=== pc_unit ===
**pc_unit: clock nets**

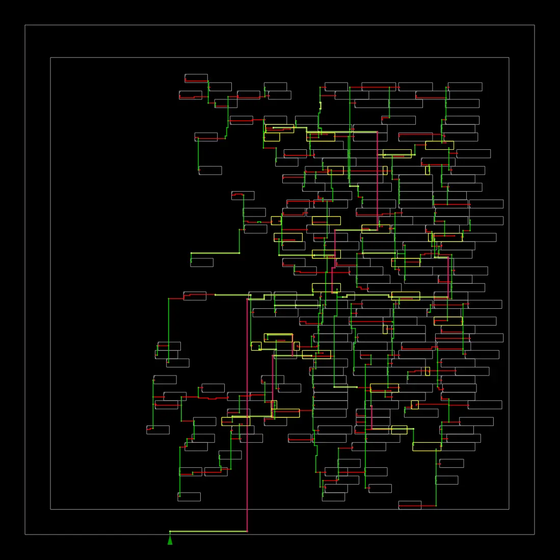

[config.mk]
export PLATFORM = sky130hd
export DESIGN_NAME = pc_unit
export DESIGN_NICKNAME = d
export VERILOG_FILES = /design/src/rtl/pc_pkg.sv /design/src/rtl/pc_unit_ras_stack.sv /design/src/rtl/pc_unit.sv
export SDC_FILE = /design/constraint.sdc
export NUM_CORES = 1
export LEC_CHECK = 0
export ABC_AREA = 1
export CAP_MARGIN = 15
export CORE_MARGIN = 8
export CORE_UTILIZATION = 55
export CTS_CLUSTER_SIZE = 14
export DETAILED_ROUTE_END_ITERATION = 7
export HOLD_SLACK_MARGIN = 0.02
export PLACE_DENSITY = 0.78
export SYNTH_ARGS = -nofsm -noshare
export SYNTH_HDL_FRONTEND = slang
export SYNTH_HIERARCHICAL = 1
export SYNTH_SLANG_ARGS = --single-unit
[constraint.sdc]
create_clock -name clk -period 6.93 [get_ports clk]
set_clock_uncertainty 0.05 [all_clocks]
set_input_delay 1.0395 -clock clk [delete_from_list [all_inputs] [get_ports clk]]
set_output_delay 1.0395 -clock clk [all_outputs]
set_load 0.02 [all_outputs]
[src/rtl/pc_pkg.sv]
// Shared types and defaults for the program-counter unit: redirect-source
// encoding, default step/reset vector, and an alignment helper.
package pc_pkg;

    typedef enum logic [2:0] {
        SRC_SEQ   = 3'd0,
        SRC_STALL = 3'd1,
        SRC_JMP   = 3'd2,
        SRC_RET   = 3'd3,
        SRC_TRAP  = 3'd4,
        SRC_TRET  = 3'd5
    } redirect_src_e;

    localparam int unsigned DEF_STEP    = 32'd4;
    localparam logic [31:0] DEF_RST_VEC = 32'h0000_0000;

    // True when an address is not word aligned.
    function automatic logic low_bits_set(input logic [1:0] addr_lo);
        return (addr_lo != 2'b00);
    endfunction

endpackage

[src/rtl/pc_unit_ras_stack.sv]
// Circular return-address stack: pushes overwrite the oldest entry once full,
// the count saturates at RAS_DEPTH, and swap replaces the top in place.
module ras_stack #(
    parameter int XLEN      = 32,
    parameter int RAS_DEPTH = 4
) (
    input  logic            clk,
    input  logic            rst,
    input  logic            push,
    input  logic            pop,
    input  logic            swap,
    input  logic [XLEN-1:0] data,
    output logic [XLEN-1:0] top,
    output logic            empty,
    output logic            full
);

    localparam int PTR_W = $clog2(RAS_DEPTH);
    localparam int CNT_W = PTR_W + 1;
    localparam logic [CNT_W-1:0] DEPTH_C = CNT_W'(RAS_DEPTH);

    logic [XLEN-1:0]  entry_r [RAS_DEPTH];
    logic [PTR_W-1:0] ptr_r;
    logic [CNT_W-1:0] count_r;
    logic [PTR_W-1:0] top_idx_s;
    logic             empty_s;
    logic             full_s;

    // ptr_r names the next free slot; the top lives just below it, modulo depth.
    assign top_idx_s = ptr_r - PTR_W'(1);
    assign empty_s   = (count_r == CNT_W'(0));
    assign full_s    = (count_r == DEPTH_C);
    assign top       = entry_r[top_idx_s];
    assign empty     = empty_s;
    assign full      = full_s;

    // Pointer and saturating occupancy count.
    always_ff @(posedge clk) begin
        if (rst) begin
            ptr_r   <= PTR_W'(0);
            count_r <= CNT_W'(0);
        end else if (push) begin
            ptr_r <= ptr_r + PTR_W'(1);
            if (!full_s) begin
                count_r <= count_r + CNT_W'(1);
            end
        end else if (pop && !empty_s) begin
            ptr_r   <= top_idx_s;
            count_r <= count_r - CNT_W'(1);
        end
    end

    // Entry storage; contents are don't-care after reset, so no reset term.
    always_ff @(posedge clk) begin
        if (push) begin
            entry_r[ptr_r] <= data;
        end else if (swap && !empty_s) begin
            entry_r[top_idx_s] <= data;
        end
    end

endmodule

[src/rtl/pc_unit.sv]
// Fetch program counter: sequential advance, jumps, call/ret through a small
// circular RAS, and single-level trap entry/return with a saved exception PC.
module pc_unit
    import pc_pkg::*;
#(
    parameter int              XLEN      = 32,
    parameter int unsigned     STEP      = DEF_STEP,
    parameter logic [XLEN-1:0] RST_VEC   = XLEN'(DEF_RST_VEC),
    parameter int              RAS_DEPTH = 4
) (
    input  logic            clk,
    input  logic            rst,
    input  logic            stall,
    input  logic            jmp,
    input  logic            rel,
    input  logic [XLEN-1:0] nxt,
    input  logic            call,
    input  logic            ret,
    input  logic            trap,
    input  logic [XLEN-1:0] trap_vec,
    input  logic            tret,
    output logic [XLEN-1:0] cur,
    output logic [XLEN-1:0] epc,
    output logic            in_trap,
    output logic            ras_err,
    output logic            misalign
);

    logic [XLEN-1:0] cur_r;
    logic [XLEN-1:0] epc_r;
    logic            in_trap_r;
    logic            ras_err_r;
    logic            misalign_r;

    redirect_src_e   src_s;
    logic [XLEN-1:0] seq_s;
    logic [XLEN-1:0] dest_s;
    logic            redirect_s;
    logic [XLEN-1:0] epc_d_s;
    logic            in_trap_d_s;
    logic            ras_err_d_s;
    logic [XLEN-1:0] cur_d_s;
    logic            misalign_d_s;
    logic            push_s;
    logic            pop_s;
    logic            swap_s;
    logic [XLEN-1:0] ras_top_s;
    logic            ras_empty_s;

    assign seq_s = cur_r + XLEN'(STEP);

    ras_stack #(
        .XLEN      (XLEN),
        .RAS_DEPTH (RAS_DEPTH)
    ) u_ras (
        .clk   (clk),
        .rst   (rst),
        .push  (push_s),
        .pop   (pop_s),
        .swap  (swap_s),
        .data  (seq_s),
        .top   (ras_top_s),
        .empty (ras_empty_s),
        .full  ()
    );

    // Priority select; tret outside a handler falls through to lower sources.
    always_comb begin
        src_s = SRC_SEQ;
        if (trap) begin
            src_s = SRC_TRAP;
        end else if (tret && in_trap_r) begin
            src_s = SRC_TRET;
        end else if (ret) begin
            src_s = SRC_RET;
        end else if (jmp) begin
            src_s = SRC_JMP;
        end else if (stall) begin
            src_s = SRC_STALL;
        end else begin
            src_s = SRC_SEQ;
        end
    end

    // Destination, trap state and RAS control for the selected source.
    always_comb begin
        dest_s      = seq_s;
        redirect_s  = 1'b0;
        epc_d_s     = epc_r;
        in_trap_d_s = in_trap_r;
        ras_err_d_s = 1'b0;
        push_s      = 1'b0;
        pop_s       = 1'b0;
        swap_s      = 1'b0;
        case (src_s)
            SRC_TRAP: begin
                dest_s      = trap_vec;
                redirect_s  = 1'b1;
                epc_d_s     = cur_r;
                in_trap_d_s = 1'b1;
            end
            SRC_TRET: begin
                dest_s      = epc_r;
                redirect_s  = 1'b1;
                in_trap_d_s = 1'b0;
            end
            SRC_RET: begin
                // An empty stack degrades to a plain increment, ignoring stall.
                if (ras_empty_s) begin
                    ras_err_d_s = 1'b1;
                    dest_s      = seq_s;
                end else begin
                    dest_s     = ras_top_s;
                    redirect_s = 1'b1;
                    swap_s     = call;
                    pop_s      = !call;
                end
            end
            SRC_JMP: begin
                dest_s     = rel ? (cur_r + nxt) : nxt;
                redirect_s = 1'b1;
                push_s     = call;
            end
            SRC_STALL: begin
                dest_s = cur_r;
            end
            SRC_SEQ: begin
                dest_s = seq_s;
            end
            default: begin
                dest_s = seq_s;
            end
        endcase
    end

    // Redirect targets are forced to word alignment and flagged.
    always_comb begin
        cur_d_s      = dest_s;
        misalign_d_s = 1'b0;
        if (redirect_s && low_bits_set(dest_s[1:0])) begin
            cur_d_s      = {dest_s[XLEN-1:2], 2'b00};
            misalign_d_s = 1'b1;
        end else begin
            cur_d_s      = dest_s;
            misalign_d_s = 1'b0;
        end
    end

    // Architectural PC state and one-cycle status pulses.
    always_ff @(posedge clk) begin
        if (rst) begin
            cur_r      <= RST_VEC;
            epc_r      <= XLEN'(0);
            in_trap_r  <= 1'b0;
            ras_err_r  <= 1'b0;
            misalign_r <= 1'b0;
        end else begin
            cur_r      <= cur_d_s;
            epc_r      <= epc_d_s;
            in_trap_r  <= in_trap_d_s;
            ras_err_r  <= ras_err_d_s;
            misalign_r <= misalign_d_s;
        end
    end

    assign cur      = cur_r;
    assign epc      = epc_r;
    assign in_trap  = in_trap_r;
    assign ras_err  = ras_err_r;
    assign misalign = misalign_r;

endmodule
=== dot_accumulator_64b ===
==> src/rtl/dot_accumulator_64b.sv <==
// Dot-product accumulator fed by a 32x32 single-cycle multiplier.
// Sums a programmed number of 64-bit products into a wide unsigned accumulator.
module dot_accumulator_64b #(
    parameter int ACC_WIDTH = 80,
    parameter int LEN_WIDTH = 16
) (
    input  logic                 iClk,
    input  logic                 iRst,
    input  logic                 iClr,
    input  logic                 iStart,
    input  logic [LEN_WIDTH-1:0] iLen,
    input  logic                 iEn,
    input  logic [63:0]          iProd,
    output logic                 oBusy,
    output logic                 oDone,
    output logic [ACC_WIDTH-1:0] oAcc,
    output logic [LEN_WIDTH-1:0] oCnt,
    output logic                 oOvf
);

    typedef enum logic [1:0] {IDLE, RUN, DONE} state_t;

    state_t                 state_q, state_d;
    logic [ACC_WIDTH-1:0]   acc_q, acc_d;
    logic [LEN_WIDTH-1:0]   cnt_q, cnt_d;
    logic [LEN_WIDTH-1:0]   len_q, len_d;
    logic                   ovf_q, ovf_d;
    logic                   en_dly_q;
    logic [ACC_WIDTH:0]     sum;
    logic [LEN_WIDTH-1:0]   cnt_inc;

    // Extra top bit catches the carry out of the accumulator.
    assign sum     = {1'b0, acc_q} + (ACC_WIDTH+1)'(iProd);
    assign cnt_inc = cnt_q + LEN_WIDTH'(1);

    always_comb begin
        state_d = state_q;
        acc_d   = acc_q;
        cnt_d   = cnt_q;
        len_d   = len_q;
        ovf_d   = ovf_q;
        case (state_q)
            IDLE: begin
                if (iStart) begin
                    len_d   = iLen;
                    acc_d   = '0;
                    cnt_d   = '0;
                    ovf_d   = 1'b0;
                    state_d = (iLen == '0) ? DONE : RUN;
                end
            end
            RUN: begin
                // en_dly_q marks the cycle the multiplier output belongs to us.
                if (en_dly_q) begin
                    acc_d = sum[ACC_WIDTH-1:0];
                    ovf_d = ovf_q | sum[ACC_WIDTH];
                    cnt_d = cnt_inc;
                    if (cnt_inc == len_q)
                        state_d = DONE;
                end
            end
            DONE:    state_d = IDLE;
            default: state_d = IDLE;
        endcase
    end

    always_ff @(posedge iClk) begin
        if (iRst || iClr) begin
            state_q  <= IDLE;
            acc_q    <= '0;
            cnt_q    <= '0;
            len_q    <= '0;
            ovf_q    <= 1'b0;
            en_dly_q <= 1'b0;
        end else begin
            state_q  <= state_d;
            acc_q    <= acc_d;
            cnt_q    <= cnt_d;
            len_q    <= len_d;
            ovf_q    <= ovf_d;
            en_dly_q <= iEn;
        end
    end

    assign oBusy = (state_q == RUN);
    assign oDone = (state_q == DONE);
    assign oAcc  = acc_q;
    assign oCnt  = cnt_q;
    assign oOvf  = ovf_q;

endmodule

==> config.mk <==
export PLATFORM = sky130hd
export DESIGN_NAME = dot_accumulator_64b
export DESIGN_NICKNAME = d
export VERILOG_FILES = /design/src/rtl/dot_accumulator_64b.sv
export SDC_FILE = /design/constraint.sdc
export NUM_CORES = 1
export LEC_CHECK = 0
export ABC_CLOCK_PERIOD_IN_PS = 4950
export CORE_MARGIN = 2
export CORE_UTILIZATION = 55
export CTS_CLUSTER_SIZE = 12
export DETAILED_ROUTE_END_ITERATION = 12
export HOLD_SLACK_MARGIN = 0.15
export PLACE_DENSITY_LB_ADDON = 0.1
export SYNTH_ARGS = -nofsm -noshare
export SYNTH_HDL_FRONTEND = slang
export SYNTH_SLANG_ARGS = --single-unit
export TNS_END_PERCENT = 1
==> constraint.sdc <==
create_clock -name iClk -period 4.95 [get_ports iClk]
set_clock_uncertainty 0.1 [all_clocks]
set_input_delay 0.7425 -clock iClk [delete_from_list [all_inputs] [get_ports iClk]]
set_output_delay 0.7425 -clock iClk [all_outputs]
set_load 0.01 [all_outputs]
**dot_accumulator_64b: cells colored by class**

Fill, decap, tap and diode cells in gray.
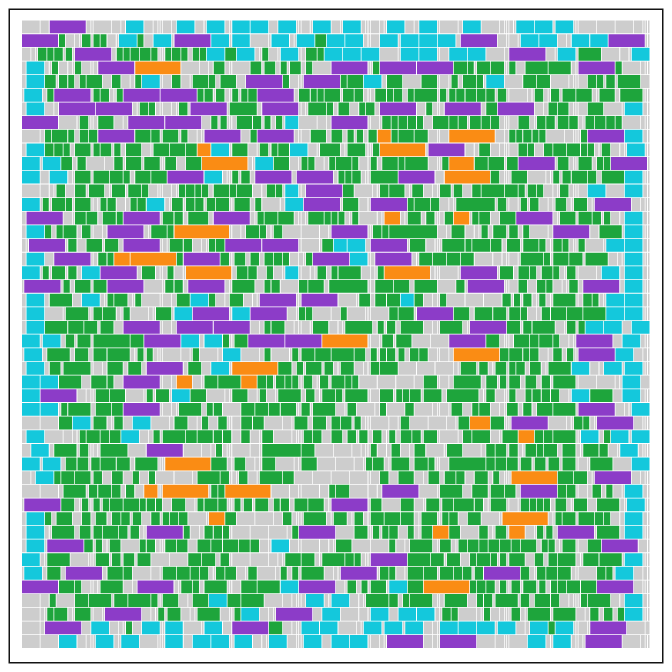
Key: other buffers and delay cells = cyan [cells 188, share of their area 17%]; flip-flops = purple [cells 116, share of their area 21%]; all other logic = green [cells 950, share of their area 56%]; clock drivers and dummy loads = orange [cells 32, share of their area 5.4%]

==> results.cfg, dot_accumulator_64b <==
; synthesis and place-and-route metrics
[drt]
first_pass_iters = 7
drt_wl_total_um = 25500
via_count = 8996
ant_nets = 0
wl_per_cell_um = 17.0

[final_layout]
clkbuf_count = 18
buffers = 188

[power_and_ir_drop]
p_int_mw = 1.78
pg_clk_mw = 1.23
powerComb_uw = 286

[synth]
top_cell_area_share_pct = 26.7
most_common_cell = nand2_1
ys.flops = 116

[outcome]
status = finished, final reports clean

[critical_path]
cp-start-kind = input pin
rrSetupSlack_ns = 1.39
cp_num_buf_inv = 1
reg2reg_from = oAcc[0]

[final_timing]
period_needed_ns = 3.98

[global_routing]
grt_pass1_vias = 8275

[clock_tree]
ctsRootBufferMaster = clkbuf_16
cts_sinks = 116

[hold_path]
hold_start = oAcc[25]

[placement]
place.gp.congestion = 0.971
**pc_unit: metal 1**

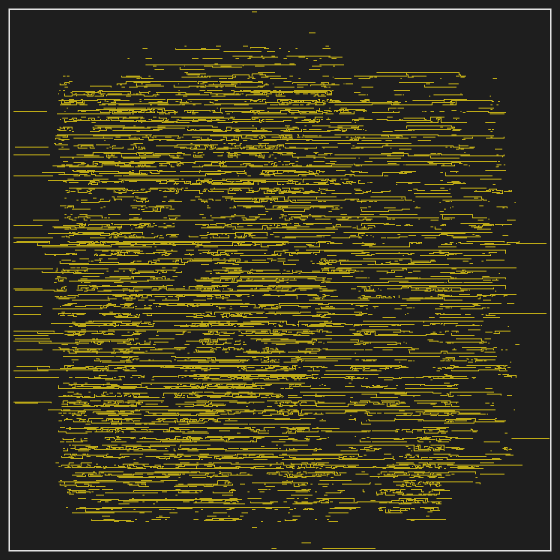
1655 nets have wire on it. The layer carries 15400 um of wire. The longest straight run is 61.2 um.
met1 Track Usage GR: 35.2%
drt total wl: 37500 um

**pc_unit: cells colored by class**

Fill, decap, tap and diode cells in gray.
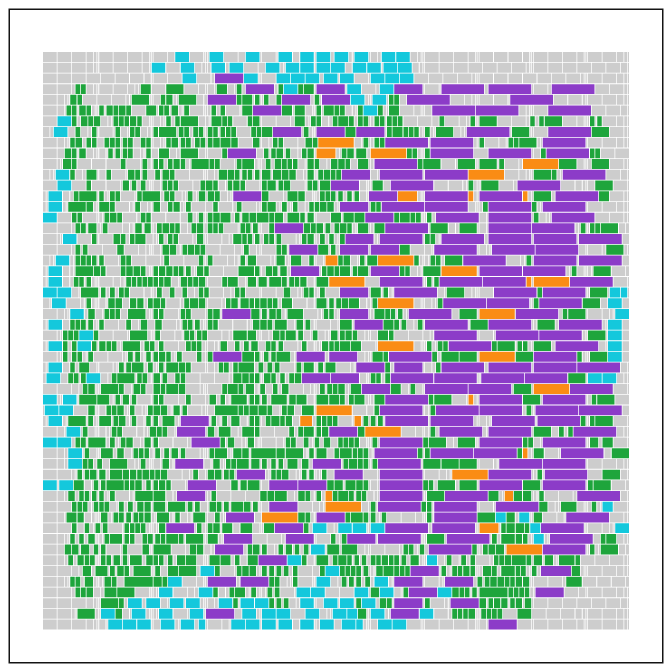
Key: clock drivers and dummy loads = orange [cells 32, share of their area 4.1%]; flip-flops = purple [cells 200, share of their area 38%]; all other logic = green [cells 1285, share of their area 48%]; other buffers and delay cells = cyan [cells 147, share of their area 10%]

Notes on 'clock nets' of pc_unit above:
CTS sink cnt: 200
Clk power: 960 uW
Latency at later pin: 0.44 ns

==> results.cfg, pc_unit <==
; synthesis and place-and-route metrics
[hold_path]
whs_endpoint = epc[8]

[final_layout]
bufAreaShareNonClock_pct = 10.0
layout_top_cells = 389 x nand2_1, 206 x nor2_1, 191 x inv_1

[clock_tree]
holdBufCountCts = 0

[run]
tool_warnings = 26

[power_and_ir_drop]
p_seq_mw = 1.38
clkPwrFrac_pct = 31.8

[floorplan]
ios = 140
die_h_um = 166
core_area_mm2 = 0.0219
tap_cells = 280

[critical_path]
required_ns = 6.95
crit_path_start = trap
critPathCaptureType = flip-flop

[placement]
place.gp.congestion = 0.986

[synth]
syn_inst = 1542

[outcome]
status = finished, final reports clean

[global_routing]
met3_usage_pct = 4.31
track_usage_pct = 26.3

==> notes/layouts.md <==
Pictures saved along the way, in no particular order.

Wire density map.
panel A
The bar under the picture is 50 um long. 33 x 33 tiles, from dark blue (low) to red (high), scaled to the fullest tile. Values are wire area over tile area, all layers added.
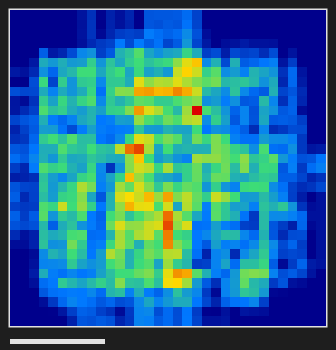
panel B
The bar under the picture is 50 um long. 26 x 26 tiles, from dark blue (low) to red (high), scaled to the fullest tile. Values are wire area over tile area, all layers added.
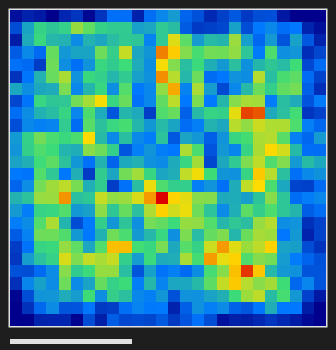
Panel B is dot_accumulator_64b.
Panel A is pc_unit.
- largest die: panel A

Key to panel A:
The emptiest ninth of the die: upper right. The densest ninth of the die: center. 18% of the tiles are over half the peak. 16% of the tiles are nearly empty. The fullest tile reaches 0.79. The mean over all tiles is 0.23.


=== line_buffer_feeder ===
==> config.mk <==
export PLATFORM = sky130hd
export DESIGN_NAME = line_buffer_feeder
export DESIGN_NICKNAME = d
export VERILOG_FILES = /design/src/rtl/line_buffer_feeder.sv
export SDC_FILE = /design/constraint.sdc
export NUM_CORES = 1
export LEC_CHECK = 0
export CORE_MARGIN = 1
export CORE_UTILIZATION = 40
export CTS_CLUSTER_DIAMETER = 120
export DETAILED_ROUTE_END_ITERATION = 8
export PLACE_DENSITY = 0.72
export SYNTH_ARGS = -nofsm -noshare
export SYNTH_HDL_FRONTEND = slang
export SYNTH_SLANG_ARGS = --single-unit
export TNS_END_PERCENT = 100
==> constraint.sdc <==
create_clock -name clk -period 3.9 [get_ports clk]
set_input_delay 0.78 -clock clk [delete_from_list [all_inputs] [get_ports clk]]
set_output_delay 0.78 -clock clk [all_outputs]
set_load 0.005 [all_outputs]
==> src/rtl/line_buffer_feeder.sv <==
// Raster pixel feeder: reads an IMG_W x IMG_H frame from a synchronous-read
// pixel memory and streams it into a line buffer write port with HBLANK idle
// cycles between lines. Fixed two-cycle read-to-write pipeline.
module line_buffer_feeder #(
  parameter int DATA_W = 8,
  parameter int IMG_W  = 10,
  parameter int IMG_H  = 2,
  parameter int HBLANK = 2,
  parameter int ADDR_W = 8
) (
  input  logic              clk,
  input  logic              rst,
  input  logic              start_i,
  input  logic              abort_i,
  output logic              mem_rd_o,
  output logic [ADDR_W-1:0] mem_addr_o,
  input  logic [DATA_W-1:0] mem_data_i,
  output logic              we_o,
  output logic [DATA_W-1:0] data_o,
  output logic              line_end_o,
  output logic              frame_done_o,
  output logic              busy_o
);

  localparam int COL_W = (IMG_W > 1) ? $clog2(IMG_W) : 1;
  localparam int ROW_W = (IMG_H > 1) ? $clog2(IMG_H) : 1;
  localparam int BLK_W = (HBLANK > 1) ? $clog2(HBLANK) : 1;

  localparam logic [COL_W-1:0] COL_LAST = COL_W'(IMG_W - 1);
  localparam logic [ROW_W-1:0] ROW_LAST = ROW_W'(IMG_H - 1);
  localparam logic [BLK_W-1:0] BLK_LAST = BLK_W'((HBLANK > 0) ? HBLANK - 1 : 0);

  typedef enum logic [2:0] {
    IDLE,
    READ,
    BLANK,
    DRAIN,
    DONE
  } state_t;

  state_t           state;
  logic [COL_W-1:0] col;
  logic [ROW_W-1:0] row;
  logic [BLK_W-1:0] blk;
  logic             drain_cnt;
  logic             rd_d1;
  logic             le_d1;
  logic             last_col;

  // Current read is the last pixel of its line.
  always_comb begin
    last_col = (col == COL_LAST);
  end

  // Frame sequencer with registered outputs and the two-stage write pipeline.
  always_ff @(posedge clk or posedge rst) begin
    if (rst) begin
      state        <= IDLE;
      col          <= '0;
      row          <= '0;
      blk          <= '0;
      drain_cnt    <= 1'b0;
      rd_d1        <= 1'b0;
      le_d1        <= 1'b0;
      mem_rd_o     <= 1'b0;
      mem_addr_o   <= '0;
      we_o         <= 1'b0;
      data_o       <= '0;
      line_end_o   <= 1'b0;
      frame_done_o <= 1'b0;
      busy_o       <= 1'b0;
    end else begin
      // Pipeline: read strobe -> data capture -> write strobe.
      rd_d1        <= mem_rd_o;
      le_d1        <= mem_rd_o && last_col;
      we_o         <= rd_d1;
      line_end_o   <= le_d1;
      frame_done_o <= 1'b0;
      if (rd_d1) begin
        data_o <= mem_data_i;
      end

      if (abort_i) begin
        // Flush in-flight reads so nothing reaches the line buffer after abort.
        state      <= IDLE;
        mem_rd_o   <= 1'b0;
        busy_o     <= 1'b0;
        rd_d1      <= 1'b0;
        le_d1      <= 1'b0;
        we_o       <= 1'b0;
        line_end_o <= 1'b0;
        col        <= '0;
        row        <= '0;
        blk        <= '0;
        drain_cnt  <= 1'b0;
        mem_addr_o <= '0;
      end else begin
        case (state)
          IDLE: begin
            if (start_i) begin
              state      <= READ;
              mem_rd_o   <= 1'b1;
              busy_o     <= 1'b1;
              col        <= '0;
              row        <= '0;
              mem_addr_o <= '0;
            end
          end
          READ: begin
            mem_addr_o <= mem_addr_o + ADDR_W'(1);
            if (last_col) begin
              col <= '0;
              if (row == ROW_LAST) begin
                state      <= DRAIN;
                mem_rd_o   <= 1'b0;
                drain_cnt  <= 1'b0;
                mem_addr_o <= '0;
              end else begin
                row <= row + ROW_W'(1);
                if (HBLANK > 0) begin
                  state    <= BLANK;
                  mem_rd_o <= 1'b0;
                  blk      <= '0;
                end
              end
            end else begin
              col <= col + COL_W'(1);
            end
          end
          BLANK: begin
            if (blk == BLK_LAST) begin
              state    <= READ;
              mem_rd_o <= 1'b1;
            end else begin
              blk <= blk + BLK_W'(1);
            end
          end
          DRAIN: begin
            if (drain_cnt) begin
              state        <= DONE;
              frame_done_o <= 1'b1;
            end else begin
              drain_cnt <= 1'b1;
            end
          end
          DONE: begin
            state  <= IDLE;
            busy_o <= 1'b0;
          end
          default: begin
            state    <= IDLE;
            mem_rd_o <= 1'b0;
            busy_o   <= 1'b0;
          end
        endcase
      end
    end
  end

endmodule

=== hidden_delta_accum ===
===== src/rtl/hidden_delta_pkg.sv =====
// Shared types and helpers for the hidden-layer delta accumulator: FSM state
// encoding, accumulator width derivation and the result saturation function.
package hidden_delta_pkg;

  typedef enum logic [1:0] {
    IDLE   = 2'd0,
    ACCUM  = 2'd1,
    SCALE  = 2'd2,
    OUTPUT = 2'd3
  } state_t;

  function automatic int clog2(input int n);
    int r;
    r = 0;
    while ((1 << r) < n) r++;
    return r;
  endfunction

  // One guard bit per doubling of NOUT plus one for the most-negative product.
  function automatic int acc_bits(input int nw, input int nd, input int nout);
    return nw + nd + clog2(nout) + 1;
  endfunction

  // Clamp a sign-extended accumulator value into an obits-wide signed range.
  function automatic logic signed [63:0] saturate(input logic signed [63:0] v,
                                                   input int obits);
    logic signed [63:0] hi;
    logic signed [63:0] lo;
    hi = (64'sd1 <<< (obits - 1)) - 64'sd1;
    lo = -(64'sd1 <<< (obits - 1));
    if (v > hi) return hi;
    if (v < lo) return lo;
    return v;
  endfunction

endpackage


===== src/rtl/hidden_delta_lane.sv =====
// One hidden-neuron lane: signed MAC accumulator, ReLU-derivative mask and
// shift/saturate into a registered result. HIDDEN_DELTA_ROUND_EN selects round-half-up.
module hidden_delta_lane
  import hidden_delta_pkg::*;
#(
  parameter int NWBITS  = 16,
  parameter int NDBITS  = 16,
  parameter int ACCBITS = 37,
  parameter int OBITS   = 17
) (
  input  logic                     clk,
  input  logic                     reset_b,
  input  logic                     clear,
  input  logic                     acc_en,
  input  logic                     scale_en,
  input  logic                     mask,
  input  logic signed [NWBITS-1:0] weight,
  input  logic signed [NDBITS-1:0] delta,
  output logic signed [OBITS-1:0]  result
);

  localparam int PBITS = NWBITS + NDBITS;

`ifdef HIDDEN_DELTA_ROUND_EN
  localparam logic signed [ACCBITS:0] ROUND_K = (ACCBITS + 1)'(64'd1 << (NDBITS - 2));
`else
  localparam logic signed [ACCBITS:0] ROUND_K = '0;
`endif

  logic signed [PBITS-1:0]   prod;
  logic signed [ACCBITS-1:0] acc;
  logic signed [ACCBITS:0]   pre;
  logic signed [ACCBITS:0]   shifted;
  logic signed [OBITS-1:0]   sat_r;

  // Full PBITS product: even (-2^(NW-1)) * (-2^(ND-1)) fits without wrap.
  assign prod = PBITS'(weight) * PBITS'(delta);

  always_ff @(posedge clk or negedge reset_b) begin
    if (!reset_b) begin
      acc <= '0;
    end else if (clear) begin
      acc <= '0;
    end else if (acc_en) begin
      acc <= acc + ACCBITS'(prod);
    end
  end

  // One extra bit keeps the rounding add from wrapping near the positive limit.
  assign pre     = (ACCBITS + 1)'(acc) + ROUND_K;
  assign shifted = pre >>> (NDBITS - 1);
  assign sat_r   = OBITS'(saturate(64'(shifted), OBITS));

  always_ff @(posedge clk or negedge reset_b) begin
    if (!reset_b) begin
      result <= '0;
    end else if (scale_en) begin
      result <= mask ? '0 : sat_r;
    end
  end

endmodule


===== src/rtl/hidden_delta_accum.sv =====
// Hidden-layer error term for NCH neurons: streams NOUT weight/delta beats,
// then masks, rescales and saturates. Build option: HIDDEN_DELTA_ROUND_EN.
module hidden_delta_accum
  import hidden_delta_pkg::*;
#(
  parameter int NWBITS = 16,
  parameter int NDBITS = 16,
  parameter int NCH    = 4,
  parameter int NOUT   = 10,
  parameter int OBITS  = NWBITS + 1
) (
  input  logic                    clk,
  input  logic                    reset_b,
  input  logic                    start,
  input  logic [NCH-1:0]          isneg,
  input  logic                    in_valid,
  output logic                    in_ready,
  input  logic [NCH*NWBITS-1:0]   weight_vec,
  input  logic [NDBITS-1:0]       delta,
  output logic                    out_valid,
  input  logic                    out_ready,
  output logic [NCH*OBITS-1:0]    deriv_vec,
  output logic                    busy,
  output logic [1:0]              dbg_state
);

  localparam int ACCBITS = acc_bits(NWBITS, NDBITS, NOUT);
  localparam int CNTW    = (NOUT > 1) ? clog2(NOUT) : 1;
  localparam logic [CNTW-1:0] LAST = CNTW'(NOUT - 1);

  state_t          state;
  state_t          state_nxt;
  logic [CNTW-1:0] cnt;
  logic [NCH-1:0]  mask_q;
  logic            clear;
  logic            acc_en;
  logic            scale_en;

  always_ff @(posedge clk or negedge reset_b) begin
    if (!reset_b) state <= IDLE;
    else          state <= state_nxt;
  end

  // Handshakes: a beat transfers on a rising edge where in_valid && in_ready,
  // a result on one where out_valid && out_ready; valid never waits on ready.
  always_comb begin
    state_nxt = state;
    in_ready  = 1'b0;
    out_valid = 1'b0;
    busy      = 1'b1;
    clear     = 1'b0;
    acc_en    = 1'b0;
    scale_en  = 1'b0;
    case (state)
      IDLE: begin
        busy = 1'b0;
        if (start) begin
          clear     = 1'b1;
          state_nxt = ACCUM;
        end
      end
      ACCUM: begin
        in_ready = 1'b1;
        if (in_valid) begin
          acc_en = 1'b1;
          if (cnt == LAST) state_nxt = SCALE;
        end
      end
      SCALE: begin
        scale_en  = 1'b1;
        state_nxt = OUTPUT;
      end
      OUTPUT: begin
        out_valid = 1'b1;
        if (out_ready) state_nxt = IDLE;
      end
      default: state_nxt = IDLE;
    endcase
  end

  always_ff @(posedge clk or negedge reset_b) begin
    if (!reset_b) begin
      cnt    <= '0;
      mask_q <= '0;
    end else if (clear) begin
      cnt    <= '0;
      mask_q <= isneg;
    end else if (acc_en) begin
      cnt <= cnt + CNTW'(1);
    end
  end

  assign dbg_state = state;

  for (genvar c = 0; c < NCH; c++) begin : g_lane
    hidden_delta_lane #(
      .NWBITS  (NWBITS),
      .NDBITS  (NDBITS),
      .ACCBITS (ACCBITS),
      .OBITS   (OBITS)
    ) u_lane (
      .clk      (clk),
      .reset_b  (reset_b),
      .clear    (clear),
      .acc_en   (acc_en),
      .scale_en (scale_en),
      .mask     (mask_q[c]),
      .weight   (weight_vec[c*NWBITS +: NWBITS]),
      .delta    (delta),
      .result   (deriv_vec[c*OBITS +: OBITS])
    );
  end

endmodule


===== config.mk =====
export PLATFORM = sky130hd
export DESIGN_NAME = hidden_delta_accum
export DESIGN_NICKNAME = d
export VERILOG_FILES = /design/src/rtl/hidden_delta_pkg.sv /design/src/rtl/hidden_delta_lane.sv /design/src/rtl/hidden_delta_accum.sv
export SDC_FILE = /design/constraint.sdc
export NUM_CORES = 2
export LEC_CHECK = 0
export CAP_MARGIN = 20
export CORE_MARGIN = 4
export CORE_UTILIZATION = 55
export DETAILED_ROUTE_END_ITERATION = 6
export GPL_TIMING_DRIVEN = 0
export PLACE_DENSITY = 0.8
export SYNTH_ARGS = -nofsm -noshare
export SYNTH_HDL_FRONTEND = slang
export SYNTH_SLANG_ARGS = --single-unit
export TNS_END_PERCENT = 5

===== constraint.sdc =====
create_clock -name clk -period 14.27 [get_ports clk]
set_clock_uncertainty 0.1 [all_clocks]
set_input_delay 2.854 -clock clk [delete_from_list [all_inputs] [get_ports clk]]
set_output_delay 2.854 -clock clk [all_outputs]
set_load 0.01 [all_outputs]

=== key_event_unit_flat ===
[src/rtl/key_event_pkg.sv]
// key_event_pkg: shared types and helpers for the key event unit.
//   kev_state_t : per-channel classification FSM states
//   kev_cnt_w   : counter width that can hold 0..max(a,b)-1
package key_event_pkg;

    typedef enum logic [1:0] {
        KEV_IDLE = 2'd0,
        KEV_HELD = 2'd1,
        KEV_LONG = 2'd2
    } kev_state_t;

    function automatic int kev_cnt_w(input int a, input int b);
        int m;
        m = (a > b) ? a : b;
        return (m < 2) ? 1 : $clog2(m);
    endfunction

endpackage

[src/rtl/key_event_if.sv]
// key_event_if: raw key inputs and classified event outputs of the key
// event unit, one bit per channel.
//   i_in      raw key levels (driven by the pin side / master)
//   o_level   debounced level, 1 = pressed
//   o_press, o_release, o_short, o_long, o_repeat : 1-cycle event pulses
// Modports: master = pin/consumer side, slave = key_event_unit.
interface key_event_if #(
    parameter int N_KEYS = 4
);
    logic [N_KEYS-1:0] i_in;
    logic [N_KEYS-1:0] o_level;
    logic [N_KEYS-1:0] o_press;
    logic [N_KEYS-1:0] o_release;
    logic [N_KEYS-1:0] o_short;
    logic [N_KEYS-1:0] o_long;
    logic [N_KEYS-1:0] o_repeat;

    modport master (
        output i_in,
        input  o_level, o_press, o_release, o_short, o_long, o_repeat
    );

    modport slave (
        input  i_in,
        output o_level, o_press, o_release, o_short, o_long, o_repeat
    );
endinterface

[src/rtl/key_event_chan.sv]
// key_event_chan: one key channel. Two-flop synchroniser, debounce counter,
// IDLE/HELD/LONG classifier and registered one-cycle event pulses.
// Optional feature: KEY_EVENT_REPEAT_EN enables auto-repeat in KEV_LONG;
// without it o_repeat is 0 and the hold counter idles in KEV_LONG.
// Ports:
//   i_clk, i_rst   clock, synchronous active-high reset
//   i_key          raw key level, already normalised (1 = pressed)
//   o_level        debounced level
//   o_press/o_release/o_short/o_long/o_repeat  event pulses
module key_event_chan
    import key_event_pkg::*;
#(
    parameter int DEBOUNCE_CYCLES = 250000,
    parameter int LONG_CYCLES     = 25000000,
    parameter int REPEAT_CYCLES   = 5000000
) (
    input  logic i_clk,
    input  logic i_rst,
    input  logic i_key,
    output logic o_level,
    output logic o_press,
    output logic o_release,
    output logic o_short,
    output logic o_long,
    output logic o_repeat
);

    localparam int DW = kev_cnt_w(DEBOUNCE_CYCLES, DEBOUNCE_CYCLES);
    localparam int CW = kev_cnt_w(LONG_CYCLES, REPEAT_CYCLES);
    localparam logic [DW-1:0] DEB_MAX  = DW'(DEBOUNCE_CYCLES - 1);
    localparam logic [CW-1:0] LONG_MAX = CW'(LONG_CYCLES - 1);
`ifdef KEY_EVENT_REPEAT_EN
    localparam logic [CW-1:0] REP_MAX  = CW'(REPEAT_CYCLES - 1);
`endif

    logic [1:0]    sync_q;
    logic [DW-1:0] deb_q, deb_d;
    logic          stab_q, stab_d;   // debounced level inside the channel
    logic          lvl_q;            // stab_q delayed so o_level lines up with the pulses
    kev_state_t    state_q, state_d;
    logic [CW-1:0] hold_q, hold_d;
    logic          press_q, press_d;
    logic          rel_q, rel_d;
    logic          short_q, short_d;
    logic          long_q, long_d;
    logic          rise_w, fall_w;
`ifdef KEY_EVENT_REPEAT_EN
    logic          rpt_q, rpt_d;
`endif

    // Debounce: count consecutive samples that disagree with the accepted
    // level; the DEBOUNCE_CYCLES-th disagreeing sample flips it.
    always_comb begin
        deb_d  = '0;
        stab_d = stab_q;
        if (sync_q[1] != stab_q) begin
            if (deb_q == DEB_MAX) begin
                stab_d = ~stab_q;
            end else begin
                deb_d = deb_q + 1'b1;
            end
        end
    end

    assign rise_w = stab_q & ~lvl_q;
    assign fall_w = ~stab_q & lvl_q;

    always_comb begin
        state_d = state_q;
        hold_d  = hold_q;
        press_d = 1'b0;
        rel_d   = 1'b0;
        short_d = 1'b0;
        long_d  = 1'b0;
`ifdef KEY_EVENT_REPEAT_EN
        rpt_d   = 1'b0;
`endif
        case (state_q)
            KEV_IDLE: begin
                if (rise_w) begin
                    state_d = KEV_HELD;
                    hold_d  = '0;
                    press_d = 1'b1;
                end
            end
            KEV_HELD: begin
                // Release takes priority over reaching the long threshold.
                if (fall_w) begin
                    state_d = KEV_IDLE;
                    rel_d   = 1'b1;
                    short_d = 1'b1;
                end else if (hold_q == LONG_MAX) begin
                    state_d = KEV_LONG;
                    hold_d  = '0;
                    long_d  = 1'b1;
                end else begin
                    hold_d = hold_q + 1'b1;
                end
            end
            KEV_LONG: begin
                if (fall_w) begin
                    state_d = KEV_IDLE;
                    rel_d   = 1'b1;
`ifdef KEY_EVENT_REPEAT_EN
                end else if (hold_q == REP_MAX) begin
                    hold_d = '0;
                    rpt_d  = 1'b1;
                end else begin
                    hold_d = hold_q + 1'b1;
`endif
                end
            end
            default: state_d = KEV_IDLE;
        endcase
    end

    always_ff @(posedge i_clk) begin
        if (i_rst) begin
            sync_q  <= '0;
            deb_q   <= '0;
            stab_q  <= 1'b0;
            lvl_q   <= 1'b0;
            state_q <= KEV_IDLE;
            hold_q  <= '0;
            press_q <= 1'b0;
            rel_q   <= 1'b0;
            short_q <= 1'b0;
            long_q  <= 1'b0;
        end else begin
            sync_q  <= {sync_q[0], i_key};
            deb_q   <= deb_d;
            stab_q  <= stab_d;
            lvl_q   <= stab_q;
            state_q <= state_d;
            hold_q  <= hold_d;
            press_q <= press_d;
            rel_q   <= rel_d;
            short_q <= short_d;
            long_q  <= long_d;
        end
    end

`ifdef KEY_EVENT_REPEAT_EN
    always_ff @(posedge i_clk) begin
        if (i_rst) rpt_q <= 1'b0;
        else       rpt_q <= rpt_d;
    end
    assign o_repeat = rpt_q;
`else
    assign o_repeat = 1'b0;
`endif

    assign o_level   = lvl_q;
    assign o_press   = press_q;
    assign o_release = rel_q;
    assign o_short   = short_q;
    assign o_long    = long_q;

endmodule

[src/rtl/key_event_unit.sv]
// key_event_unit: N_KEYS independent key channels. Normalises raw input
// polarity (ACTIVE_LOW) and instantiates one key_event_chan per key.
// Optional feature: KEY_EVENT_REPEAT_EN (auto-repeat pulses on o_repeat).
// Ports:
//   i_clk, i_rst   clock, synchronous active-high reset
//   kif            key_event_if.slave: i_in raw levels in, o_* outputs
module key_event_unit
    import key_event_pkg::*;
#(
    parameter int N_KEYS          = 4,
    parameter int ACTIVE_LOW      = 1,
    parameter int DEBOUNCE_CYCLES = 250000,
    parameter int LONG_CYCLES     = 25000000,
    parameter int REPEAT_CYCLES   = 5000000
) (
    input  logic        i_clk,
    input  logic        i_rst,
    key_event_if.slave  kif
);

    logic [N_KEYS-1:0] key_w;
    logic [N_KEYS-1:0] lvl_w, press_w, rel_w, short_w, long_w, rpt_w;

    assign key_w = (ACTIVE_LOW != 0) ? ~kif.i_in : kif.i_in;

    for (genvar g = 0; g < N_KEYS; g++) begin : g_chan
        key_event_chan #(
            .DEBOUNCE_CYCLES (DEBOUNCE_CYCLES),
            .LONG_CYCLES     (LONG_CYCLES),
            .REPEAT_CYCLES   (REPEAT_CYCLES)
        ) u_chan (
            .i_clk     (i_clk),
            .i_rst     (i_rst),
            .i_key     (key_w[g]),
            .o_level   (lvl_w[g]),
            .o_press   (press_w[g]),
            .o_release (rel_w[g]),
            .o_short   (short_w[g]),
            .o_long    (long_w[g]),
            .o_repeat  (rpt_w[g])
        );
    end

    assign kif.o_level   = lvl_w;
    assign kif.o_press   = press_w;
    assign kif.o_release = rel_w;
    assign kif.o_short   = short_w;
    assign kif.o_long    = long_w;
    assign kif.o_repeat  = rpt_w;

endmodule

[src/flat_wrapper.sv]
// flat-port wrapper written by rule: the top's interface ports become plain ports
module key_event_unit_flat import key_event_pkg::*;
#(
    parameter int N_KEYS          = 4,
    parameter int ACTIVE_LOW      = 1,
    parameter int DEBOUNCE_CYCLES = 250000,
    parameter int LONG_CYCLES     = 25000000,
    parameter int REPEAT_CYCLES   = 5000000
)
  (i_clk, i_rst, kif_i_in, kif_o_level, kif_o_press, kif_o_release, kif_o_short, kif_o_long, kif_o_repeat);
  key_event_if #(.N_KEYS(N_KEYS)) kif_i ();
  input  logic i_clk;
  input  logic i_rst;
  input wire logic [$bits(kif_i.i_in)-1:0] kif_i_in;
  output wire logic [$bits(kif_i.o_level)-1:0] kif_o_level;
  output wire logic [$bits(kif_i.o_press)-1:0] kif_o_press;
  output wire logic [$bits(kif_i.o_release)-1:0] kif_o_release;
  output wire logic [$bits(kif_i.o_short)-1:0] kif_o_short;
  output wire logic [$bits(kif_i.o_long)-1:0] kif_o_long;
  output wire logic [$bits(kif_i.o_repeat)-1:0] kif_o_repeat;
  assign kif_i.i_in = kif_i_in;
  assign kif_o_level = kif_i.o_level;
  assign kif_o_press = kif_i.o_press;
  assign kif_o_release = kif_i.o_release;
  assign kif_o_short = kif_i.o_short;
  assign kif_o_long = kif_i.o_long;
  assign kif_o_repeat = kif_i.o_repeat;
  key_event_unit #(.N_KEYS(N_KEYS), .ACTIVE_LOW(ACTIVE_LOW), .DEBOUNCE_CYCLES(DEBOUNCE_CYCLES), .LONG_CYCLES(LONG_CYCLES), .REPEAT_CYCLES(REPEAT_CYCLES)) u_core (.i_clk(i_clk), .i_rst(i_rst), .kif(kif_i));
endmodule
[config.mk]
export PLATFORM = sky130hd
export DESIGN_NAME = key_event_unit_flat
export DESIGN_NICKNAME = d
export VERILOG_FILES = /design/src/rtl/key_event_pkg.sv /design/src/rtl/key_event_if.sv /design/src/rtl/key_event_chan.sv /design/src/rtl/key_event_unit.sv /design/src/flat_wrapper.sv
export SDC_FILE = /design/constraint.sdc
export NUM_CORES = 1
export LEC_CHECK = 0
export ABC_CLOCK_PERIOD_IN_PS = 2400
export CORE_ASPECT_RATIO = 1.5
export CORE_MARGIN = 1.5
export CORE_UTILIZATION = 60
export CTS_BUF_LIST = sky130_fd_sc_hd__clkbuf_8
export DETAILED_ROUTE_END_ITERATION = 8
export HOLD_SLACK_MARGIN = 0.15
export PLACE_DENSITY = 0.78
export RECOVER_POWER = 50
export SLEW_MARGIN = 5
export SYNTH_ARGS = -nofsm -noshare
export SYNTH_HDL_FRONTEND = slang
export SYNTH_HIERARCHICAL = 1
export SYNTH_SLANG_ARGS = --single-unit
[constraint.sdc]
create_clock -name i_clk -period 2.4 [get_ports i_clk]
set_input_delay 0.24 -clock i_clk [delete_from_list [all_inputs] [get_ports i_clk]]
set_output_delay 0.24 -clock i_clk [all_outputs]
set_load 0.05 [all_outputs]

==> notes/layouts.md <==
Pictures saved along the way, in no particular order.

Clock nets.
picture 1
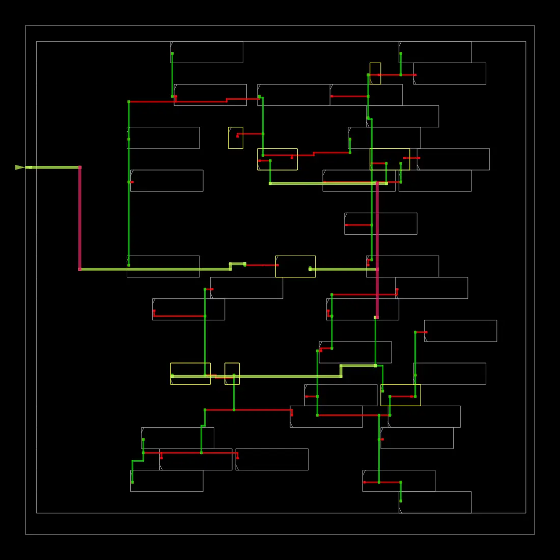
picture 2
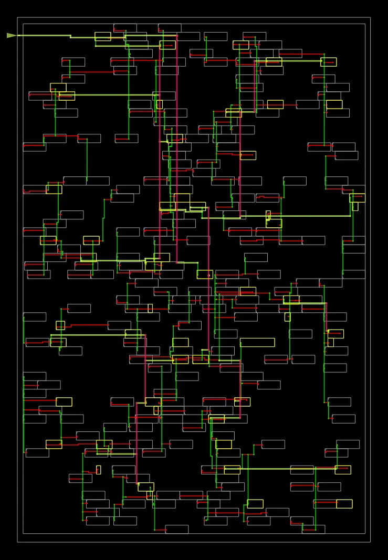
picture 3
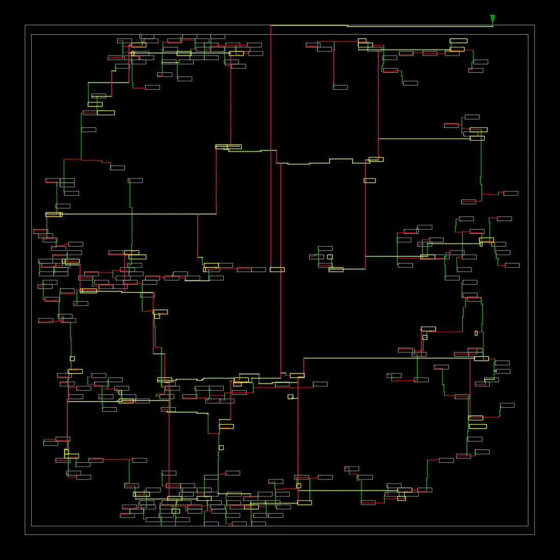
- fewest clock buffers: picture 1
picture 2 -> key_event_unit_flat
picture 3 -> hidden_delta_accum
picture 1 -> line_buffer_feeder

**line_buffer_feeder: wire density map**

The bar under the picture is 20 um long. 13 x 13 tiles, from dark blue (low) to red (high), scaled to the fullest tile. Values are wire area over tile area, all layers added.
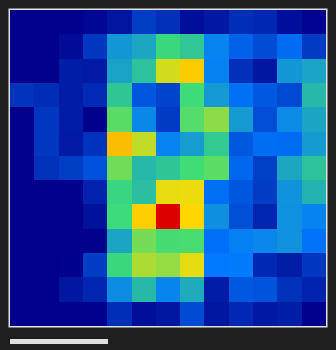
20% of the tiles are nearly empty. The emptiest ninth of the die: lower left. The mean over all tiles is 0.12.
via count: 1236
routed length per instance: 13.5 um

==> results.cfg, line_buffer_feeder <==
; synthesis and place-and-route metrics
[critical_path]
max_stage_delay_ns = 0.88
endpoint = mem_addr_o[7]
critPathCaptureType = flip-flop
critical_path.cell_chain = clkdlybuf4s50_1 > a21oi_2 > or4_4 > a21oi_2
cp-start-kind = input pin

[drt]
highest_layer = met4
ant_nets = 0

[floorplan]
chipArea_mm2 = 0.00417

[synth]
xor_share_pct = 0.559
ys_sh_aoi_pct = 15.7
topCombFamilyByArea = simple AND/OR/NAND/NOR gates

[final_timing]
hold_viol_final = 0
tightest_slew_ns = 0.691
tns_ns = 0

[hold_path]
holdPathStages = 1

[clock_tree]
ctsRootBufferMaster = clkbuf_8
cts_sinks = 33

[final_layout]
comb_area_um2 = 668

[outcome]
status = finished, final reports clean
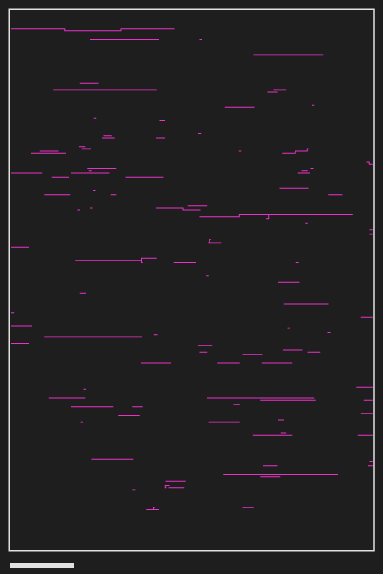
**Above:** key_event_unit_flat (metal 3).
The bar under the picture is 20 um long.
The wires run mostly horizontal. The layer holds 3.0% of the routed length. 62 nets have wire on it.
grt met3 use: 3.10%
via count: 9474
drt total wl: 23300 um

==> results.cfg, key_event_unit_flat <==
; synthesis and place-and-route metrics
[clock_tree]
htree_levels = 1
clock_latency_ns = 0.56
cts_setup_buffers = 0

[final_timing]
fin_crit_sh_pct = 94.0
drv_slew = 0

[floorplan]
die_h_um = 168
ios = 30

[final_layout]
bufAreaShareNonClock_pct = 4.42
comb_cells = 1000
layout.cells.most_common = dfxtp_1
final_core_util_pct = 67.4
buffers = 63

[synth]
syn_avg_cell_area_um2 = 8.34
yosys-top-cells-count = 212 x dfxtp_1, 154 x nor2_1, 128 x nand2_1
ys_cells = 1306
top_area_cell = dfxtp_1
fp_nets = 1332
mux_share_pct = 0.735
top_cell_area_share_pct = 39.0
synth_top_flop_cell = dfxtp_1

[outcome]
status = finished, final reports clean

[placement]
port_buffers = 25
place.gp.congestion = 0.859

[critical_path]
path_depth = 7
crit_path_start = u_core/g_chan[3].u_chan/state_q[1]
**hidden_delta_accum: wire density map**

The bar under the picture is 100 um long. 33 x 33 tiles, from dark blue (low) to red (high), scaled to the fullest tile. Values are wire area over tile area, all layers added.
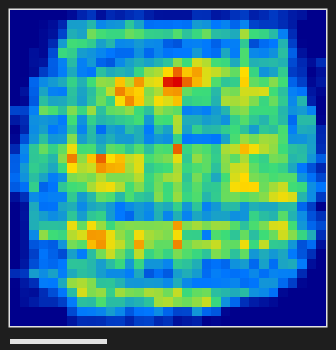
28% of the tiles are over half the peak. The mean over all tiles is 0.31. The fullest tile reaches 0.86. 11% of the tiles are nearly empty.
drt total wl: 186000 um
routed length per instance: 24.3 um
via count: 44028
total track usage: 35.7%

**hidden_delta_accum: cells colored by class**

Fill, decap, tap and diode cells in gray.
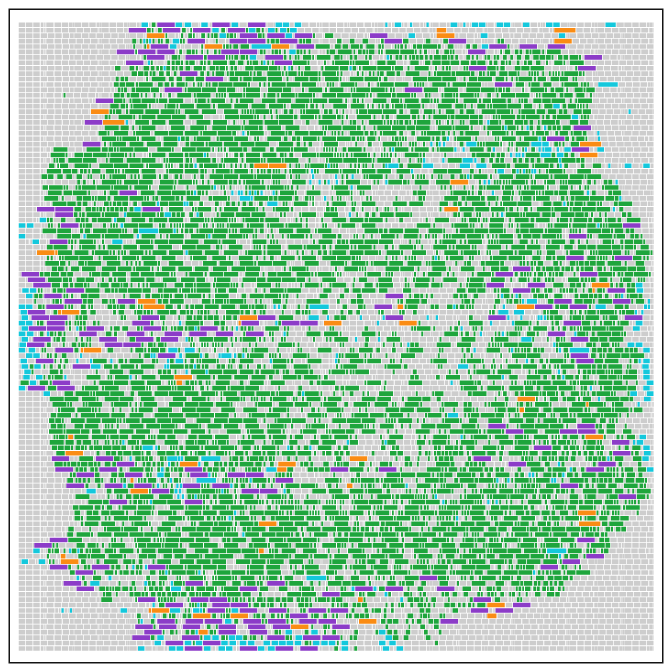
Key: flip-flops = purple [cells 226, share of their area 9.5%]; all other logic = green [cells 5567, share of their area 83%]; clock drivers and dummy loads = orange [cells 63, share of their area 2.1%]; other buffers and delay cells = cyan [cells 436, share of their area 5.3%]

==> results.cfg, hidden_delta_accum <==
; synthesis and place-and-route metrics
[drt]
met1Wirelength_um = 69600
viasPerCell = 5.74
wl_met3_um = 24800
routed-wl-met2_um = 79600

[final_layout]
flop-count = 226
final_core_util_pct = 60.7
antenna_cells = 20

[clock_tree]
htree_levels = 2
cts_tree = done
clk_pin_slew_ns = 0.06

[final_timing]
tightest_slew_ns = 1.29
drv_slew = 0

[critical_path]
cpMaxStageDelayCell = clkbuf_1
path_depth = 21
critPathCaptureType = flip-flop
cp.arrival_ns = 11.78

[global_routing]
met2_usage_pct = 51.6
grt-ovfl-total = 0
grt_max_degree = 107
globalRouteMet1Util_pct = 47.3

[hold_path]
hold_start = mask_q[3]

[floorplan]
placementRows = 116
fp.dieW_um = 327

[synth]
synth_top_flop_cell = dfrtp_1
mux_share_pct = 0.0358
topCombFamilyByArea = adder cells
ys_seq_share_pct = 10.1

[outcome]
status = finished, final reports clean

=== regfile_scoreboard ===
**regfile_scoreboard: metal 1**

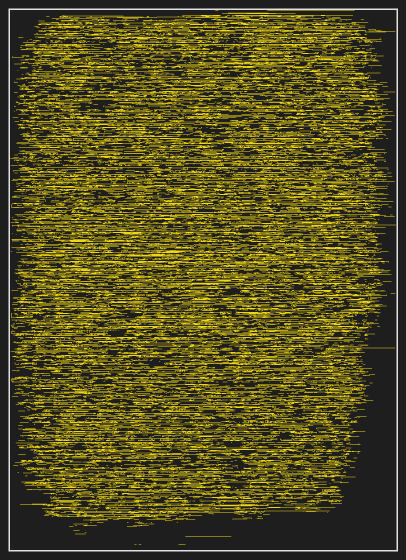

==> src/rtl/regfile_scoreboard.sv <==
// Decode-stage integer register file with write bypass, optional zero register
// and a per-register pending-write scoreboard that drives operand stalls.
module regfile_scoreboard #(
  parameter int unsigned XLEN     = 32,
  parameter int unsigned NREGS    = 32,
  parameter int unsigned AW       = 5,
  parameter int unsigned NREAD    = 2,
  parameter int unsigned BYPASS   = 1,
  parameter int unsigned ZERO_REG = 1
) (
  input  logic                  clk,
  input  logic                  rst,
  input  logic [NREAD*AW-1:0]   A,
  input  logic [NREAD-1:0]      RE,
  output logic [NREAD*XLEN-1:0] RD,
  input  logic                  WE3,
  input  logic [AW-1:0]         A3,
  input  logic [XLEN-1:0]       WD3,
  input  logic                  ISSUE,
  input  logic [AW-1:0]         ISSUE_RD,
  input  logic                  FLUSH,
  output logic [NREAD-1:0]      BUSY,
  output logic                  STALL
);

  localparam bit HAS_ZERO = (ZERO_REG != 0);
  localparam bit HAS_BYP  = (BYPASS != 0);

  logic [XLEN-1:0]  regs_q [NREGS];
  logic [NREGS-1:0] pend_q;
  logic [NREGS-1:0] pend_d;
  logic             wr_ok;
  logic             issue_ok;

  // Writes and issues that target the hardwired zero register have no effect.
  assign wr_ok    = WE3   && !(HAS_ZERO && (A3 == '0));
  assign issue_ok = ISSUE && !(HAS_ZERO && (ISSUE_RD == '0));

  always_ff @(posedge clk or posedge rst) begin
    if (rst) begin
      for (int i = 0; i < int'(NREGS); i++) regs_q[i] <= '0;
    end else if (wr_ok) begin
      regs_q[A3] <= WD3;
    end
  end

  // Issue is applied after the retire-clear so a new producer keeps ownership.
  always_comb begin
    pend_d = pend_q;
    if (FLUSH) begin
      pend_d = '0;
    end else begin
      if (WE3)      pend_d[A3]       = 1'b0;
      if (issue_ok) pend_d[ISSUE_RD] = 1'b1;
    end
  end

  always_ff @(posedge clk or posedge rst) begin
    if (rst) pend_q <= '0;
    else     pend_q <= pend_d;
  end

  for (genvar p = 0; p < int'(NREAD); p++) begin : g_rd
    logic [AW-1:0]   addr;
    logic            hit;
    logic            is_zero;
    logic [XLEN-1:0] data;

    assign addr    = A[p*AW +: AW];
    assign hit     = HAS_BYP && wr_ok && (A3 == addr);
    assign is_zero = HAS_ZERO && (addr == '0);

    // Reset and the zero register override any bypassed write data.
    always_comb begin
      data = regs_q[addr];
      if (hit)           data = WD3;
      if (is_zero || rst) data = '0;
    end

    assign RD[p*XLEN +: XLEN] = data;
    assign BUSY[p] = RE[p] && pend_q[addr] && !hit && !is_zero && !rst;
  end

  assign STALL = |BUSY;

endmodule
==> config.mk <==
export PLATFORM = sky130hd
export DESIGN_NAME = regfile_scoreboard
export DESIGN_NICKNAME = d
export VERILOG_FILES = /design/src/rtl/regfile_scoreboard.sv
export SDC_FILE = /design/constraint.sdc
export NUM_CORES = 2
export LEC_CHECK = 0
export ABC_AREA = 1
export CAP_MARGIN = 20
export CORE_ASPECT_RATIO = 1.4
export CORE_UTILIZATION = 53
export DETAILED_ROUTE_END_ITERATION = 16
export PLACE_DENSITY = 0.7
export SLEW_MARGIN = 20
export SYNTH_ARGS = -nofsm -noshare
export SYNTH_HDL_FRONTEND = slang
export SYNTH_SLANG_ARGS = --single-unit
==> constraint.sdc <==
create_clock -name clk -period 111.4 [get_ports clk]
set_clock_uncertainty 0.1 [all_clocks]
set_input_delay 22.28 -clock clk [delete_from_list [all_inputs] [get_ports clk]]
set_output_delay 22.28 -clock clk [all_outputs]
set_load 0.05 [all_outputs]
=== vend_ctrl_flat ===
<file path="src/rtl/vend_if.sv">
// Coin/cancel inputs and sale outputs of the vending controller.
// master drives the buttons, slave is the controller.
interface vend_if #(
    parameter int N_COINS  = 3,
    parameter int CREDIT_W = 8
);
    logic [N_COINS-1:0]  i_coin;
    logic                i_cancel;
    logic [CREDIT_W-1:0] o_credit;
    logic                o_vend;
    logic [CREDIT_W-1:0] o_change;
    logic                o_change_valid;
    logic [N_COINS-1:0]  o_reject;
    logic                o_busy;

    modport master (
        output i_coin, i_cancel,
        input  o_credit, o_vend, o_change, o_change_valid, o_reject, o_busy
    );

    modport slave (
        input  i_coin, i_cancel,
        output o_credit, o_vend, o_change, o_change_valid, o_reject, o_busy
    );
endinterface

</file>
<file path="src/rtl/vend_ctrl.sv">
// Vending controller: per-channel sync/debounce/edge detect feeding
// a credit accumulator and a COLLECT/VEND/CHANGE sale FSM.
module vend_ctrl #(
    parameter int N_COINS     = 3,
    parameter int CREDIT_W    = 8,
    parameter logic [N_COINS*CREDIT_W-1:0] COIN_VALS =
        {8'd100, 8'd50, 8'd25},
    parameter int PRICE       = 150,
    parameter int DEB_CYCLES  = 50000,
    parameter int DISP_CYCLES = 50000000
) (
    input  logic i_clk,
    input  logic i_rst,
    vend_if.slave bus
);
    localparam int NCH = N_COINS + 1;
    localparam int CW  = $clog2(DEB_CYCLES + 1);
    localparam int DW  = $clog2(DISP_CYCLES + 1);

    typedef enum logic [1:0] {COLLECT, VEND, CHANGE} state_t;

    logic [NCH-1:0]     raw, s1, s2, deb, deb_q, ev;
    logic [CW-1:0]      cnt [NCH];
    logic [N_COINS-1:0] coin_ev, lowest;
    logic               cancel_ev;

    assign raw       = {bus.i_cancel, bus.i_coin};
    assign ev        = deb & ~deb_q;
    assign coin_ev   = ev[N_COINS-1:0];
    assign cancel_ev = ev[N_COINS];
    assign lowest    = coin_ev & (~coin_ev + N_COINS'(1));

    // Synchronise, debounce and remember last debounced level.
    // Levels reset high so a button held through reset is ignored.
    always_ff @(posedge i_clk) begin
        if (!i_rst) begin
            s1    <= '1;
            s2    <= '1;
            deb   <= '1;
            deb_q <= '1;
            for (int k = 0; k < NCH; k++) cnt[k] <= '0;
        end else begin
            s1    <= raw;
            s2    <= s1;
            deb_q <= deb;
            for (int k = 0; k < NCH; k++) begin
                if (s2[k] == deb[k]) begin
                    cnt[k] <= '0;
                end else if (cnt[k] == CW'(DEB_CYCLES - 1)) begin
                    cnt[k] <= '0;
                    deb[k] <= ~deb[k];
                end else begin
                    cnt[k] <= cnt[k] + CW'(1);
                end
            end
        end
    end

    state_t              state_q, state_d;
    logic [CREDIT_W-1:0] credit_q, credit_d;
    logic [CREDIT_W-1:0] change_q, change_d;
    logic [DW-1:0]       vcnt_q, vcnt_d;
    logic [N_COINS-1:0]  reject_q, reject_d;
    logic [CREDIT_W-1:0] add, sum;
    logic                vend_q, valid_q, busy_q;

    // Next-state, credit and rejection decisions.
    always_comb begin
        state_d  = state_q;
        credit_d = credit_q;
        change_d = change_q;
        vcnt_d   = vcnt_q;
        reject_d = coin_ev;
        add      = '0;
        for (int k = 0; k < N_COINS; k++) begin
            if (lowest[k]) add = COIN_VALS[k*CREDIT_W +: CREDIT_W];
        end
        sum = credit_q + add;
        unique case (state_q)
            COLLECT: begin
                if (cancel_ev && credit_q != '0) begin
                    change_d = credit_q;
                    state_d  = CHANGE;
                end else begin
                    reject_d = coin_ev & ~lowest;
                    credit_d = sum;
                    if (sum >= CREDIT_W'(PRICE)) begin
                        state_d = VEND;
                        vcnt_d  = DW'(DISP_CYCLES);
                    end
                end
            end
            VEND: begin
                if (vcnt_q == DW'(1)) begin
                    state_d  = CHANGE;
                    vcnt_d   = '0;
                    change_d = credit_q - CREDIT_W'(PRICE);
                end else begin
                    vcnt_d = vcnt_q - DW'(1);
                end
            end
            CHANGE: begin
                credit_d = '0;
                change_d = '0;
                state_d  = COLLECT;
            end
            default: state_d = COLLECT;
        endcase
    end

    // State and registered outputs.
    always_ff @(posedge i_clk) begin
        if (!i_rst) begin
            state_q  <= COLLECT;
            credit_q <= '0;
            change_q <= '0;
            vcnt_q   <= '0;
            reject_q <= '0;
            vend_q   <= 1'b0;
            valid_q  <= 1'b0;
            busy_q   <= 1'b0;
        end else begin
            state_q  <= state_d;
            credit_q <= credit_d;
            change_q <= change_d;
            vcnt_q   <= vcnt_d;
            reject_q <= reject_d;
            vend_q   <= (state_d == VEND);
            valid_q  <= (state_d == CHANGE);
            busy_q   <= (state_d != COLLECT);
        end
    end

    assign bus.o_credit       = credit_q;
    assign bus.o_change       = change_q;
    assign bus.o_reject       = reject_q;
    assign bus.o_vend         = vend_q;
    assign bus.o_change_valid = valid_q;
    assign bus.o_busy         = busy_q;
endmodule

</file>
<file path="src/flat_wrapper.sv">
// flat-port wrapper written by rule: the top's interface ports become plain ports
module vend_ctrl_flat 
#(
    parameter int N_COINS     = 3,
    parameter int CREDIT_W    = 8,
    parameter logic [N_COINS*CREDIT_W-1:0] COIN_VALS =
        {8'd100, 8'd50, 8'd25},
    parameter int PRICE       = 150,
    parameter int DEB_CYCLES  = 50000,
    parameter int DISP_CYCLES = 50000000
)
  (i_clk, i_rst, bus_i_coin, bus_i_cancel, bus_o_credit, bus_o_vend, bus_o_change, bus_o_change_valid, bus_o_reject, bus_o_busy);
  vend_if #(.N_COINS(N_COINS), .CREDIT_W(CREDIT_W)) bus_i ();
  input  logic i_clk;
  input  logic i_rst;
  input wire logic [$bits(bus_i.i_coin)-1:0] bus_i_coin;
  input wire logic [$bits(bus_i.i_cancel)-1:0] bus_i_cancel;
  output wire logic [$bits(bus_i.o_credit)-1:0] bus_o_credit;
  output wire logic [$bits(bus_i.o_vend)-1:0] bus_o_vend;
  output wire logic [$bits(bus_i.o_change)-1:0] bus_o_change;
  output wire logic [$bits(bus_i.o_change_valid)-1:0] bus_o_change_valid;
  output wire logic [$bits(bus_i.o_reject)-1:0] bus_o_reject;
  output wire logic [$bits(bus_i.o_busy)-1:0] bus_o_busy;
  assign bus_i.i_coin = bus_i_coin;
  assign bus_i.i_cancel = bus_i_cancel;
  assign bus_o_credit = bus_i.o_credit;
  assign bus_o_vend = bus_i.o_vend;
  assign bus_o_change = bus_i.o_change;
  assign bus_o_change_valid = bus_i.o_change_valid;
  assign bus_o_reject = bus_i.o_reject;
  assign bus_o_busy = bus_i.o_busy;
  vend_ctrl #(.N_COINS(N_COINS), .CREDIT_W(CREDIT_W), .COIN_VALS(COIN_VALS), .PRICE(PRICE), .DEB_CYCLES(DEB_CYCLES), .DISP_CYCLES(DISP_CYCLES)) u_core (.i_clk(i_clk), .i_rst(i_rst), .bus(bus_i));
endmodule
</file>
<file path="config.mk">
export PLATFORM = sky130hd
export DESIGN_NAME = vend_ctrl_flat
export DESIGN_NICKNAME = d
export VERILOG_FILES = /design/src/rtl/vend_if.sv /design/src/rtl/vend_ctrl.sv /design/src/flat_wrapper.sv
export SDC_FILE = /design/constraint.sdc
export NUM_CORES = 1
export LEC_CHECK = 0
export CORE_UTILIZATION = 35
export CTS_BUF_LIST = sky130_fd_sc_hd__clkbuf_4 sky130_fd_sc_hd__clkbuf_8
export CTS_CLUSTER_SIZE = 12
export DETAILED_ROUTE_END_ITERATION = 10
export PLACE_DENSITY = 0.61
export SKIP_CTS_REPAIR_TIMING = 1
export SLEW_MARGIN = 20
export SYNTH_ARGS = -nofsm -noshare
export SYNTH_HDL_FRONTEND = slang
export SYNTH_SLANG_ARGS = --single-unit
</file>
<file path="constraint.sdc">
create_clock -name i_clk -period 3.9 [get_ports i_clk]
set_clock_uncertainty 0.05 [all_clocks]
set_input_delay 0.585 -clock i_clk [delete_from_list [all_inputs] [get_ports i_clk]]
set_output_delay 0.585 -clock i_clk [all_outputs]
set_load 0.03 [all_outputs]
</file>
=== exec_mem_ref ===
===== config.mk =====
export PLATFORM = sky130hd
export DESIGN_NAME = exec_mem_ref
export DESIGN_NICKNAME = d
export VERILOG_FILES = /design/src/rtl/pdp8_pkg.sv /design/src/rtl/op7_alu.sv /design/src/rtl/exec_mem_ref.sv
export SDC_FILE = /design/constraint.sdc
export NUM_CORES = 1
export LEC_CHECK = 0
export ABC_AREA = 1
export CAP_MARGIN = 15
export CELL_PAD_IN_SITES_DETAIL_PLACEMENT = 1
export CELL_PAD_IN_SITES_GLOBAL_PLACEMENT = 2
export CORE_MARGIN = 1.5
export CORE_UTILIZATION = 32
export CTS_CLUSTER_DIAMETER = 60
export DETAILED_ROUTE_END_ITERATION = 16
export GPL_TIMING_DRIVEN = 0
export MAX_ROUTING_LAYER = met4
export PLACE_DENSITY = 0.93
export SLEW_MARGIN = 20
export SYNTH_ARGS = -nofsm -noshare
export SYNTH_HDL_FRONTEND = slang
export SYNTH_SLANG_ARGS = --single-unit

===== constraint.sdc =====
create_clock -name clk -period 3.8 [get_ports clk]
set_clock_uncertainty 0.15 [all_clocks]
set_input_delay 0.76 -clock clk [delete_from_list [all_inputs] [get_ports clk]]
set_output_delay 0.76 -clock clk [all_outputs]
set_load 0.1 [all_outputs]

===== src/rtl/pdp8_pkg.sv =====
// Shared PDP-8 types for the execute stage: word widths, decoded opcode structs,
// FSM state and instruction-class enums, plus the instruction-class decoder.
package pdp8_pkg;

  localparam int unsigned ADDR_WIDTH = 12;
  localparam int unsigned DATA_WIDTH = 12;

  typedef struct packed {
    logic                  AND;
    logic                  TAD;
    logic                  ISZ;
    logic                  DCA;
    logic                  JMS;
    logic                  JMP;
    logic [ADDR_WIDTH-1:0] mem_inst_addr;
  } pdp_mem_opcode_s;

  typedef struct packed {
    logic CLA_CLL;
    logic CMA;
    logic CML;
    logic IAC;
    logic RAR;
    logic RAL;
    logic HLT;
    logic NOP;
  } pdp_op7_opcode_s;

  typedef enum logic [2:0] {StIdle, StRdWait, StExe, StWr, StHalt} exec_state_e;

  typedef enum logic [2:0] {
    InsNop, InsAnd, InsTad, InsIsz, InsDca, InsJms, InsJmp, InsOp7
  } ins_e;

  // mem_bits = {AND,TAD,ISZ,DCA,JMS,JMP}; ambiguous or empty encodings become NOP.
  function automatic ins_e decode_ins(input logic [5:0] mem_bits, input logic op7_any);
    ins_e ins;
    ins = InsNop;
    if (mem_bits == 6'b000000) begin
      ins = op7_any ? InsOp7 : InsNop;
    end else if (!op7_any) begin
      case (mem_bits)
        6'b100000: ins = InsAnd;
        6'b010000: ins = InsTad;
        6'b001000: ins = InsIsz;
        6'b000100: ins = InsDca;
        6'b000010: ins = InsJms;
        6'b000001: ins = InsJmp;
        default:   ins = InsNop;
      endcase
    end
    return ins;
  endfunction

endpackage


===== src/rtl/op7_alu.sv =====
// Group-1 operate microop evaluation on the 13-bit {L,AC} pair, applied in
// the fixed order clear, complement, increment, rotate.
module op7_alu
  import pdp8_pkg::*;
#(
  parameter int unsigned DATA_W = DATA_WIDTH
) (
  input  logic [DATA_W-1:0] ac,
  input  logic              link,
  input  pdp_op7_opcode_s   op7,
  output logic [DATA_W-1:0] new_ac,
  output logic              new_link
);

  logic [DATA_W:0] lac;
  logic            unused_op7;

  assign unused_op7 = op7.HLT ^ op7.NOP;

  always_comb begin
    lac = {link, ac};
    if (op7.CLA_CLL) lac = '0;
    if (op7.CMA)     lac[DATA_W-1:0] = ~lac[DATA_W-1:0];
    if (op7.CML)     lac[DATA_W] = ~lac[DATA_W];
    if (op7.IAC)     lac = lac + (DATA_W + 1)'(1);
    if (op7.RAR)     lac = {lac[0], lac[DATA_W:1]};
    if (op7.RAL)     lac = {lac[DATA_W-1:0], lac[DATA_W]};
    new_ac   = lac[DATA_W-1:0];
    new_link = lac[DATA_W];
  end

endmodule


===== src/rtl/exec_mem_ref.sv =====
// PDP-8 execute stage for memory-reference and group-1 operate instructions.
// Owns AC, L and PC and sequences operand reads/writes to memory.
module exec_mem_ref
  import pdp8_pkg::*;
#(
  parameter int unsigned ADDR_W = ADDR_WIDTH,
  parameter int unsigned DATA_W = DATA_WIDTH,
  parameter int unsigned RD_LAT = 1
) (
  input  logic              clk,
  input  logic              reset,
  input  logic [ADDR_W-1:0] base_addr,
  input  logic              ifd_valid,
  input  pdp_mem_opcode_s   pdp_mem_opcode,
  input  pdp_op7_opcode_s   pdp_op7_opcode,
  output logic              stall,
  output logic [ADDR_W-1:0] PC_value,
  output logic              exec_rd_req,
  output logic [ADDR_W-1:0] exec_rd_addr,
  input  logic [DATA_W-1:0] exec_rd_data,
  output logic              exec_wr_req,
  output logic [ADDR_W-1:0] exec_wr_addr,
  output logic [DATA_W-1:0] exec_wr_data,
  output logic [DATA_W-1:0] ac,
  output logic              link,
  output logic              halted
);

  localparam logic [1:0] RdLatCnt = 2'(RD_LAT);

  exec_state_e       state_q, state_d;
  ins_e              ins_q, ins_d;
  pdp_op7_opcode_s   op7_q, op7_d;
  logic [ADDR_W-1:0] ea_q, ea_d, pc_q, pc_d, rd_addr_q, rd_addr_d, wr_addr_q, wr_addr_d;
  logic [DATA_W-1:0] ac_q, ac_d, mdata_q, mdata_d, wr_data_q, wr_data_d;
  logic [1:0]        cnt_q, cnt_d;
  logic              link_q, link_d, stall_q, stall_d, halted_q, halted_d;
  logic              rd_req_q, rd_req_d, wr_req_q, wr_req_d;
  logic [DATA_W-1:0] alu_ac, isz_val;
  logic              alu_link;
  logic [DATA_W:0]   tad_sum;
  logic [5:0]        mem_bits;
  logic [ADDR_W-1:0] pc_inc;

  assign mem_bits = {pdp_mem_opcode.AND, pdp_mem_opcode.TAD, pdp_mem_opcode.ISZ,
                     pdp_mem_opcode.DCA, pdp_mem_opcode.JMS, pdp_mem_opcode.JMP};
  assign tad_sum  = {1'b0, ac_q} + {1'b0, mdata_q};
  assign isz_val  = mdata_q + DATA_W'(1);
  assign pc_inc   = pc_q + ADDR_W'(1);

  op7_alu #(
    .DATA_W(DATA_W)
  ) u_op7_alu (
    .ac      (ac_q),
    .link    (link_q),
    .op7     (op7_q),
    .new_ac  (alu_ac),
    .new_link(alu_link)
  );

  always_comb begin
    state_d   = state_q;
    ins_d     = ins_q;
    op7_d     = op7_q;
    ea_d      = ea_q;
    pc_d      = pc_q;
    ac_d      = ac_q;
    link_d    = link_q;
    mdata_d   = mdata_q;
    cnt_d     = cnt_q;
    stall_d   = stall_q;
    halted_d  = halted_q;
    rd_req_d  = 1'b0;
    rd_addr_d = rd_addr_q;
    wr_req_d  = 1'b0;
    wr_addr_d = wr_addr_q;
    wr_data_d = wr_data_q;
    unique case (state_q)
      StIdle: begin
        if (ifd_valid && !stall_q) begin
          ins_d   = decode_ins(mem_bits, pdp_op7_opcode != '0);
          op7_d   = pdp_op7_opcode;
          ea_d    = pdp_mem_opcode.mem_inst_addr;
          stall_d = 1'b1;
          if (ins_d == InsAnd || ins_d == InsTad || ins_d == InsIsz) begin
            rd_req_d  = 1'b1;
            rd_addr_d = pdp_mem_opcode.mem_inst_addr;
            cnt_d     = 2'd0;
            state_d   = StRdWait;
          end else begin
            state_d = StExe;
          end
        end
      end
      StRdWait: begin
        // One extra wait cycle beyond RD_LAT so read data is sampled once it is valid.
        if (cnt_q == RdLatCnt) begin
          mdata_d = exec_rd_data;
          state_d = StExe;
        end else begin
          cnt_d = cnt_q + 2'd1;
        end
      end
      StExe: begin
        state_d = StIdle;
        stall_d = 1'b0;
        pc_d    = pc_inc;
        unique case (ins_q)
          InsAnd: ac_d = ac_q & mdata_q;
          InsTad: begin
            ac_d   = tad_sum[DATA_W-1:0];
            link_d = link_q ^ tad_sum[DATA_W];
          end
          InsIsz, InsDca, InsJms: begin
            wr_req_d  = 1'b1;
            wr_addr_d = ea_q;
            wr_data_d = (ins_q == InsIsz) ? isz_val :
                        (ins_q == InsDca) ? ac_q : DATA_W'(pc_inc);
            stall_d   = 1'b1;
            pc_d      = pc_q;
            state_d   = StWr;
          end
          InsJmp: pc_d = ea_q;
          InsOp7: begin
            ac_d   = alu_ac;
            link_d = alu_link;
            if (op7_q.HLT) begin
              halted_d = 1'b1;
              stall_d  = 1'b1;
              state_d  = StHalt;
            end
          end
          default: ;
        endcase
      end
      StWr: begin
        state_d = StIdle;
        stall_d = 1'b0;
        pc_d    = pc_inc;
        if (ins_q == InsIsz && wr_data_q == '0) pc_d = pc_q + ADDR_W'(2);
        if (ins_q == InsDca) ac_d = '0;
        if (ins_q == InsJms) pc_d = ea_q + ADDR_W'(1);
      end
      StHalt: ;
      default: state_d = StIdle;
    endcase
  end

  always_ff @(posedge clk) begin
    if (reset) begin
      state_q   <= StIdle;
      ins_q     <= InsNop;
      op7_q     <= '0;
      ea_q      <= '0;
      pc_q      <= base_addr;
      ac_q      <= '0;
      link_q    <= 1'b0;
      mdata_q   <= '0;
      cnt_q     <= 2'd0;
      stall_q   <= 1'b0;
      halted_q  <= 1'b0;
      rd_req_q  <= 1'b0;
      rd_addr_q <= '0;
      wr_req_q  <= 1'b0;
      wr_addr_q <= '0;
      wr_data_q <= '0;
    end else begin
      state_q   <= state_d;
      ins_q     <= ins_d;
      op7_q     <= op7_d;
      ea_q      <= ea_d;
      pc_q      <= pc_d;
      ac_q      <= ac_d;
      link_q    <= link_d;
      mdata_q   <= mdata_d;
      cnt_q     <= cnt_d;
      stall_q   <= stall_d;
      halted_q  <= halted_d;
      rd_req_q  <= rd_req_d;
      rd_addr_q <= rd_addr_d;
      wr_req_q  <= wr_req_d;
      wr_addr_q <= wr_addr_d;
      wr_data_q <= wr_data_d;
    end
  end

  // A decoder presenting work while busy is a protocol slip; the request is dropped.
  always @(posedge clk) begin
    assert (reset || !(ifd_valid && stall_q))
      else $warning("ifd_valid dropped while stall is high");
  end

  assign stall        = stall_q;
  assign PC_value     = pc_q;
  assign exec_rd_req  = rd_req_q;
  assign exec_rd_addr = rd_addr_q;
  assign exec_wr_req  = wr_req_q;
  assign exec_wr_addr = wr_addr_q;
  assign exec_wr_data = wr_data_q;
  assign ac           = ac_q;
  assign link         = link_q;
  assign halted       = halted_q;

endmodule

=== key_conditioner_flat ===
## config.mk

```make
export PLATFORM = sky130hd
export DESIGN_NAME = key_conditioner_flat
export DESIGN_NICKNAME = d
export VERILOG_FILES = /design/src/rtl/key_conditioner_if.sv /design/src/rtl/key_conditioner.sv /design/src/flat_wrapper.sv
export SDC_FILE = /design/constraint.sdc
export NUM_CORES = 1
export LEC_CHECK = 0
export CAP_MARGIN = 20
export CORE_MARGIN = 2
export CORE_UTILIZATION = 54
export CTS_CLUSTER_DIAMETER = 40
export DETAILED_ROUTE_END_ITERATION = 16
export PLACE_DENSITY = 0.8
export SYNTH_ARGS = -nofsm -noshare
export SYNTH_HDL_FRONTEND = slang
export SYNTH_SLANG_ARGS = --single-unit
```

## constraint.sdc

```tcl
create_clock -name clk -period 2.2 [get_ports clk]
set_input_delay 0.44 -clock clk [delete_from_list [all_inputs] [get_ports clk]]
set_output_delay 0.44 -clock clk [all_outputs]
set_load 0.02 [all_outputs]
```

## src/rtl/key_conditioner_if.sv

```systemverilog
// rtl/key_conditioner_if.sv - raw key inputs and conditioned key outputs
interface key_conditioner_if;
   logic [2:0] key_n;
   logic [2:0] pressed;
   logic [2:0] press_pulse;
   logic [2:0] release_pulse;
   logic [2:0] long_pulse;

   // Drives the raw keys and observes the conditioned levels and pulses.
   modport master (
      output key_n,
      input  pressed,
      input  press_pulse,
      input  release_pulse,
      input  long_pulse
   );

   // The conditioner itself.
   modport slave (
      input  key_n,
      output pressed,
      output press_pulse,
      output release_pulse,
      output long_pulse
   );
endinterface

```

## src/rtl/key_conditioner.sv

```systemverilog
// rtl/key_conditioner.sv - key synchroniser, debouncer and press/release/long-press pulse generator
module key_conditioner #(
   parameter int unsigned DEBOUNCE_CYCLES = 500000,
   parameter int unsigned LONG_CYCLES     = 50000000
) (
   input  logic             clk,
   input  logic             rst_n,
   key_conditioner_if.slave kif
);

   localparam logic [19:0] DEBOUNCE_LAST = 20'(DEBOUNCE_CYCLES - 1);
   localparam logic [31:0] LONG_LAST     = 32'(LONG_CYCLES - 1);

   // Two-stage synchroniser; keys idle high, so both stages reset to released.
   logic [2:0]  sync1;
   logic [2:0]  sync2;

   // Accepted key level (active low, like the raw key) and its debounce counters.
   logic [2:0]  stable;
   logic [2:0]  stable_nx;
   logic [19:0] db_cnt    [3];
   logic [19:0] db_cnt_nx [3];

   // Hold timing for the long-press pulse; long_done keeps it to one per press.
   logic [31:0] hold_cnt    [3];
   logic [31:0] hold_cnt_nx [3];
   logic [2:0]  long_done;
   logic [2:0]  long_done_nx;

   // Registered outputs and their next values.
   logic [2:0]  pressed_q;
   logic [2:0]  press_q;
   logic [2:0]  release_q;
   logic [2:0]  long_q;
   logic [2:0]  press_nx;
   logic [2:0]  release_nx;
   logic [2:0]  long_nx;

   // Per-key next-state: debounce qualification, edge pulses and long-press timing.
   always_comb begin
      stable_nx    = stable;
      long_done_nx = long_done;
      press_nx     = '0;
      release_nx   = '0;
      long_nx      = '0;
      for (int i = 0; i < 3; i++) begin
         db_cnt_nx[i]   = db_cnt[i];
         hold_cnt_nx[i] = hold_cnt[i];

         // Any sample agreeing with the accepted level restarts qualification.
         if (sync2[i] == stable[i]) begin
            db_cnt_nx[i] = '0;
         end else if (db_cnt[i] == DEBOUNCE_LAST) begin
            stable_nx[i]  = sync2[i];
            db_cnt_nx[i]  = '0;
            press_nx[i]   = stable[i];
            release_nx[i] = ~stable[i];
         end else begin
            db_cnt_nx[i] = db_cnt[i] + 20'd1;
         end

         // A release on the expiry edge takes precedence, so no long pulse then.
         if (press_nx[i] || release_nx[i]) begin
            hold_cnt_nx[i]  = '0;
            long_done_nx[i] = 1'b0;
         end else if (pressed_q[i] && !long_done[i]) begin
            if (hold_cnt[i] == LONG_LAST) begin
               long_nx[i]      = 1'b1;
               long_done_nx[i] = 1'b1;
            end else begin
               hold_cnt_nx[i] = hold_cnt[i] + 32'd1;
            end
         end
      end
   end

   // State and output registers; reset discards any qualification in progress.
   always_ff @(posedge clk) begin
      if (!rst_n) begin
         sync1     <= '1;
         sync2     <= '1;
         stable    <= '1;
         long_done <= '0;
         pressed_q <= '0;
         press_q   <= '0;
         release_q <= '0;
         long_q    <= '0;
         for (int i = 0; i < 3; i++) begin
            db_cnt[i]   <= '0;
            hold_cnt[i] <= '0;
         end
      end else begin
         sync1     <= kif.key_n;
         sync2     <= sync1;
         stable    <= stable_nx;
         long_done <= long_done_nx;
         pressed_q <= ~stable_nx;
         press_q   <= press_nx;
         release_q <= release_nx;
         long_q    <= long_nx;
         for (int i = 0; i < 3; i++) begin
            db_cnt[i]   <= db_cnt_nx[i];
            hold_cnt[i] <= hold_cnt_nx[i];
         end
      end
   end

   assign kif.pressed       = pressed_q;
   assign kif.press_pulse   = press_q;
   assign kif.release_pulse = release_q;
   assign kif.long_pulse    = long_q;

endmodule
```

## src/flat_wrapper.sv

```systemverilog
// flat-port wrapper written by rule: the top's interface ports become plain ports
module key_conditioner_flat 
#(
   parameter int unsigned DEBOUNCE_CYCLES = 500000,
   parameter int unsigned LONG_CYCLES     = 50000000
)
  (clk, rst_n, kif_key_n, kif_pressed, kif_press_pulse, kif_release_pulse, kif_long_pulse);
  key_conditioner_if kif_i ();
  input  logic clk;
  input  logic rst_n;
  input wire logic [$bits(kif_i.key_n)-1:0] kif_key_n;
  output wire logic [$bits(kif_i.pressed)-1:0] kif_pressed;
  output wire logic [$bits(kif_i.press_pulse)-1:0] kif_press_pulse;
  output wire logic [$bits(kif_i.release_pulse)-1:0] kif_release_pulse;
  output wire logic [$bits(kif_i.long_pulse)-1:0] kif_long_pulse;
  assign kif_i.key_n = kif_key_n;
  assign kif_pressed = kif_i.pressed;
  assign kif_press_pulse = kif_i.press_pulse;
  assign kif_release_pulse = kif_i.release_pulse;
  assign kif_long_pulse = kif_i.long_pulse;
  key_conditioner #(.DEBOUNCE_CYCLES(DEBOUNCE_CYCLES), .LONG_CYCLES(LONG_CYCLES)) u_core (.clk(clk), .rst_n(rst_n), .kif(kif_i));
endmodule
```


==> screenshots <==
Cells colored by class.
Fill, decap, tap and diode cells in gray.
(a)
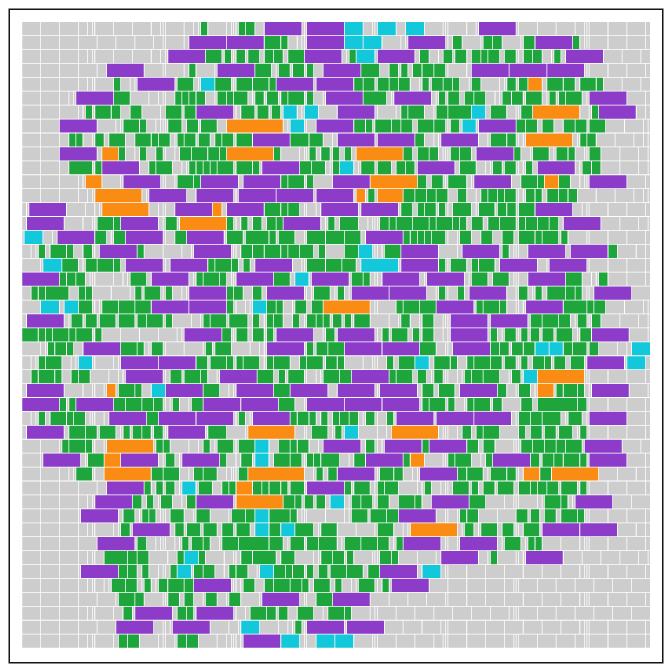
(b)
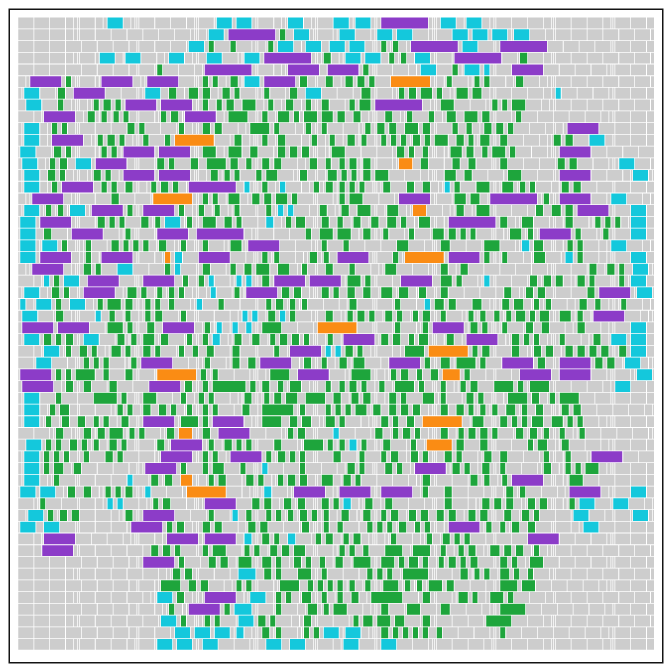
(c)
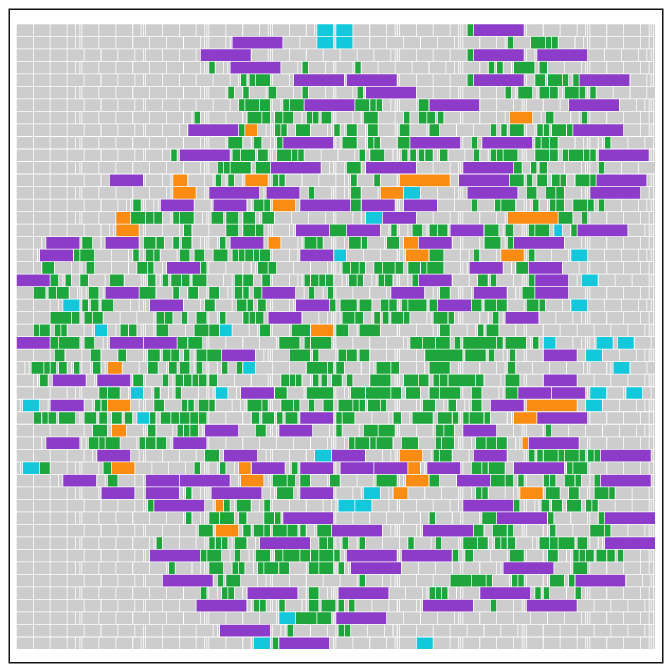
(d)
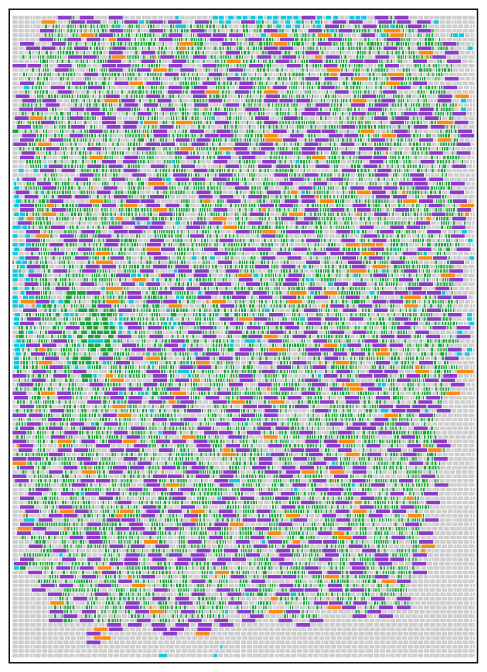
Of these, most sequential cells: (d)
Of these, fewest sequential cells: (b)
| from | picture |
|---|---|
| vend_ctrl_flat | (c) |
| key_conditioner_flat | (a) |
| regfile_scoreboard | (d) |
| exec_mem_ref | (b) |

**key_conditioner_flat: metal 1**

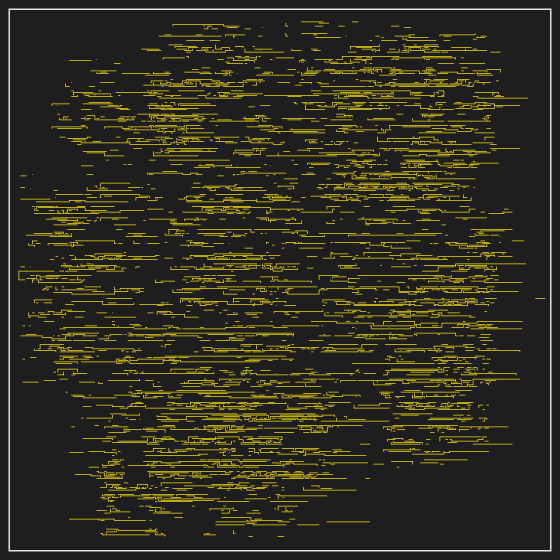
The layer carries 7920 um of wire. The wires run mostly horizontal. The layer holds 47% of the routed length.

**key_conditioner_flat: wire density map**

The bar under the picture is 50 um long. 25 x 25 tiles, from dark blue (low) to red (high), scaled to the fullest tile. Values are wire area over tile area, all layers added.
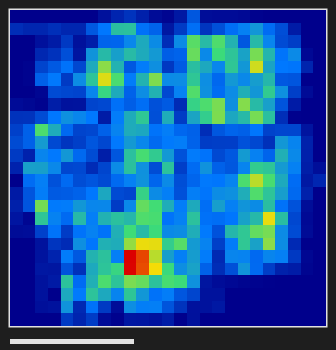
The emptiest ninth of the die: lower right. 18% of the tiles are nearly empty. The densest ninth of the die: bottom center.
drt total wl: 16800 um
total track usage: 21.1%
routed length per instance: 14.1 um
via count: 6908

==> results.cfg, key_conditioner_flat <==
; synthesis and place-and-route metrics
[final_layout]
drive_gt1_share_pct = 7.36
flop-count = 180
bufAreaShareNonClock_pct = 4.20

[critical_path]
cp_num_buf_inv = 1

[clock_tree]
ctsRootBufferMaster = clkbuf_16

[final_timing]
max_freq_mhz = 478
setup_viol = 0

[synth]
xor_share_pct = 12.1
ys.flops = 180

[global_routing]
busiest_layer = met2
grt_pass1_wl_um = 28500

[outcome]
status = finished, final reports clean

[drt]
viasPerCell = 5.79

[run]
tool_warnings = 26

[hold_path]
hold_start = u_core.sync1[2]
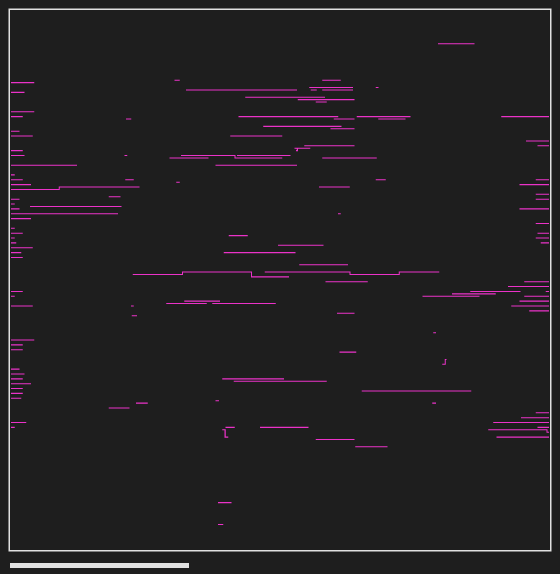
**Above:** exec_mem_ref (metal 3).
The bar under the picture is 50 um long.
The longest straight run is 30.8 um. The wires run mostly horizontal. The layer holds 4.1% of the routed length. 108 nets have wire on it. The layer carries 1110 um of wire.
via count: 7784
grt met3 use: 2.50%

==> results.cfg, exec_mem_ref <==
; synthesis and place-and-route metrics
[synth]
ys_cells = 1073
topCombFamilyByArea = simple AND/OR/NAND/NOR gates
fa_ha_area_share_pct = 3.49
top_area_cell = dfxtp_1

[critical_path]
critical_path.cell_chain = clkdlybuf4s50_1
critPathKind = flip-flop to output pin
cp_num_buf_inv = 1
reg2reg_to = PC_value[6]
cp-start-kind = flip-flop

[placement]
place.gp.congestion = 0.919
placed_area_mm2 = 0.00854

[global_routing]
grt_antenna_before_repair = 0
grt_max_degree = 20
met2_usage_pct = 37.6

[outcome]
status = finished, final reports clean

[hold_path]
whs_endpoint = halted
hold_start = halted

[final_layout]
antenna_cells = 0
flop-count = 104
bufAreaShareNonClock_pct = 15.4
clk_share_pct = 3.29

[final_timing]
fin_crit_sh_pct = 82.5
drv_slew = 0

[floorplan]
chipArea_mm2 = 0.0229
fp.dieW_um = 151

[drt]
highest_layer = met4

[power_and_ir_drop]
power.total_mw = 3.01
power_leader = sequential cells
p_seq_share_pct = 40.9

[clock_tree]
ctsRootBufferMaster = clkbuf_16
**regfile_scoreboard: metal 3**

The bar under the picture is 100 um long.
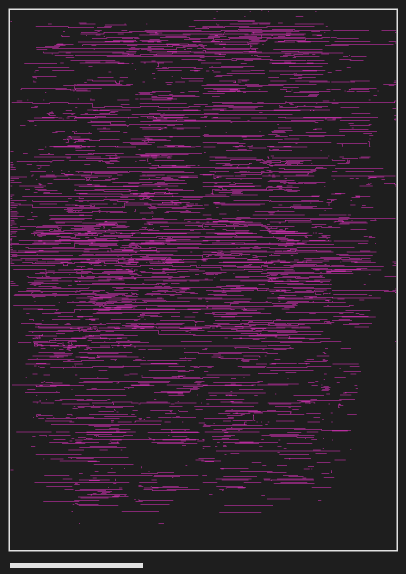
The longest straight run is 156 um. The wires run mostly horizontal. The layer holds 13% of the routed length. The layer carries 30.9 mm of wire. 704 nets have wire on it.

Notes on 'metal 1' of regfile_scoreboard above:
The longest straight run is 94.8 um. The layer holds 36% of the routed length.

==> results.cfg, regfile_scoreboard <==
; synthesis and place-and-route metrics
[synth]
fa_ha_area_share_pct = 0
yosys-top-cells-count = 3657 x nand2_1, 1056 x dfrtp_1, 1048 x o21ai_0
top_area_cell = dfrtp_1
yosys.area_share.simple_pct = 34.7
topCombFamilyByArea = simple AND/OR/NAND/NOR gates
synth_top_flop_cell = dfrtp_1
postSynth.asyncResetShare_pct = 100

[drt]
ant_nets = 0
wl_met3_um = 30900
via_count = 63470
met1Wirelength_um = 89500
routed-wl-met2_um = 107000

[critical_path]
worst-r2r-cell-count = 2

[floorplan]
tap_cells = 1490
core_area_mm2 = 0.115

[outcome]
status = finished, final reports clean

[final_layout]
layout.cells.most_common = nand2_1
seq_share_pct = 39.7
clkbuf_count = 156
comb_area_mm2 = 0.0293

[power_and_ir_drop]
p_seq_uw = 500
p_leak_nw = 32.3
p_comb_share_pct = 21.2
power.total_mw = 1.15

[placement]
dp_hpwl_um = 134000

[final_timing]
fin_crit_sh_pct = 44.9

[clock_tree]
cts_sinks = 1056
**vend_ctrl_flat: metal 3**

The bar under the picture is 50 um long.
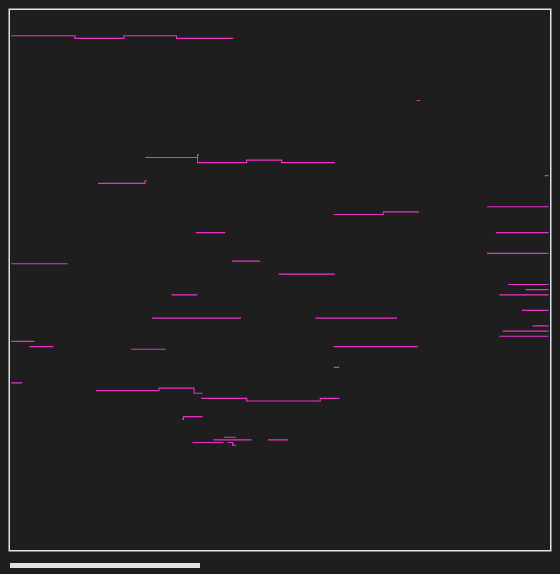
The wires run mostly horizontal. The layer carries 499 um of wire. The longest straight run is 23.0 um. The layer holds 3.6% of the routed length.

==> results.cfg, vend_ctrl_flat <==
; synthesis and place-and-route metrics
[final_layout]
inverters = 22
layout_top_cells = 110 x nor2_1, 76 x nand2_1, 66 x dfxtp_1
antenna_cells = 0
regArea_mm2 = 0.00324

[final_timing]
hold_viol_final = 0
max_freq_mhz = 277
period_needed_ns = 3.61

[synth]
mux_share_pct = 0.897
yosys.area_share.simple_pct = 24.5
ys_area_mm2 = 0.00683
xor_share_pct = 8.28
netlist_area_mm2 = 0.00683
ys_cells = 739

[floorplan]
ios = 28
die_h_um = 142
fp.dieW_um = 142

[drt]
wl_per_cell_um = 12.7
first_pass_iters = 4
highest_layer = met4
drt_iter0_drc = 326

[outcome]
status = finished, final reports clean

[power_and_ir_drop]
power_leader = sequential cells
clkPwrFrac_pct = 43.7

[critical_path]
path_depth = 14
cpMaxStageDelayCell = or4_1
critPathCaptureType = flip-flop

[clock_tree]
cts_made_buffers = 17

=== xmodem_pkt_writer ===
**xmodem_pkt_writer: clock nets**

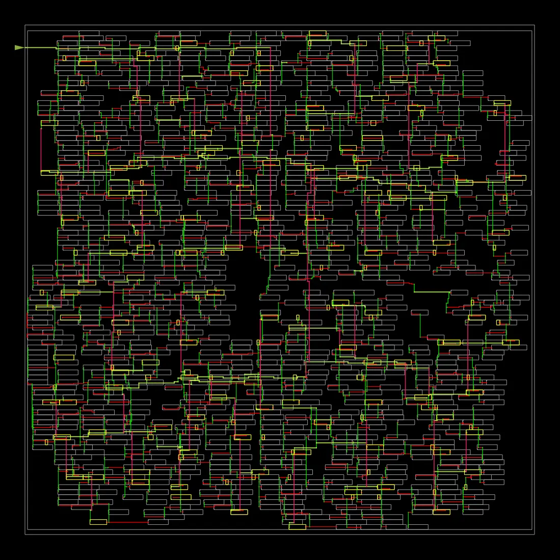

<file path="config.mk">
export PLATFORM = sky130hd
export DESIGN_NAME = xmodem_pkt_writer
export DESIGN_NICKNAME = d
export VERILOG_FILES = /design/src/rtl/xmodem_pkt_writer.sv
export SDC_FILE = /design/constraint.sdc
export NUM_CORES = 1
export LEC_CHECK = 0
export ABC_CLOCK_PERIOD_IN_PS = 3860
export CORE_UTILIZATION = 60
export CTS_BUF_LIST = sky130_fd_sc_hd__clkbuf_16
export DETAILED_ROUTE_END_ITERATION = 6
export PLACE_DENSITY_LB_ADDON = 0.15
export SLEW_MARGIN = 20
export SYNTH_ARGS = -nofsm -noshare
export SYNTH_HDL_FRONTEND = slang
export SYNTH_SLANG_ARGS = --single-unit
</file>
<file path="constraint.sdc">
create_clock -name clk -period 3.86 [get_ports clk]
set_input_delay 0.386 -clock clk [delete_from_list [all_inputs] [get_ports clk]]
set_output_delay 0.386 -clock clk [all_outputs]
set_load 0.005 [all_outputs]
</file>
<file path="src/rtl/xmodem_pkt_writer.sv">
// rtl/xmodem_pkt_writer.sv - stages XMODEM payload bytes and writes committed packets to memory
// Bytes fill a word buffer; a valid commit drains it as word writes, one per mem_ack.
module xmodem_pkt_writer #(
   parameter logic [31:0] BASE_ADDR = 32'h0000_0000,
   parameter int unsigned PKT_BYTES = 128
) (
   input  logic        clk,
   input  logic        rstn,
   input  logic        start,
   input  logic        byte_valid,
   input  logic [7:0]  byte_data,
   output logic        byte_ready,
   input  logic        pkt_commit,
   input  logic        pkt_abort,
   input  logic        xfer_done,
   output logic        mem_req,
   output logic [31:0] mem_addr,
   output logic [31:0] mem_wdata,
   input  logic        mem_ack,
   output logic        busy,
   output logic        done,
   output logic [7:0]  pkt_count,
   output logic        err
);
   localparam int unsigned WORDS = PKT_BYTES / 4;
   localparam int unsigned CW    = $clog2(PKT_BYTES + 1);
   localparam int unsigned IW    = (WORDS > 1) ? $clog2(WORDS) : 1;
   localparam logic [CW-1:0] FULL = CW'(PKT_BYTES);
   localparam logic [IW-1:0] LAST = IW'(WORDS - 1);

   typedef enum logic [1:0] {S_IDLE, S_FILL, S_WRITE, S_DONE} state_t;

   state_t         state_q, state_d;
   logic [CW-1:0]  count_q, count_d;
   logic [IW-1:0]  idx_q, idx_d;
   logic [31:0]    wptr_q, wptr_d;
   logic [7:0]     pkt_q, pkt_d;
   logic           err_q, err_d;
   logic           mem_req_q, mem_req_d;
   logic [31:0]    mem_addr_q, mem_addr_d;
   logic [31:0]    mem_wdata_q, mem_wdata_d;
   logic           ready_q, ready_d;
   logic           busy_q, busy_d;
   logic           done_q, done_d;

   logic [31:0]    stage_q [WORDS];
   logic           stage_we;
   logic [IW-1:0]  widx;
   logic [1:0]     bsel;
   logic [IW-1:0]  idx_next;
   logic           accept;

   assign widx     = IW'(count_q >> 2);
   assign bsel     = count_q[1:0];
   assign idx_next = idx_q + IW'(1);
   assign accept   = byte_valid && ready_q;

   always_comb begin
      state_d     = state_q;
      count_d     = count_q;
      idx_d       = idx_q;
      wptr_d      = wptr_q;
      pkt_d       = pkt_q;
      err_d       = err_q;
      mem_req_d   = mem_req_q;
      mem_addr_d  = mem_addr_q;
      mem_wdata_d = mem_wdata_q;
      stage_we    = 1'b0;

      case (state_q)
         S_IDLE, S_DONE: begin
            if (start) begin
               state_d = S_FILL;
               wptr_d  = BASE_ADDR;
               count_d = '0;
               idx_d   = '0;
               pkt_d   = '0;
               err_d   = 1'b0;
            end
         end
         S_FILL: begin
            // abort dominates both a coincident commit and a coincident byte
            if (pkt_abort) begin
               count_d = '0;
            end else if (pkt_commit) begin
               if (count_q == FULL) begin
                  state_d     = S_WRITE;
                  idx_d       = '0;
                  mem_req_d   = 1'b1;
                  mem_addr_d  = wptr_q;
                  mem_wdata_d = stage_q[0];
               end else begin
                  err_d   = 1'b1;
                  count_d = '0;
               end
            end else if (xfer_done) begin
               state_d = S_DONE;
               count_d = '0;
            end else if (accept) begin
               stage_we = 1'b1;
               count_d  = count_q + CW'(1);
            end
         end
         S_WRITE: begin
            if (pkt_commit || pkt_abort || xfer_done) err_d = 1'b1;
            if (mem_ack) begin
               if (idx_q == LAST) begin
                  state_d   = S_FILL;
                  mem_req_d = 1'b0;
                  wptr_d    = wptr_q + 32'(PKT_BYTES);
                  pkt_d     = pkt_q + 8'd1;
                  count_d   = '0;
                  idx_d     = '0;
               end else begin
                  idx_d       = idx_next;
                  mem_addr_d  = wptr_q + 32'({idx_next, 2'b00});
                  mem_wdata_d = stage_q[idx_next];
               end
            end
         end
         default: state_d = S_IDLE;
      endcase

      ready_d = (state_d == S_FILL) && (count_d < FULL);
      busy_d  = (state_d == S_FILL) || (state_d == S_WRITE);
      done_d  = (state_d == S_DONE);
   end

   always_ff @(posedge clk or negedge rstn) begin
      if (!rstn) begin
         state_q     <= S_IDLE;
         count_q     <= '0;
         idx_q       <= '0;
         wptr_q      <= BASE_ADDR;
         pkt_q       <= '0;
         err_q       <= 1'b0;
         mem_req_q   <= 1'b0;
         mem_addr_q  <= '0;
         mem_wdata_q <= '0;
         ready_q     <= 1'b0;
         busy_q      <= 1'b0;
         done_q      <= 1'b0;
      end else begin
         state_q     <= state_d;
         count_q     <= count_d;
         idx_q       <= idx_d;
         wptr_q      <= wptr_d;
         pkt_q       <= pkt_d;
         err_q       <= err_d;
         mem_req_q   <= mem_req_d;
         mem_addr_q  <= mem_addr_d;
         mem_wdata_q <= mem_wdata_d;
         ready_q     <= ready_d;
         busy_q      <= busy_d;
         done_q      <= done_d;
      end
   end

   // staging buffer holds payload only; it is deliberately left out of reset
   always_ff @(posedge clk) begin
      if (stage_we) stage_q[widx][{bsel, 3'b000} +: 8] <= byte_data;
   end

   assign byte_ready = ready_q;
   assign mem_req    = mem_req_q;
   assign mem_addr   = mem_addr_q;
   assign mem_wdata  = mem_wdata_q;
   assign busy       = busy_q;
   assign done       = done_q;
   assign pkt_count  = pkt_q;
   assign err        = err_q;
endmodule

</file>
=== al_key_entry ===
--- config.mk ---
export PLATFORM = sky130hd
export DESIGN_NAME = al_key_entry
export DESIGN_NICKNAME = d
export VERILOG_FILES = /design/src/rtl/al_pkg.sv /design/src/rtl/al_digit_check.sv /design/src/rtl/al_key_entry.sv
export SDC_FILE = /design/constraint.sdc
export NUM_CORES = 1
export LEC_CHECK = 0
export ABC_AREA = 1
export CORE_UTILIZATION = 47
export DETAILED_ROUTE_END_ITERATION = 16
export PLACE_DENSITY_LB_ADDON = 0.1
export SLEW_MARGIN = 10
export SYNTH_ARGS = -nofsm -noshare
export SYNTH_HDL_FRONTEND = slang
export SYNTH_SLANG_ARGS = --single-unit
--- constraint.sdc ---
create_clock -name clk -period 2 [get_ports clk]
set_input_delay 0.5 -clock clk [delete_from_list [all_inputs] [get_ports clk]]
set_output_delay 0.5 -clock clk [all_outputs]
set_load 0.01 [all_outputs]
--- src/rtl/al_pkg.sv ---
// Shared definitions for the alarm-clock key-entry path: FSM states,
// digit positions and the BCD limits of a 24-hour HH:MM value.
package al_pkg;

  typedef enum logic [1:0] {
    ST_IDLE  = 2'd0,
    ST_ENTRY = 2'd1,
    ST_LOAD  = 2'd2
  } al_state_e;

  // Index of the next digit expected, most significant first.
  localparam logic [1:0] POS_H1 = 2'd0;
  localparam logic [1:0] POS_H0 = 2'd1;
  localparam logic [1:0] POS_M1 = 2'd2;
  localparam logic [1:0] POS_M0 = 2'd3;

  // Largest legal value per digit; H0 is capped at 3 only in the 20s.
  localparam logic [3:0] H1_MAX     = 4'd2;
  localparam logic [3:0] H0_MAX_20S = 4'd3;
  localparam logic [3:0] M1_MAX     = 4'd5;
  localparam logic [3:0] DIGIT_MAX  = 4'd9;

endpackage

--- src/rtl/al_digit_check.sv ---
// Combinational legality check for one BCD digit of a 24-hour HH:MM entry.
// Shared by the alarm-entry and clock-set paths.
module al_digit_check
  import al_pkg::*;
(
  input  logic [1:0] digit_pos,
  input  logic [3:0] key_code,
  input  logic [3:0] h1,
  output logic       legal
);

  // Non-digit codes are never legal; otherwise apply the per-position limit.
  always_comb begin
    legal = 1'b0;
    if (key_code <= DIGIT_MAX) begin
      case (digit_pos)
        POS_H1:  legal = (key_code <= H1_MAX);
        POS_H0:  legal = (h1 == H1_MAX) ? (key_code <= H0_MAX_20S) : 1'b1;
        POS_M1:  legal = (key_code <= M1_MAX);
        default: legal = 1'b1;
      endcase
    end
  end

endmodule

--- src/rtl/al_key_entry.sv ---
// Alarm-time entry: collects H1 H0 M1 M0 from the keypad, rejects digits
// outside 24-hour limits and strobes load_alarm when all four are in.
// Optional inactivity abort is built when AL_KEY_ENTRY_TIMEOUT_EN is defined.
module al_key_entry
  import al_pkg::*;
#(
  parameter int unsigned TIMEOUT_SECS = 10
) (
  input  logic        clk,
  input  logic        reset,
  input  logic        key_alarm,
  input  logic        key_valid,
  input  logic [3:0]  key_code,
  input  logic        one_sec,
  output logic [15:0] new_alarm_time,
  output logic        load_alarm,
  output logic        entering,
  output logic [1:0]  digit_pos,
  output logic        key_error
);

  al_state_e   state_q, state_d;
  logic [15:0] buf_q, buf_d;
  logic [1:0]  pos_q, pos_d;
  logic        err_d, err_q;
  logic        load_q, entering_q;
  logic        legal;
  logic        digit_key;

  // Codes 10-15 are treated as if no key arrived at all.
  assign digit_key = key_valid && (key_code <= DIGIT_MAX);

  al_digit_check u_check (
    .digit_pos (pos_q),
    .key_code  (key_code),
    .h1        (buf_q[15:12]),
    .legal     (legal)
  );

`ifdef AL_KEY_ENTRY_TIMEOUT_EN
  localparam logic [7:0] TMO = TIMEOUT_SECS[7:0];
  logic [7:0] cnt_q, cnt_d;
`else
  // one_sec and TIMEOUT_SECS have no function without the abort path.
  logic unused_tmo;
  assign unused_tmo = one_sec | (TIMEOUT_SECS == 0);
`endif

  // Next-state, buffer, position, error and idle-counter decisions.
  always_comb begin
    state_d = state_q;
    buf_d   = buf_q;
    pos_d   = pos_q;
    err_d   = 1'b0;
`ifdef AL_KEY_ENTRY_TIMEOUT_EN
    cnt_d   = cnt_q;
`endif
    case (state_q)
      ST_IDLE: begin
        if (key_alarm) begin
          state_d = ST_ENTRY;
          buf_d   = 16'h0000;
          pos_d   = POS_H1;
`ifdef AL_KEY_ENTRY_TIMEOUT_EN
          cnt_d   = 8'd0;
`endif
        end
      end
      ST_ENTRY: begin
        if (key_alarm) begin
          // Restart wins over a simultaneous digit, which is dropped.
          buf_d = 16'h0000;
          pos_d = POS_H1;
`ifdef AL_KEY_ENTRY_TIMEOUT_EN
          cnt_d = 8'd0;
`endif
        end else if (digit_key) begin
          // Any digit, accepted or not, counts as activity.
`ifdef AL_KEY_ENTRY_TIMEOUT_EN
          cnt_d = 8'd0;
`endif
          if (legal) begin
            case (pos_q)
              POS_H1:  buf_d[15:12] = key_code;
              POS_H0:  buf_d[11:8]  = key_code;
              POS_M1:  buf_d[7:4]   = key_code;
              default: buf_d[3:0]   = key_code;
            endcase
            pos_d = pos_q + 2'd1;
            if (pos_q == POS_M0) state_d = ST_LOAD;
          end else begin
            err_d = 1'b1;
          end
        end
`ifdef AL_KEY_ENTRY_TIMEOUT_EN
        else if (one_sec) begin
          cnt_d = cnt_q + 8'd1;
          if (cnt_q + 8'd1 == TMO) state_d = ST_IDLE;
        end
`endif
      end
      ST_LOAD: state_d = ST_IDLE;
      default: state_d = ST_IDLE;
    endcase
  end

  // State and datapath registers; outputs are registered off next state.
  always_ff @(posedge clk) begin
    if (reset) begin
      state_q    <= ST_IDLE;
      buf_q      <= 16'h0000;
      pos_q      <= POS_H1;
      err_q      <= 1'b0;
      load_q     <= 1'b0;
      entering_q <= 1'b0;
    end else begin
      state_q    <= state_d;
      buf_q      <= buf_d;
      pos_q      <= pos_d;
      err_q      <= err_d;
      load_q     <= (state_d == ST_LOAD);
      entering_q <= (state_d == ST_ENTRY);
    end
  end

`ifdef AL_KEY_ENTRY_TIMEOUT_EN
  // Seconds elapsed since the last activity in the current entry.
  always_ff @(posedge clk) begin
    if (reset) cnt_q <= 8'd0;
    else       cnt_q <= cnt_d;
  end
`endif

  assign new_alarm_time = buf_q;
  assign load_alarm     = load_q;
  assign entering       = entering_q;
  assign digit_pos      = pos_q;
  assign key_error      = err_q;

endmodule

=== mod_exp_ctrl ===
`config.mk`:
```
export PLATFORM = sky130hd
export DESIGN_NAME = mod_exp_ctrl
export DESIGN_NICKNAME = d
export VERILOG_FILES = /design/src/rtl/mod_exp_ctrl.sv
export SDC_FILE = /design/constraint.sdc
export NUM_CORES = 2
export LEC_CHECK = 0
export CORE_MARGIN = 2
export CORE_UTILIZATION = 60
export CTS_CLUSTER_SIZE = 10
export DETAILED_ROUTE_END_ITERATION = 7
export PLACE_DENSITY = 0.83
export RECOVER_POWER = 25
export SKIP_LAST_GASP = 1
export SLEW_MARGIN = 20
export SYNTH_ARGS = -nofsm -noshare
export SYNTH_HDL_FRONTEND = slang
export SYNTH_SLANG_ARGS = --single-unit
```
`constraint.sdc`:
```
create_clock -name clk -period 19.3 [get_ports clk]
set_clock_uncertainty 0.15 [all_clocks]
set_input_delay 2.895 -clock clk [delete_from_list [all_inputs] [get_ports clk]]
set_output_delay 2.895 -clock clk [all_outputs]
set_load 0.02 [all_outputs]
```
`src/rtl/mod_exp_ctrl.sv`:
```
// Modular exponentiation sequencer (right-to-left square-and-multiply).
// Drives the shared mod-reduction unit over a four-phase go/done handshake.
module mod_exp_ctrl #(
  parameter int W    = 32,
  parameter int BITS = 65
) (
  input  logic            clk,
  input  logic            reset_n,
  input  logic            start,
  input  logic [W-1:0]    base,
  input  logic [W-1:0]    exponent,
  input  logic [W-1:0]    modulus,
  output logic [W-1:0]    result,
  output logic            busy,
  output logic            done,
  output logic            err,
  output logic [BITS-1:0] mod_x,
  output logic [BITS-1:0] mod_y,
  output logic            mod_go,
  input  logic [BITS-1:0] mod_m,
  input  logic            mod_done
);

  typedef enum logic [2:0] {
    S_IDLE, S_REDUCE, S_CHECK, S_MUL, S_SQR, S_FINISH
  } state_t;

  typedef enum logic [1:0] {
    P_ISSUE, P_WAIT, P_REL
  } phase_t;

  state_t state, state_d;
  phase_t phase, phase_d;

  logic [W-1:0]   acc, b, e, n;
  logic [W-1:0]   op_a, op_b;
  logic [2*W-1:0] prod;
  logic           accept, issue, capture;
  logic           unused_m;

  assign unused_m = ^mod_m[BITS-1:W];

  // One shared multiplier: REDUCE sends b*1, MUL acc*b, SQR b*b
  assign op_a = (state == S_MUL) ? acc : b;
  assign op_b = (state == S_REDUCE) ? W'(1) : b;
  assign prod = (2*W)'(op_a) * (2*W)'(op_b);

  always_ff @(posedge clk) begin
    if (!reset_n) begin
      state <= S_IDLE;
      phase <= P_ISSUE;
    end else begin
      state <= state_d;
      phase <= phase_d;
    end
  end

  always_comb begin
    state_d = state;
    phase_d = phase;
    accept  = 1'b0;
    issue   = 1'b0;
    capture = 1'b0;
    unique case (state)
      S_IDLE: begin
        if (start) begin
          accept = 1'b1;
          if (modulus == '0 || exponent == '0)
            state_d = S_FINISH;
          else
            state_d = S_REDUCE;
        end
      end
      S_CHECK: state_d = e[0] ? S_MUL : S_SQR;
      S_REDUCE, S_MUL, S_SQR: begin
        unique case (phase)
          P_ISSUE: begin
            if (!mod_done) begin
              issue   = 1'b1;
              phase_d = P_WAIT;
            end
          end
          P_WAIT: begin
            if (mod_done) begin
              capture = 1'b1;
              phase_d = P_REL;
            end
          end
          P_REL: begin
            if (!mod_done) begin
              phase_d = P_ISSUE;
              unique case (1'b1)
                state == S_MUL:
                  state_d = (e[W-1:1] == '0) ? S_FINISH : S_SQR;
                default: state_d = S_CHECK;
              endcase
            end
          end
          default: phase_d = P_ISSUE;
        endcase
      end
      S_FINISH: state_d = S_IDLE;
      default:  state_d = S_IDLE;
    endcase
  end

  always_ff @(posedge clk) begin
    if (!reset_n) begin
      result <= '0;
      busy   <= 1'b0;
      done   <= 1'b0;
      err    <= 1'b0;
      mod_go <= 1'b0;
      mod_x  <= '0;
      mod_y  <= '0;
      acc    <= '0;
      b      <= '0;
      e      <= '0;
      n      <= '0;
    end else begin
      done <= (state == S_FINISH);
      if (accept) begin
        b    <= base;
        e    <= exponent;
        n    <= modulus;
        acc  <= (modulus == W'(0) || modulus == W'(1)) ? W'(0) : W'(1);
        err  <= 1'b0;
        busy <= 1'b1;
      end
      if (issue) begin
        mod_x  <= BITS'(prod);
        mod_y  <= BITS'(n);
        mod_go <= 1'b1;
      end
      if (capture) begin
        mod_go <= 1'b0;
        if (state == S_MUL)
          acc <= mod_m[W-1:0];
        else
          b <= mod_m[W-1:0];
        if (state == S_SQR)
          e <= e >> 1;
      end
      if (state == S_FINISH) begin
        result <= acc;
        busy   <= 1'b0;
        err    <= (n == '0);
      end
    end
  end

endmodule

```

==> screenshots <==
Metal 3.
Plate I
The bar under the picture is 20 um long.
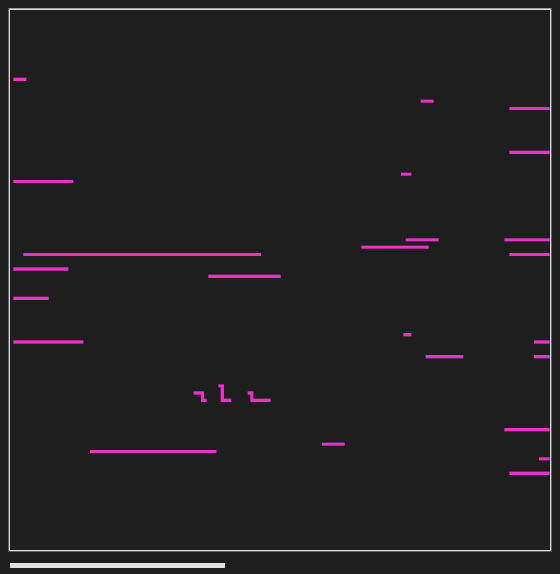
Plate II
The bar under the picture is 100 um long.
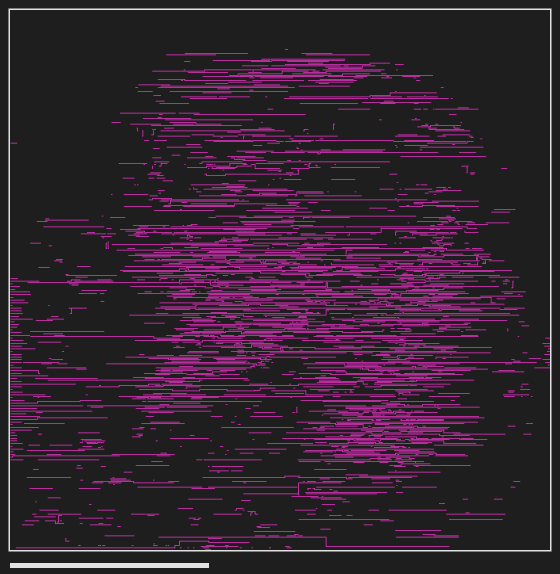
Plate III
The bar under the picture is 100 um long.
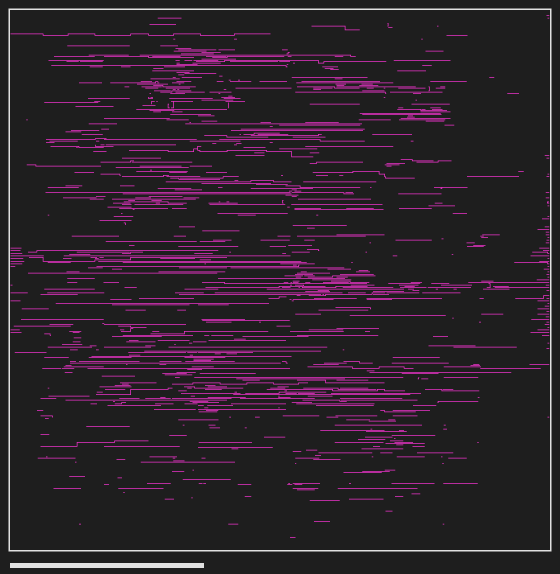
Of these, smallest die: Plate I
- mod_exp_ctrl = Plate II
- al_key_entry = Plate I
- xmodem_pkt_writer = Plate III

Key to Plate II:
662 nets have wire on it. The layer holds 15% of the routed length.

**mod_exp_ctrl: cells colored by class**

Fill, decap, tap and diode cells in gray.
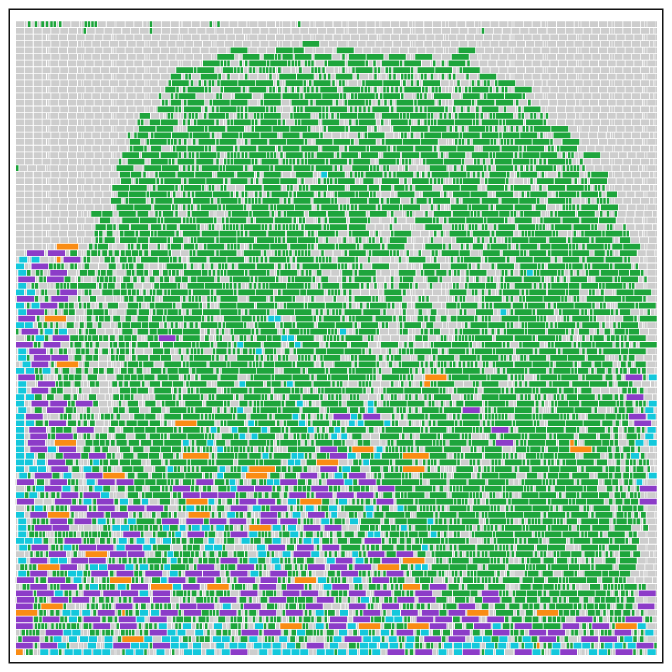
Key: clock drivers and dummy loads = orange [cells 44, share of their area 2.2%]; all other logic = green [cells 4480, share of their area 79%]; flip-flops = purple [cells 265, share of their area 12%]; other buffers and delay cells = cyan [cells 343, share of their area 7.0%]

**mod_exp_ctrl: clock nets**

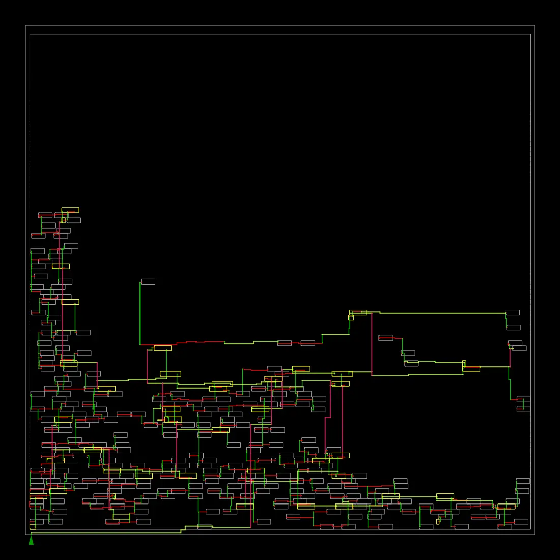
clkbuf count: 36
CTS sink cnt: 265
seq_cells: 265
number of buffers created by CTS: 34

==> results.cfg, mod_exp_ctrl <==
; synthesis and place-and-route metrics
[run]
tool_warnings = 62
cap_viol_max_count = 1

[global_routing]
met2_usage_pct = 59.6

[final_layout]
stdcell_area_mm2 = 0.0472
drive_gt1_share_pct = 3.90
regMostFlops = mod_x
largest_reg_flops = 64

[synth]
ys_area_mm2 = 0.0428
topCombFamilyByArea = adder cells
ys_sh_aoi_pct = 7.52
syn_avg_cell_area_um2 = 8.48

[outcome]
violations = max-capacitance violations, max-slew violations
status = complete, but fails checks

[critical_path]
reg2reg_from = state[2]

[final_timing]
drv_slew = 137
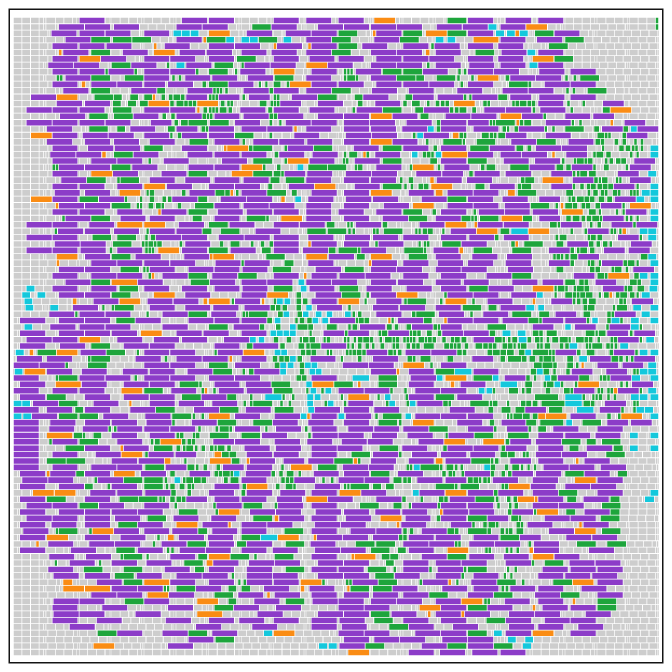
**Above:** xmodem_pkt_writer (cells colored by class).
Fill, decap, tap and diode cells in gray.
Key: other buffers and delay cells = cyan [cells 169, share of their area 3.2%]; all other logic = green [cells 1272, share of their area 23%]; flip-flops = purple [cells 1139, share of their area 67%]; clock drivers and dummy loads = orange [cells 203, share of their area 6.8%]

About 'clock nets' of xmodem_pkt_writer:
clkbuf count: 109
number of buffers created by CTS: 108
Final Skew: 0.0241 ns

==> results.cfg, xmodem_pkt_writer <==
; synthesis and place-and-route metrics
[global_routing]
busiest_layer = met2
met3_usage_pct = 8.66
globalRouteMet1Util_pct = 42.7

[synth]
ys_area_mm2 = 0.0457
ys_cells = 2561
postSynth.asyncResetShare_pct = 10.1
mux_share_pct = 14.4
yosys.area_share.simple_pct = 6.23

[final_timing]
worst_slack_ns = 0.435
drv_slew = 0

[final_layout]
flop-count = 1139
synthToLayoutAreaGrowth_pct = 12.4
drive_gt1_share_pct = 19.3
bufAreaShareNonClock_pct = 3.14
largest_reg_flops = 1024

[power_and_ir_drop]
powerComb_mw = 4.24
pg_clk_mw = 10.2
switching_power_mw = 7.21
powerDensity_mw_per_mm2 = 553

[critical_path]
cpMaxStageDelayCell = nor2_1

[placement]
port_buffers = 90

[floorplan]
die_h_um = 278
core_area_mm2 = 0.0748

[outcome]
status = finished, final reports clean

[drt]
routed-wl-met2_um = 52800
drc = 0
drt_wl_total_um = 114000

[clock_tree]
clock_latency_ns = 0.68
holdBufCountCts = 1
clk_pin_slew_ns = 0.06
**al_key_entry: cells colored by class**

Fill, decap, tap and diode cells in gray.
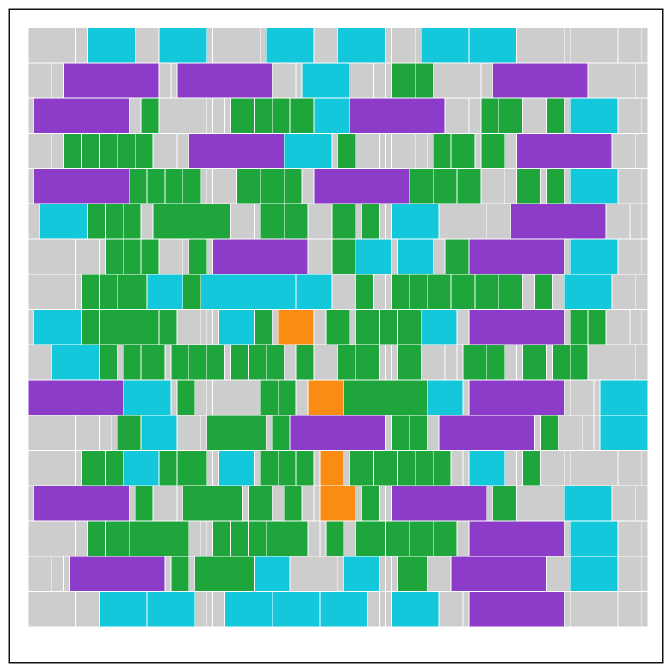
Key: clock drivers and dummy loads = orange [cells 4, share of their area 1.8%]; all other logic = green [cells 129, share of their area 41%]; other buffers and delay cells = cyan [cells 43, share of their area 27%]; flip-flops = purple [cells 23, share of their area 30%]

==> results.cfg, al_key_entry <==
; synthesis and place-and-route metrics
[outcome]
status = finished, final reports clean

[floorplan]
fp.dieW_um = 50.3
core_area_mm2 = 0.00221

[final_timing]
hold_viol_final = 0
fin_crit_sh_pct = 92.2

[final_layout]
final_core_util_pct = 69.9

[critical_path]
critPathCaptureType = flip-flop
critical_path.cell_chain = clkdlybuf4s50_1 > inv_1 > o21ai_0 > nand2_1 > nand2_1 > a21oi_4 > buf_12 > nand2_1 > nand2_1 > a21oi_1
path_depth = 10
rrSetupSlack_ns = 0.22

[power_and_ir_drop]
switching_power_uw = 254
ir_drop_mv = 0.372

[synth]
yosys-top-cells-count = 39 x nand2_1, 23 x dfxtp_1, 23 x nor2_1
topCombFamilyByArea = simple AND/OR/NAND/NOR gates
ys_sh_aoi_pct = 11.9

[clock_tree]
cts_made_buffers = 3

[global_routing]
met3_usage_pct = 2.73
grt_antenna_before_repair = 0

[run]
cap_viol_max_count = 0

[drt]
met1Wirelength_um = 1060


==> screenshots <==
Metal 1.
image #1
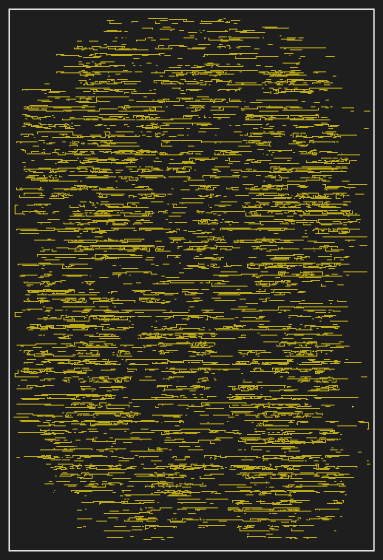
image #2
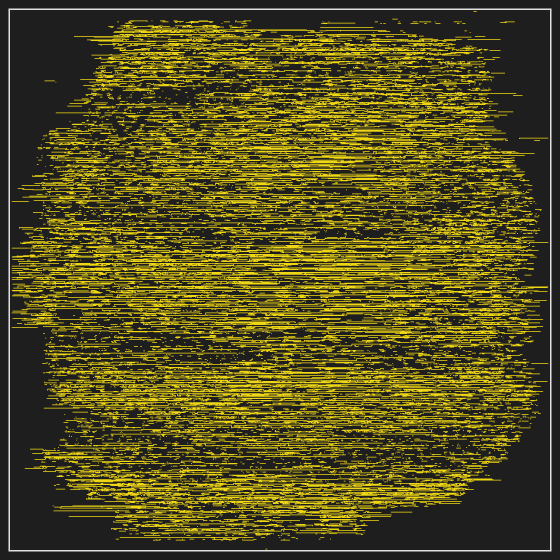
image #3
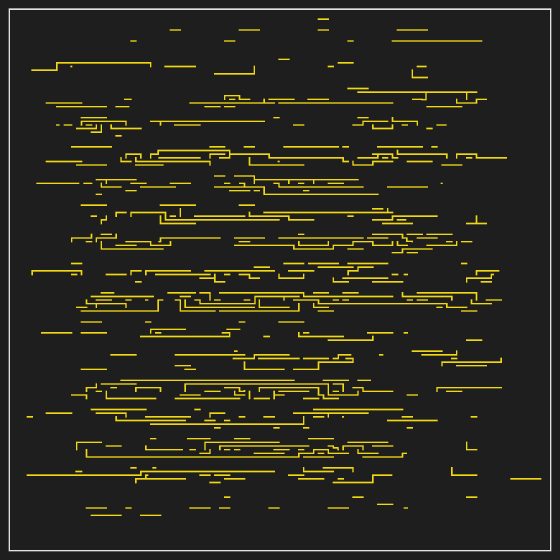
image #4
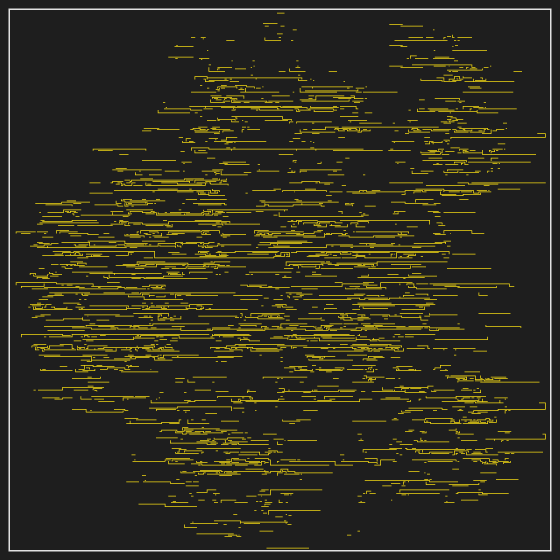
image #5
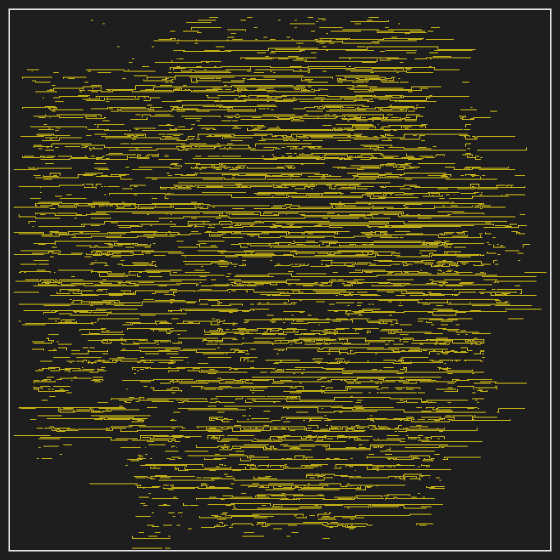
image #6
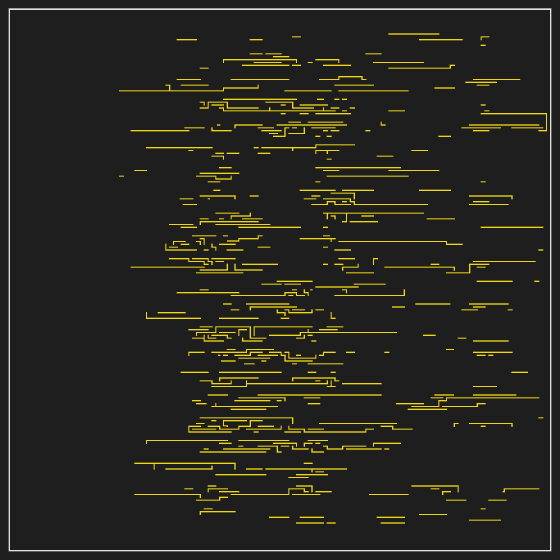
vend_ctrl_flat -> image #4
key_event_unit_flat -> image #1
al_key_entry -> image #3
hidden_delta_accum -> image #2
line_buffer_feeder -> image #6
exec_mem_ref -> image #5

Key to image #1:
The longest straight run is 23.5 um. The layer carries 9900 um of wire. The wires run mostly horizontal. The layer holds 43% of the routed length.


==> notes/layouts.md <==
Pictures saved along the way, in no particular order.

Wire density map.
shot_01.png
The bar under the picture is 20 um long. 10 x 10 tiles, from dark blue (low) to red (high), scaled to the fullest tile. Values are wire area over tile area, all layers added.
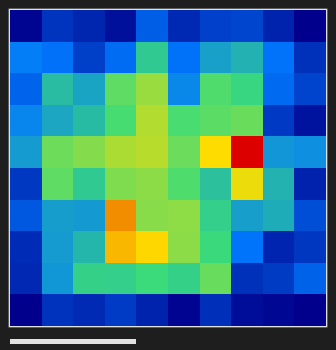
shot_02.png
The bar under the picture is 50 um long. 28 x 28 tiles, from dark blue (low) to red (high), scaled to the fullest tile. Values are wire area over tile area, all layers added.
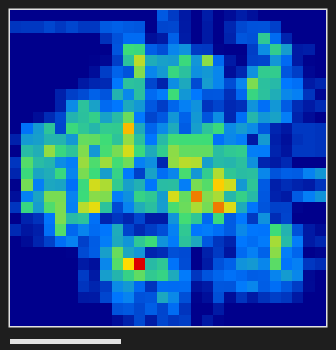
shot_03.png
The bar under the picture is 20 um long. 23 x 34 tiles, from dark blue (low) to red (high), scaled to the fullest tile. Values are wire area over tile area, all layers added.
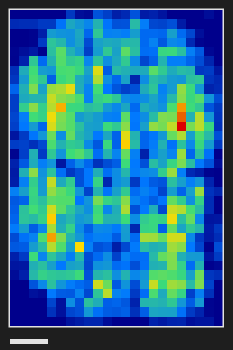
shot_04.png
The bar under the picture is 50 um long. 30 x 30 tiles, from dark blue (low) to red (high), scaled to the fullest tile. Values are wire area over tile area, all layers added.
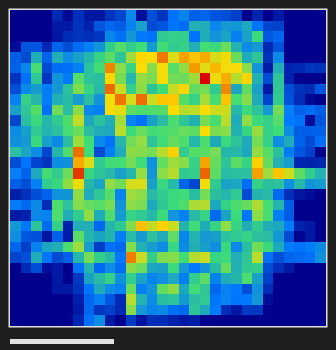
shot_05.png
The bar under the picture is 100 um long. 27 x 27 tiles, from dark blue (low) to red (high), scaled to the fullest tile. Values are wire area over tile area, all layers added.
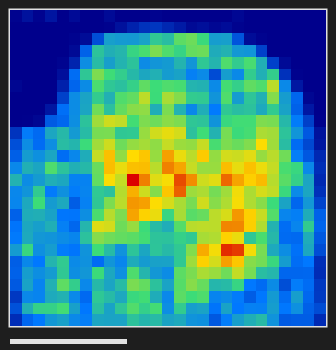
shot_06.png
The bar under the picture is 100 um long. 28 x 28 tiles, from dark blue (low) to red (high), scaled to the fullest tile. Values are wire area over tile area, all layers added.
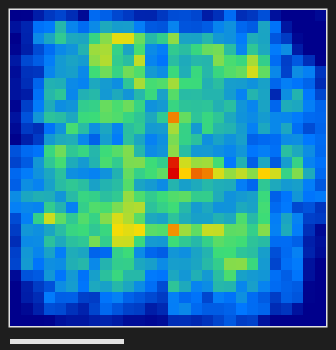
| picture | from |
|---|---|
| shot_03.png | key_event_unit_flat |
| shot_01.png | al_key_entry |
| shot_06.png | xmodem_pkt_writer |
| shot_02.png | vend_ctrl_flat |
| shot_04.png | exec_mem_ref |
| shot_05.png | mod_exp_ctrl |
- smallest die: shot_01.png

Power figures rest on the tool's default switching activity, not on a simulated workload.
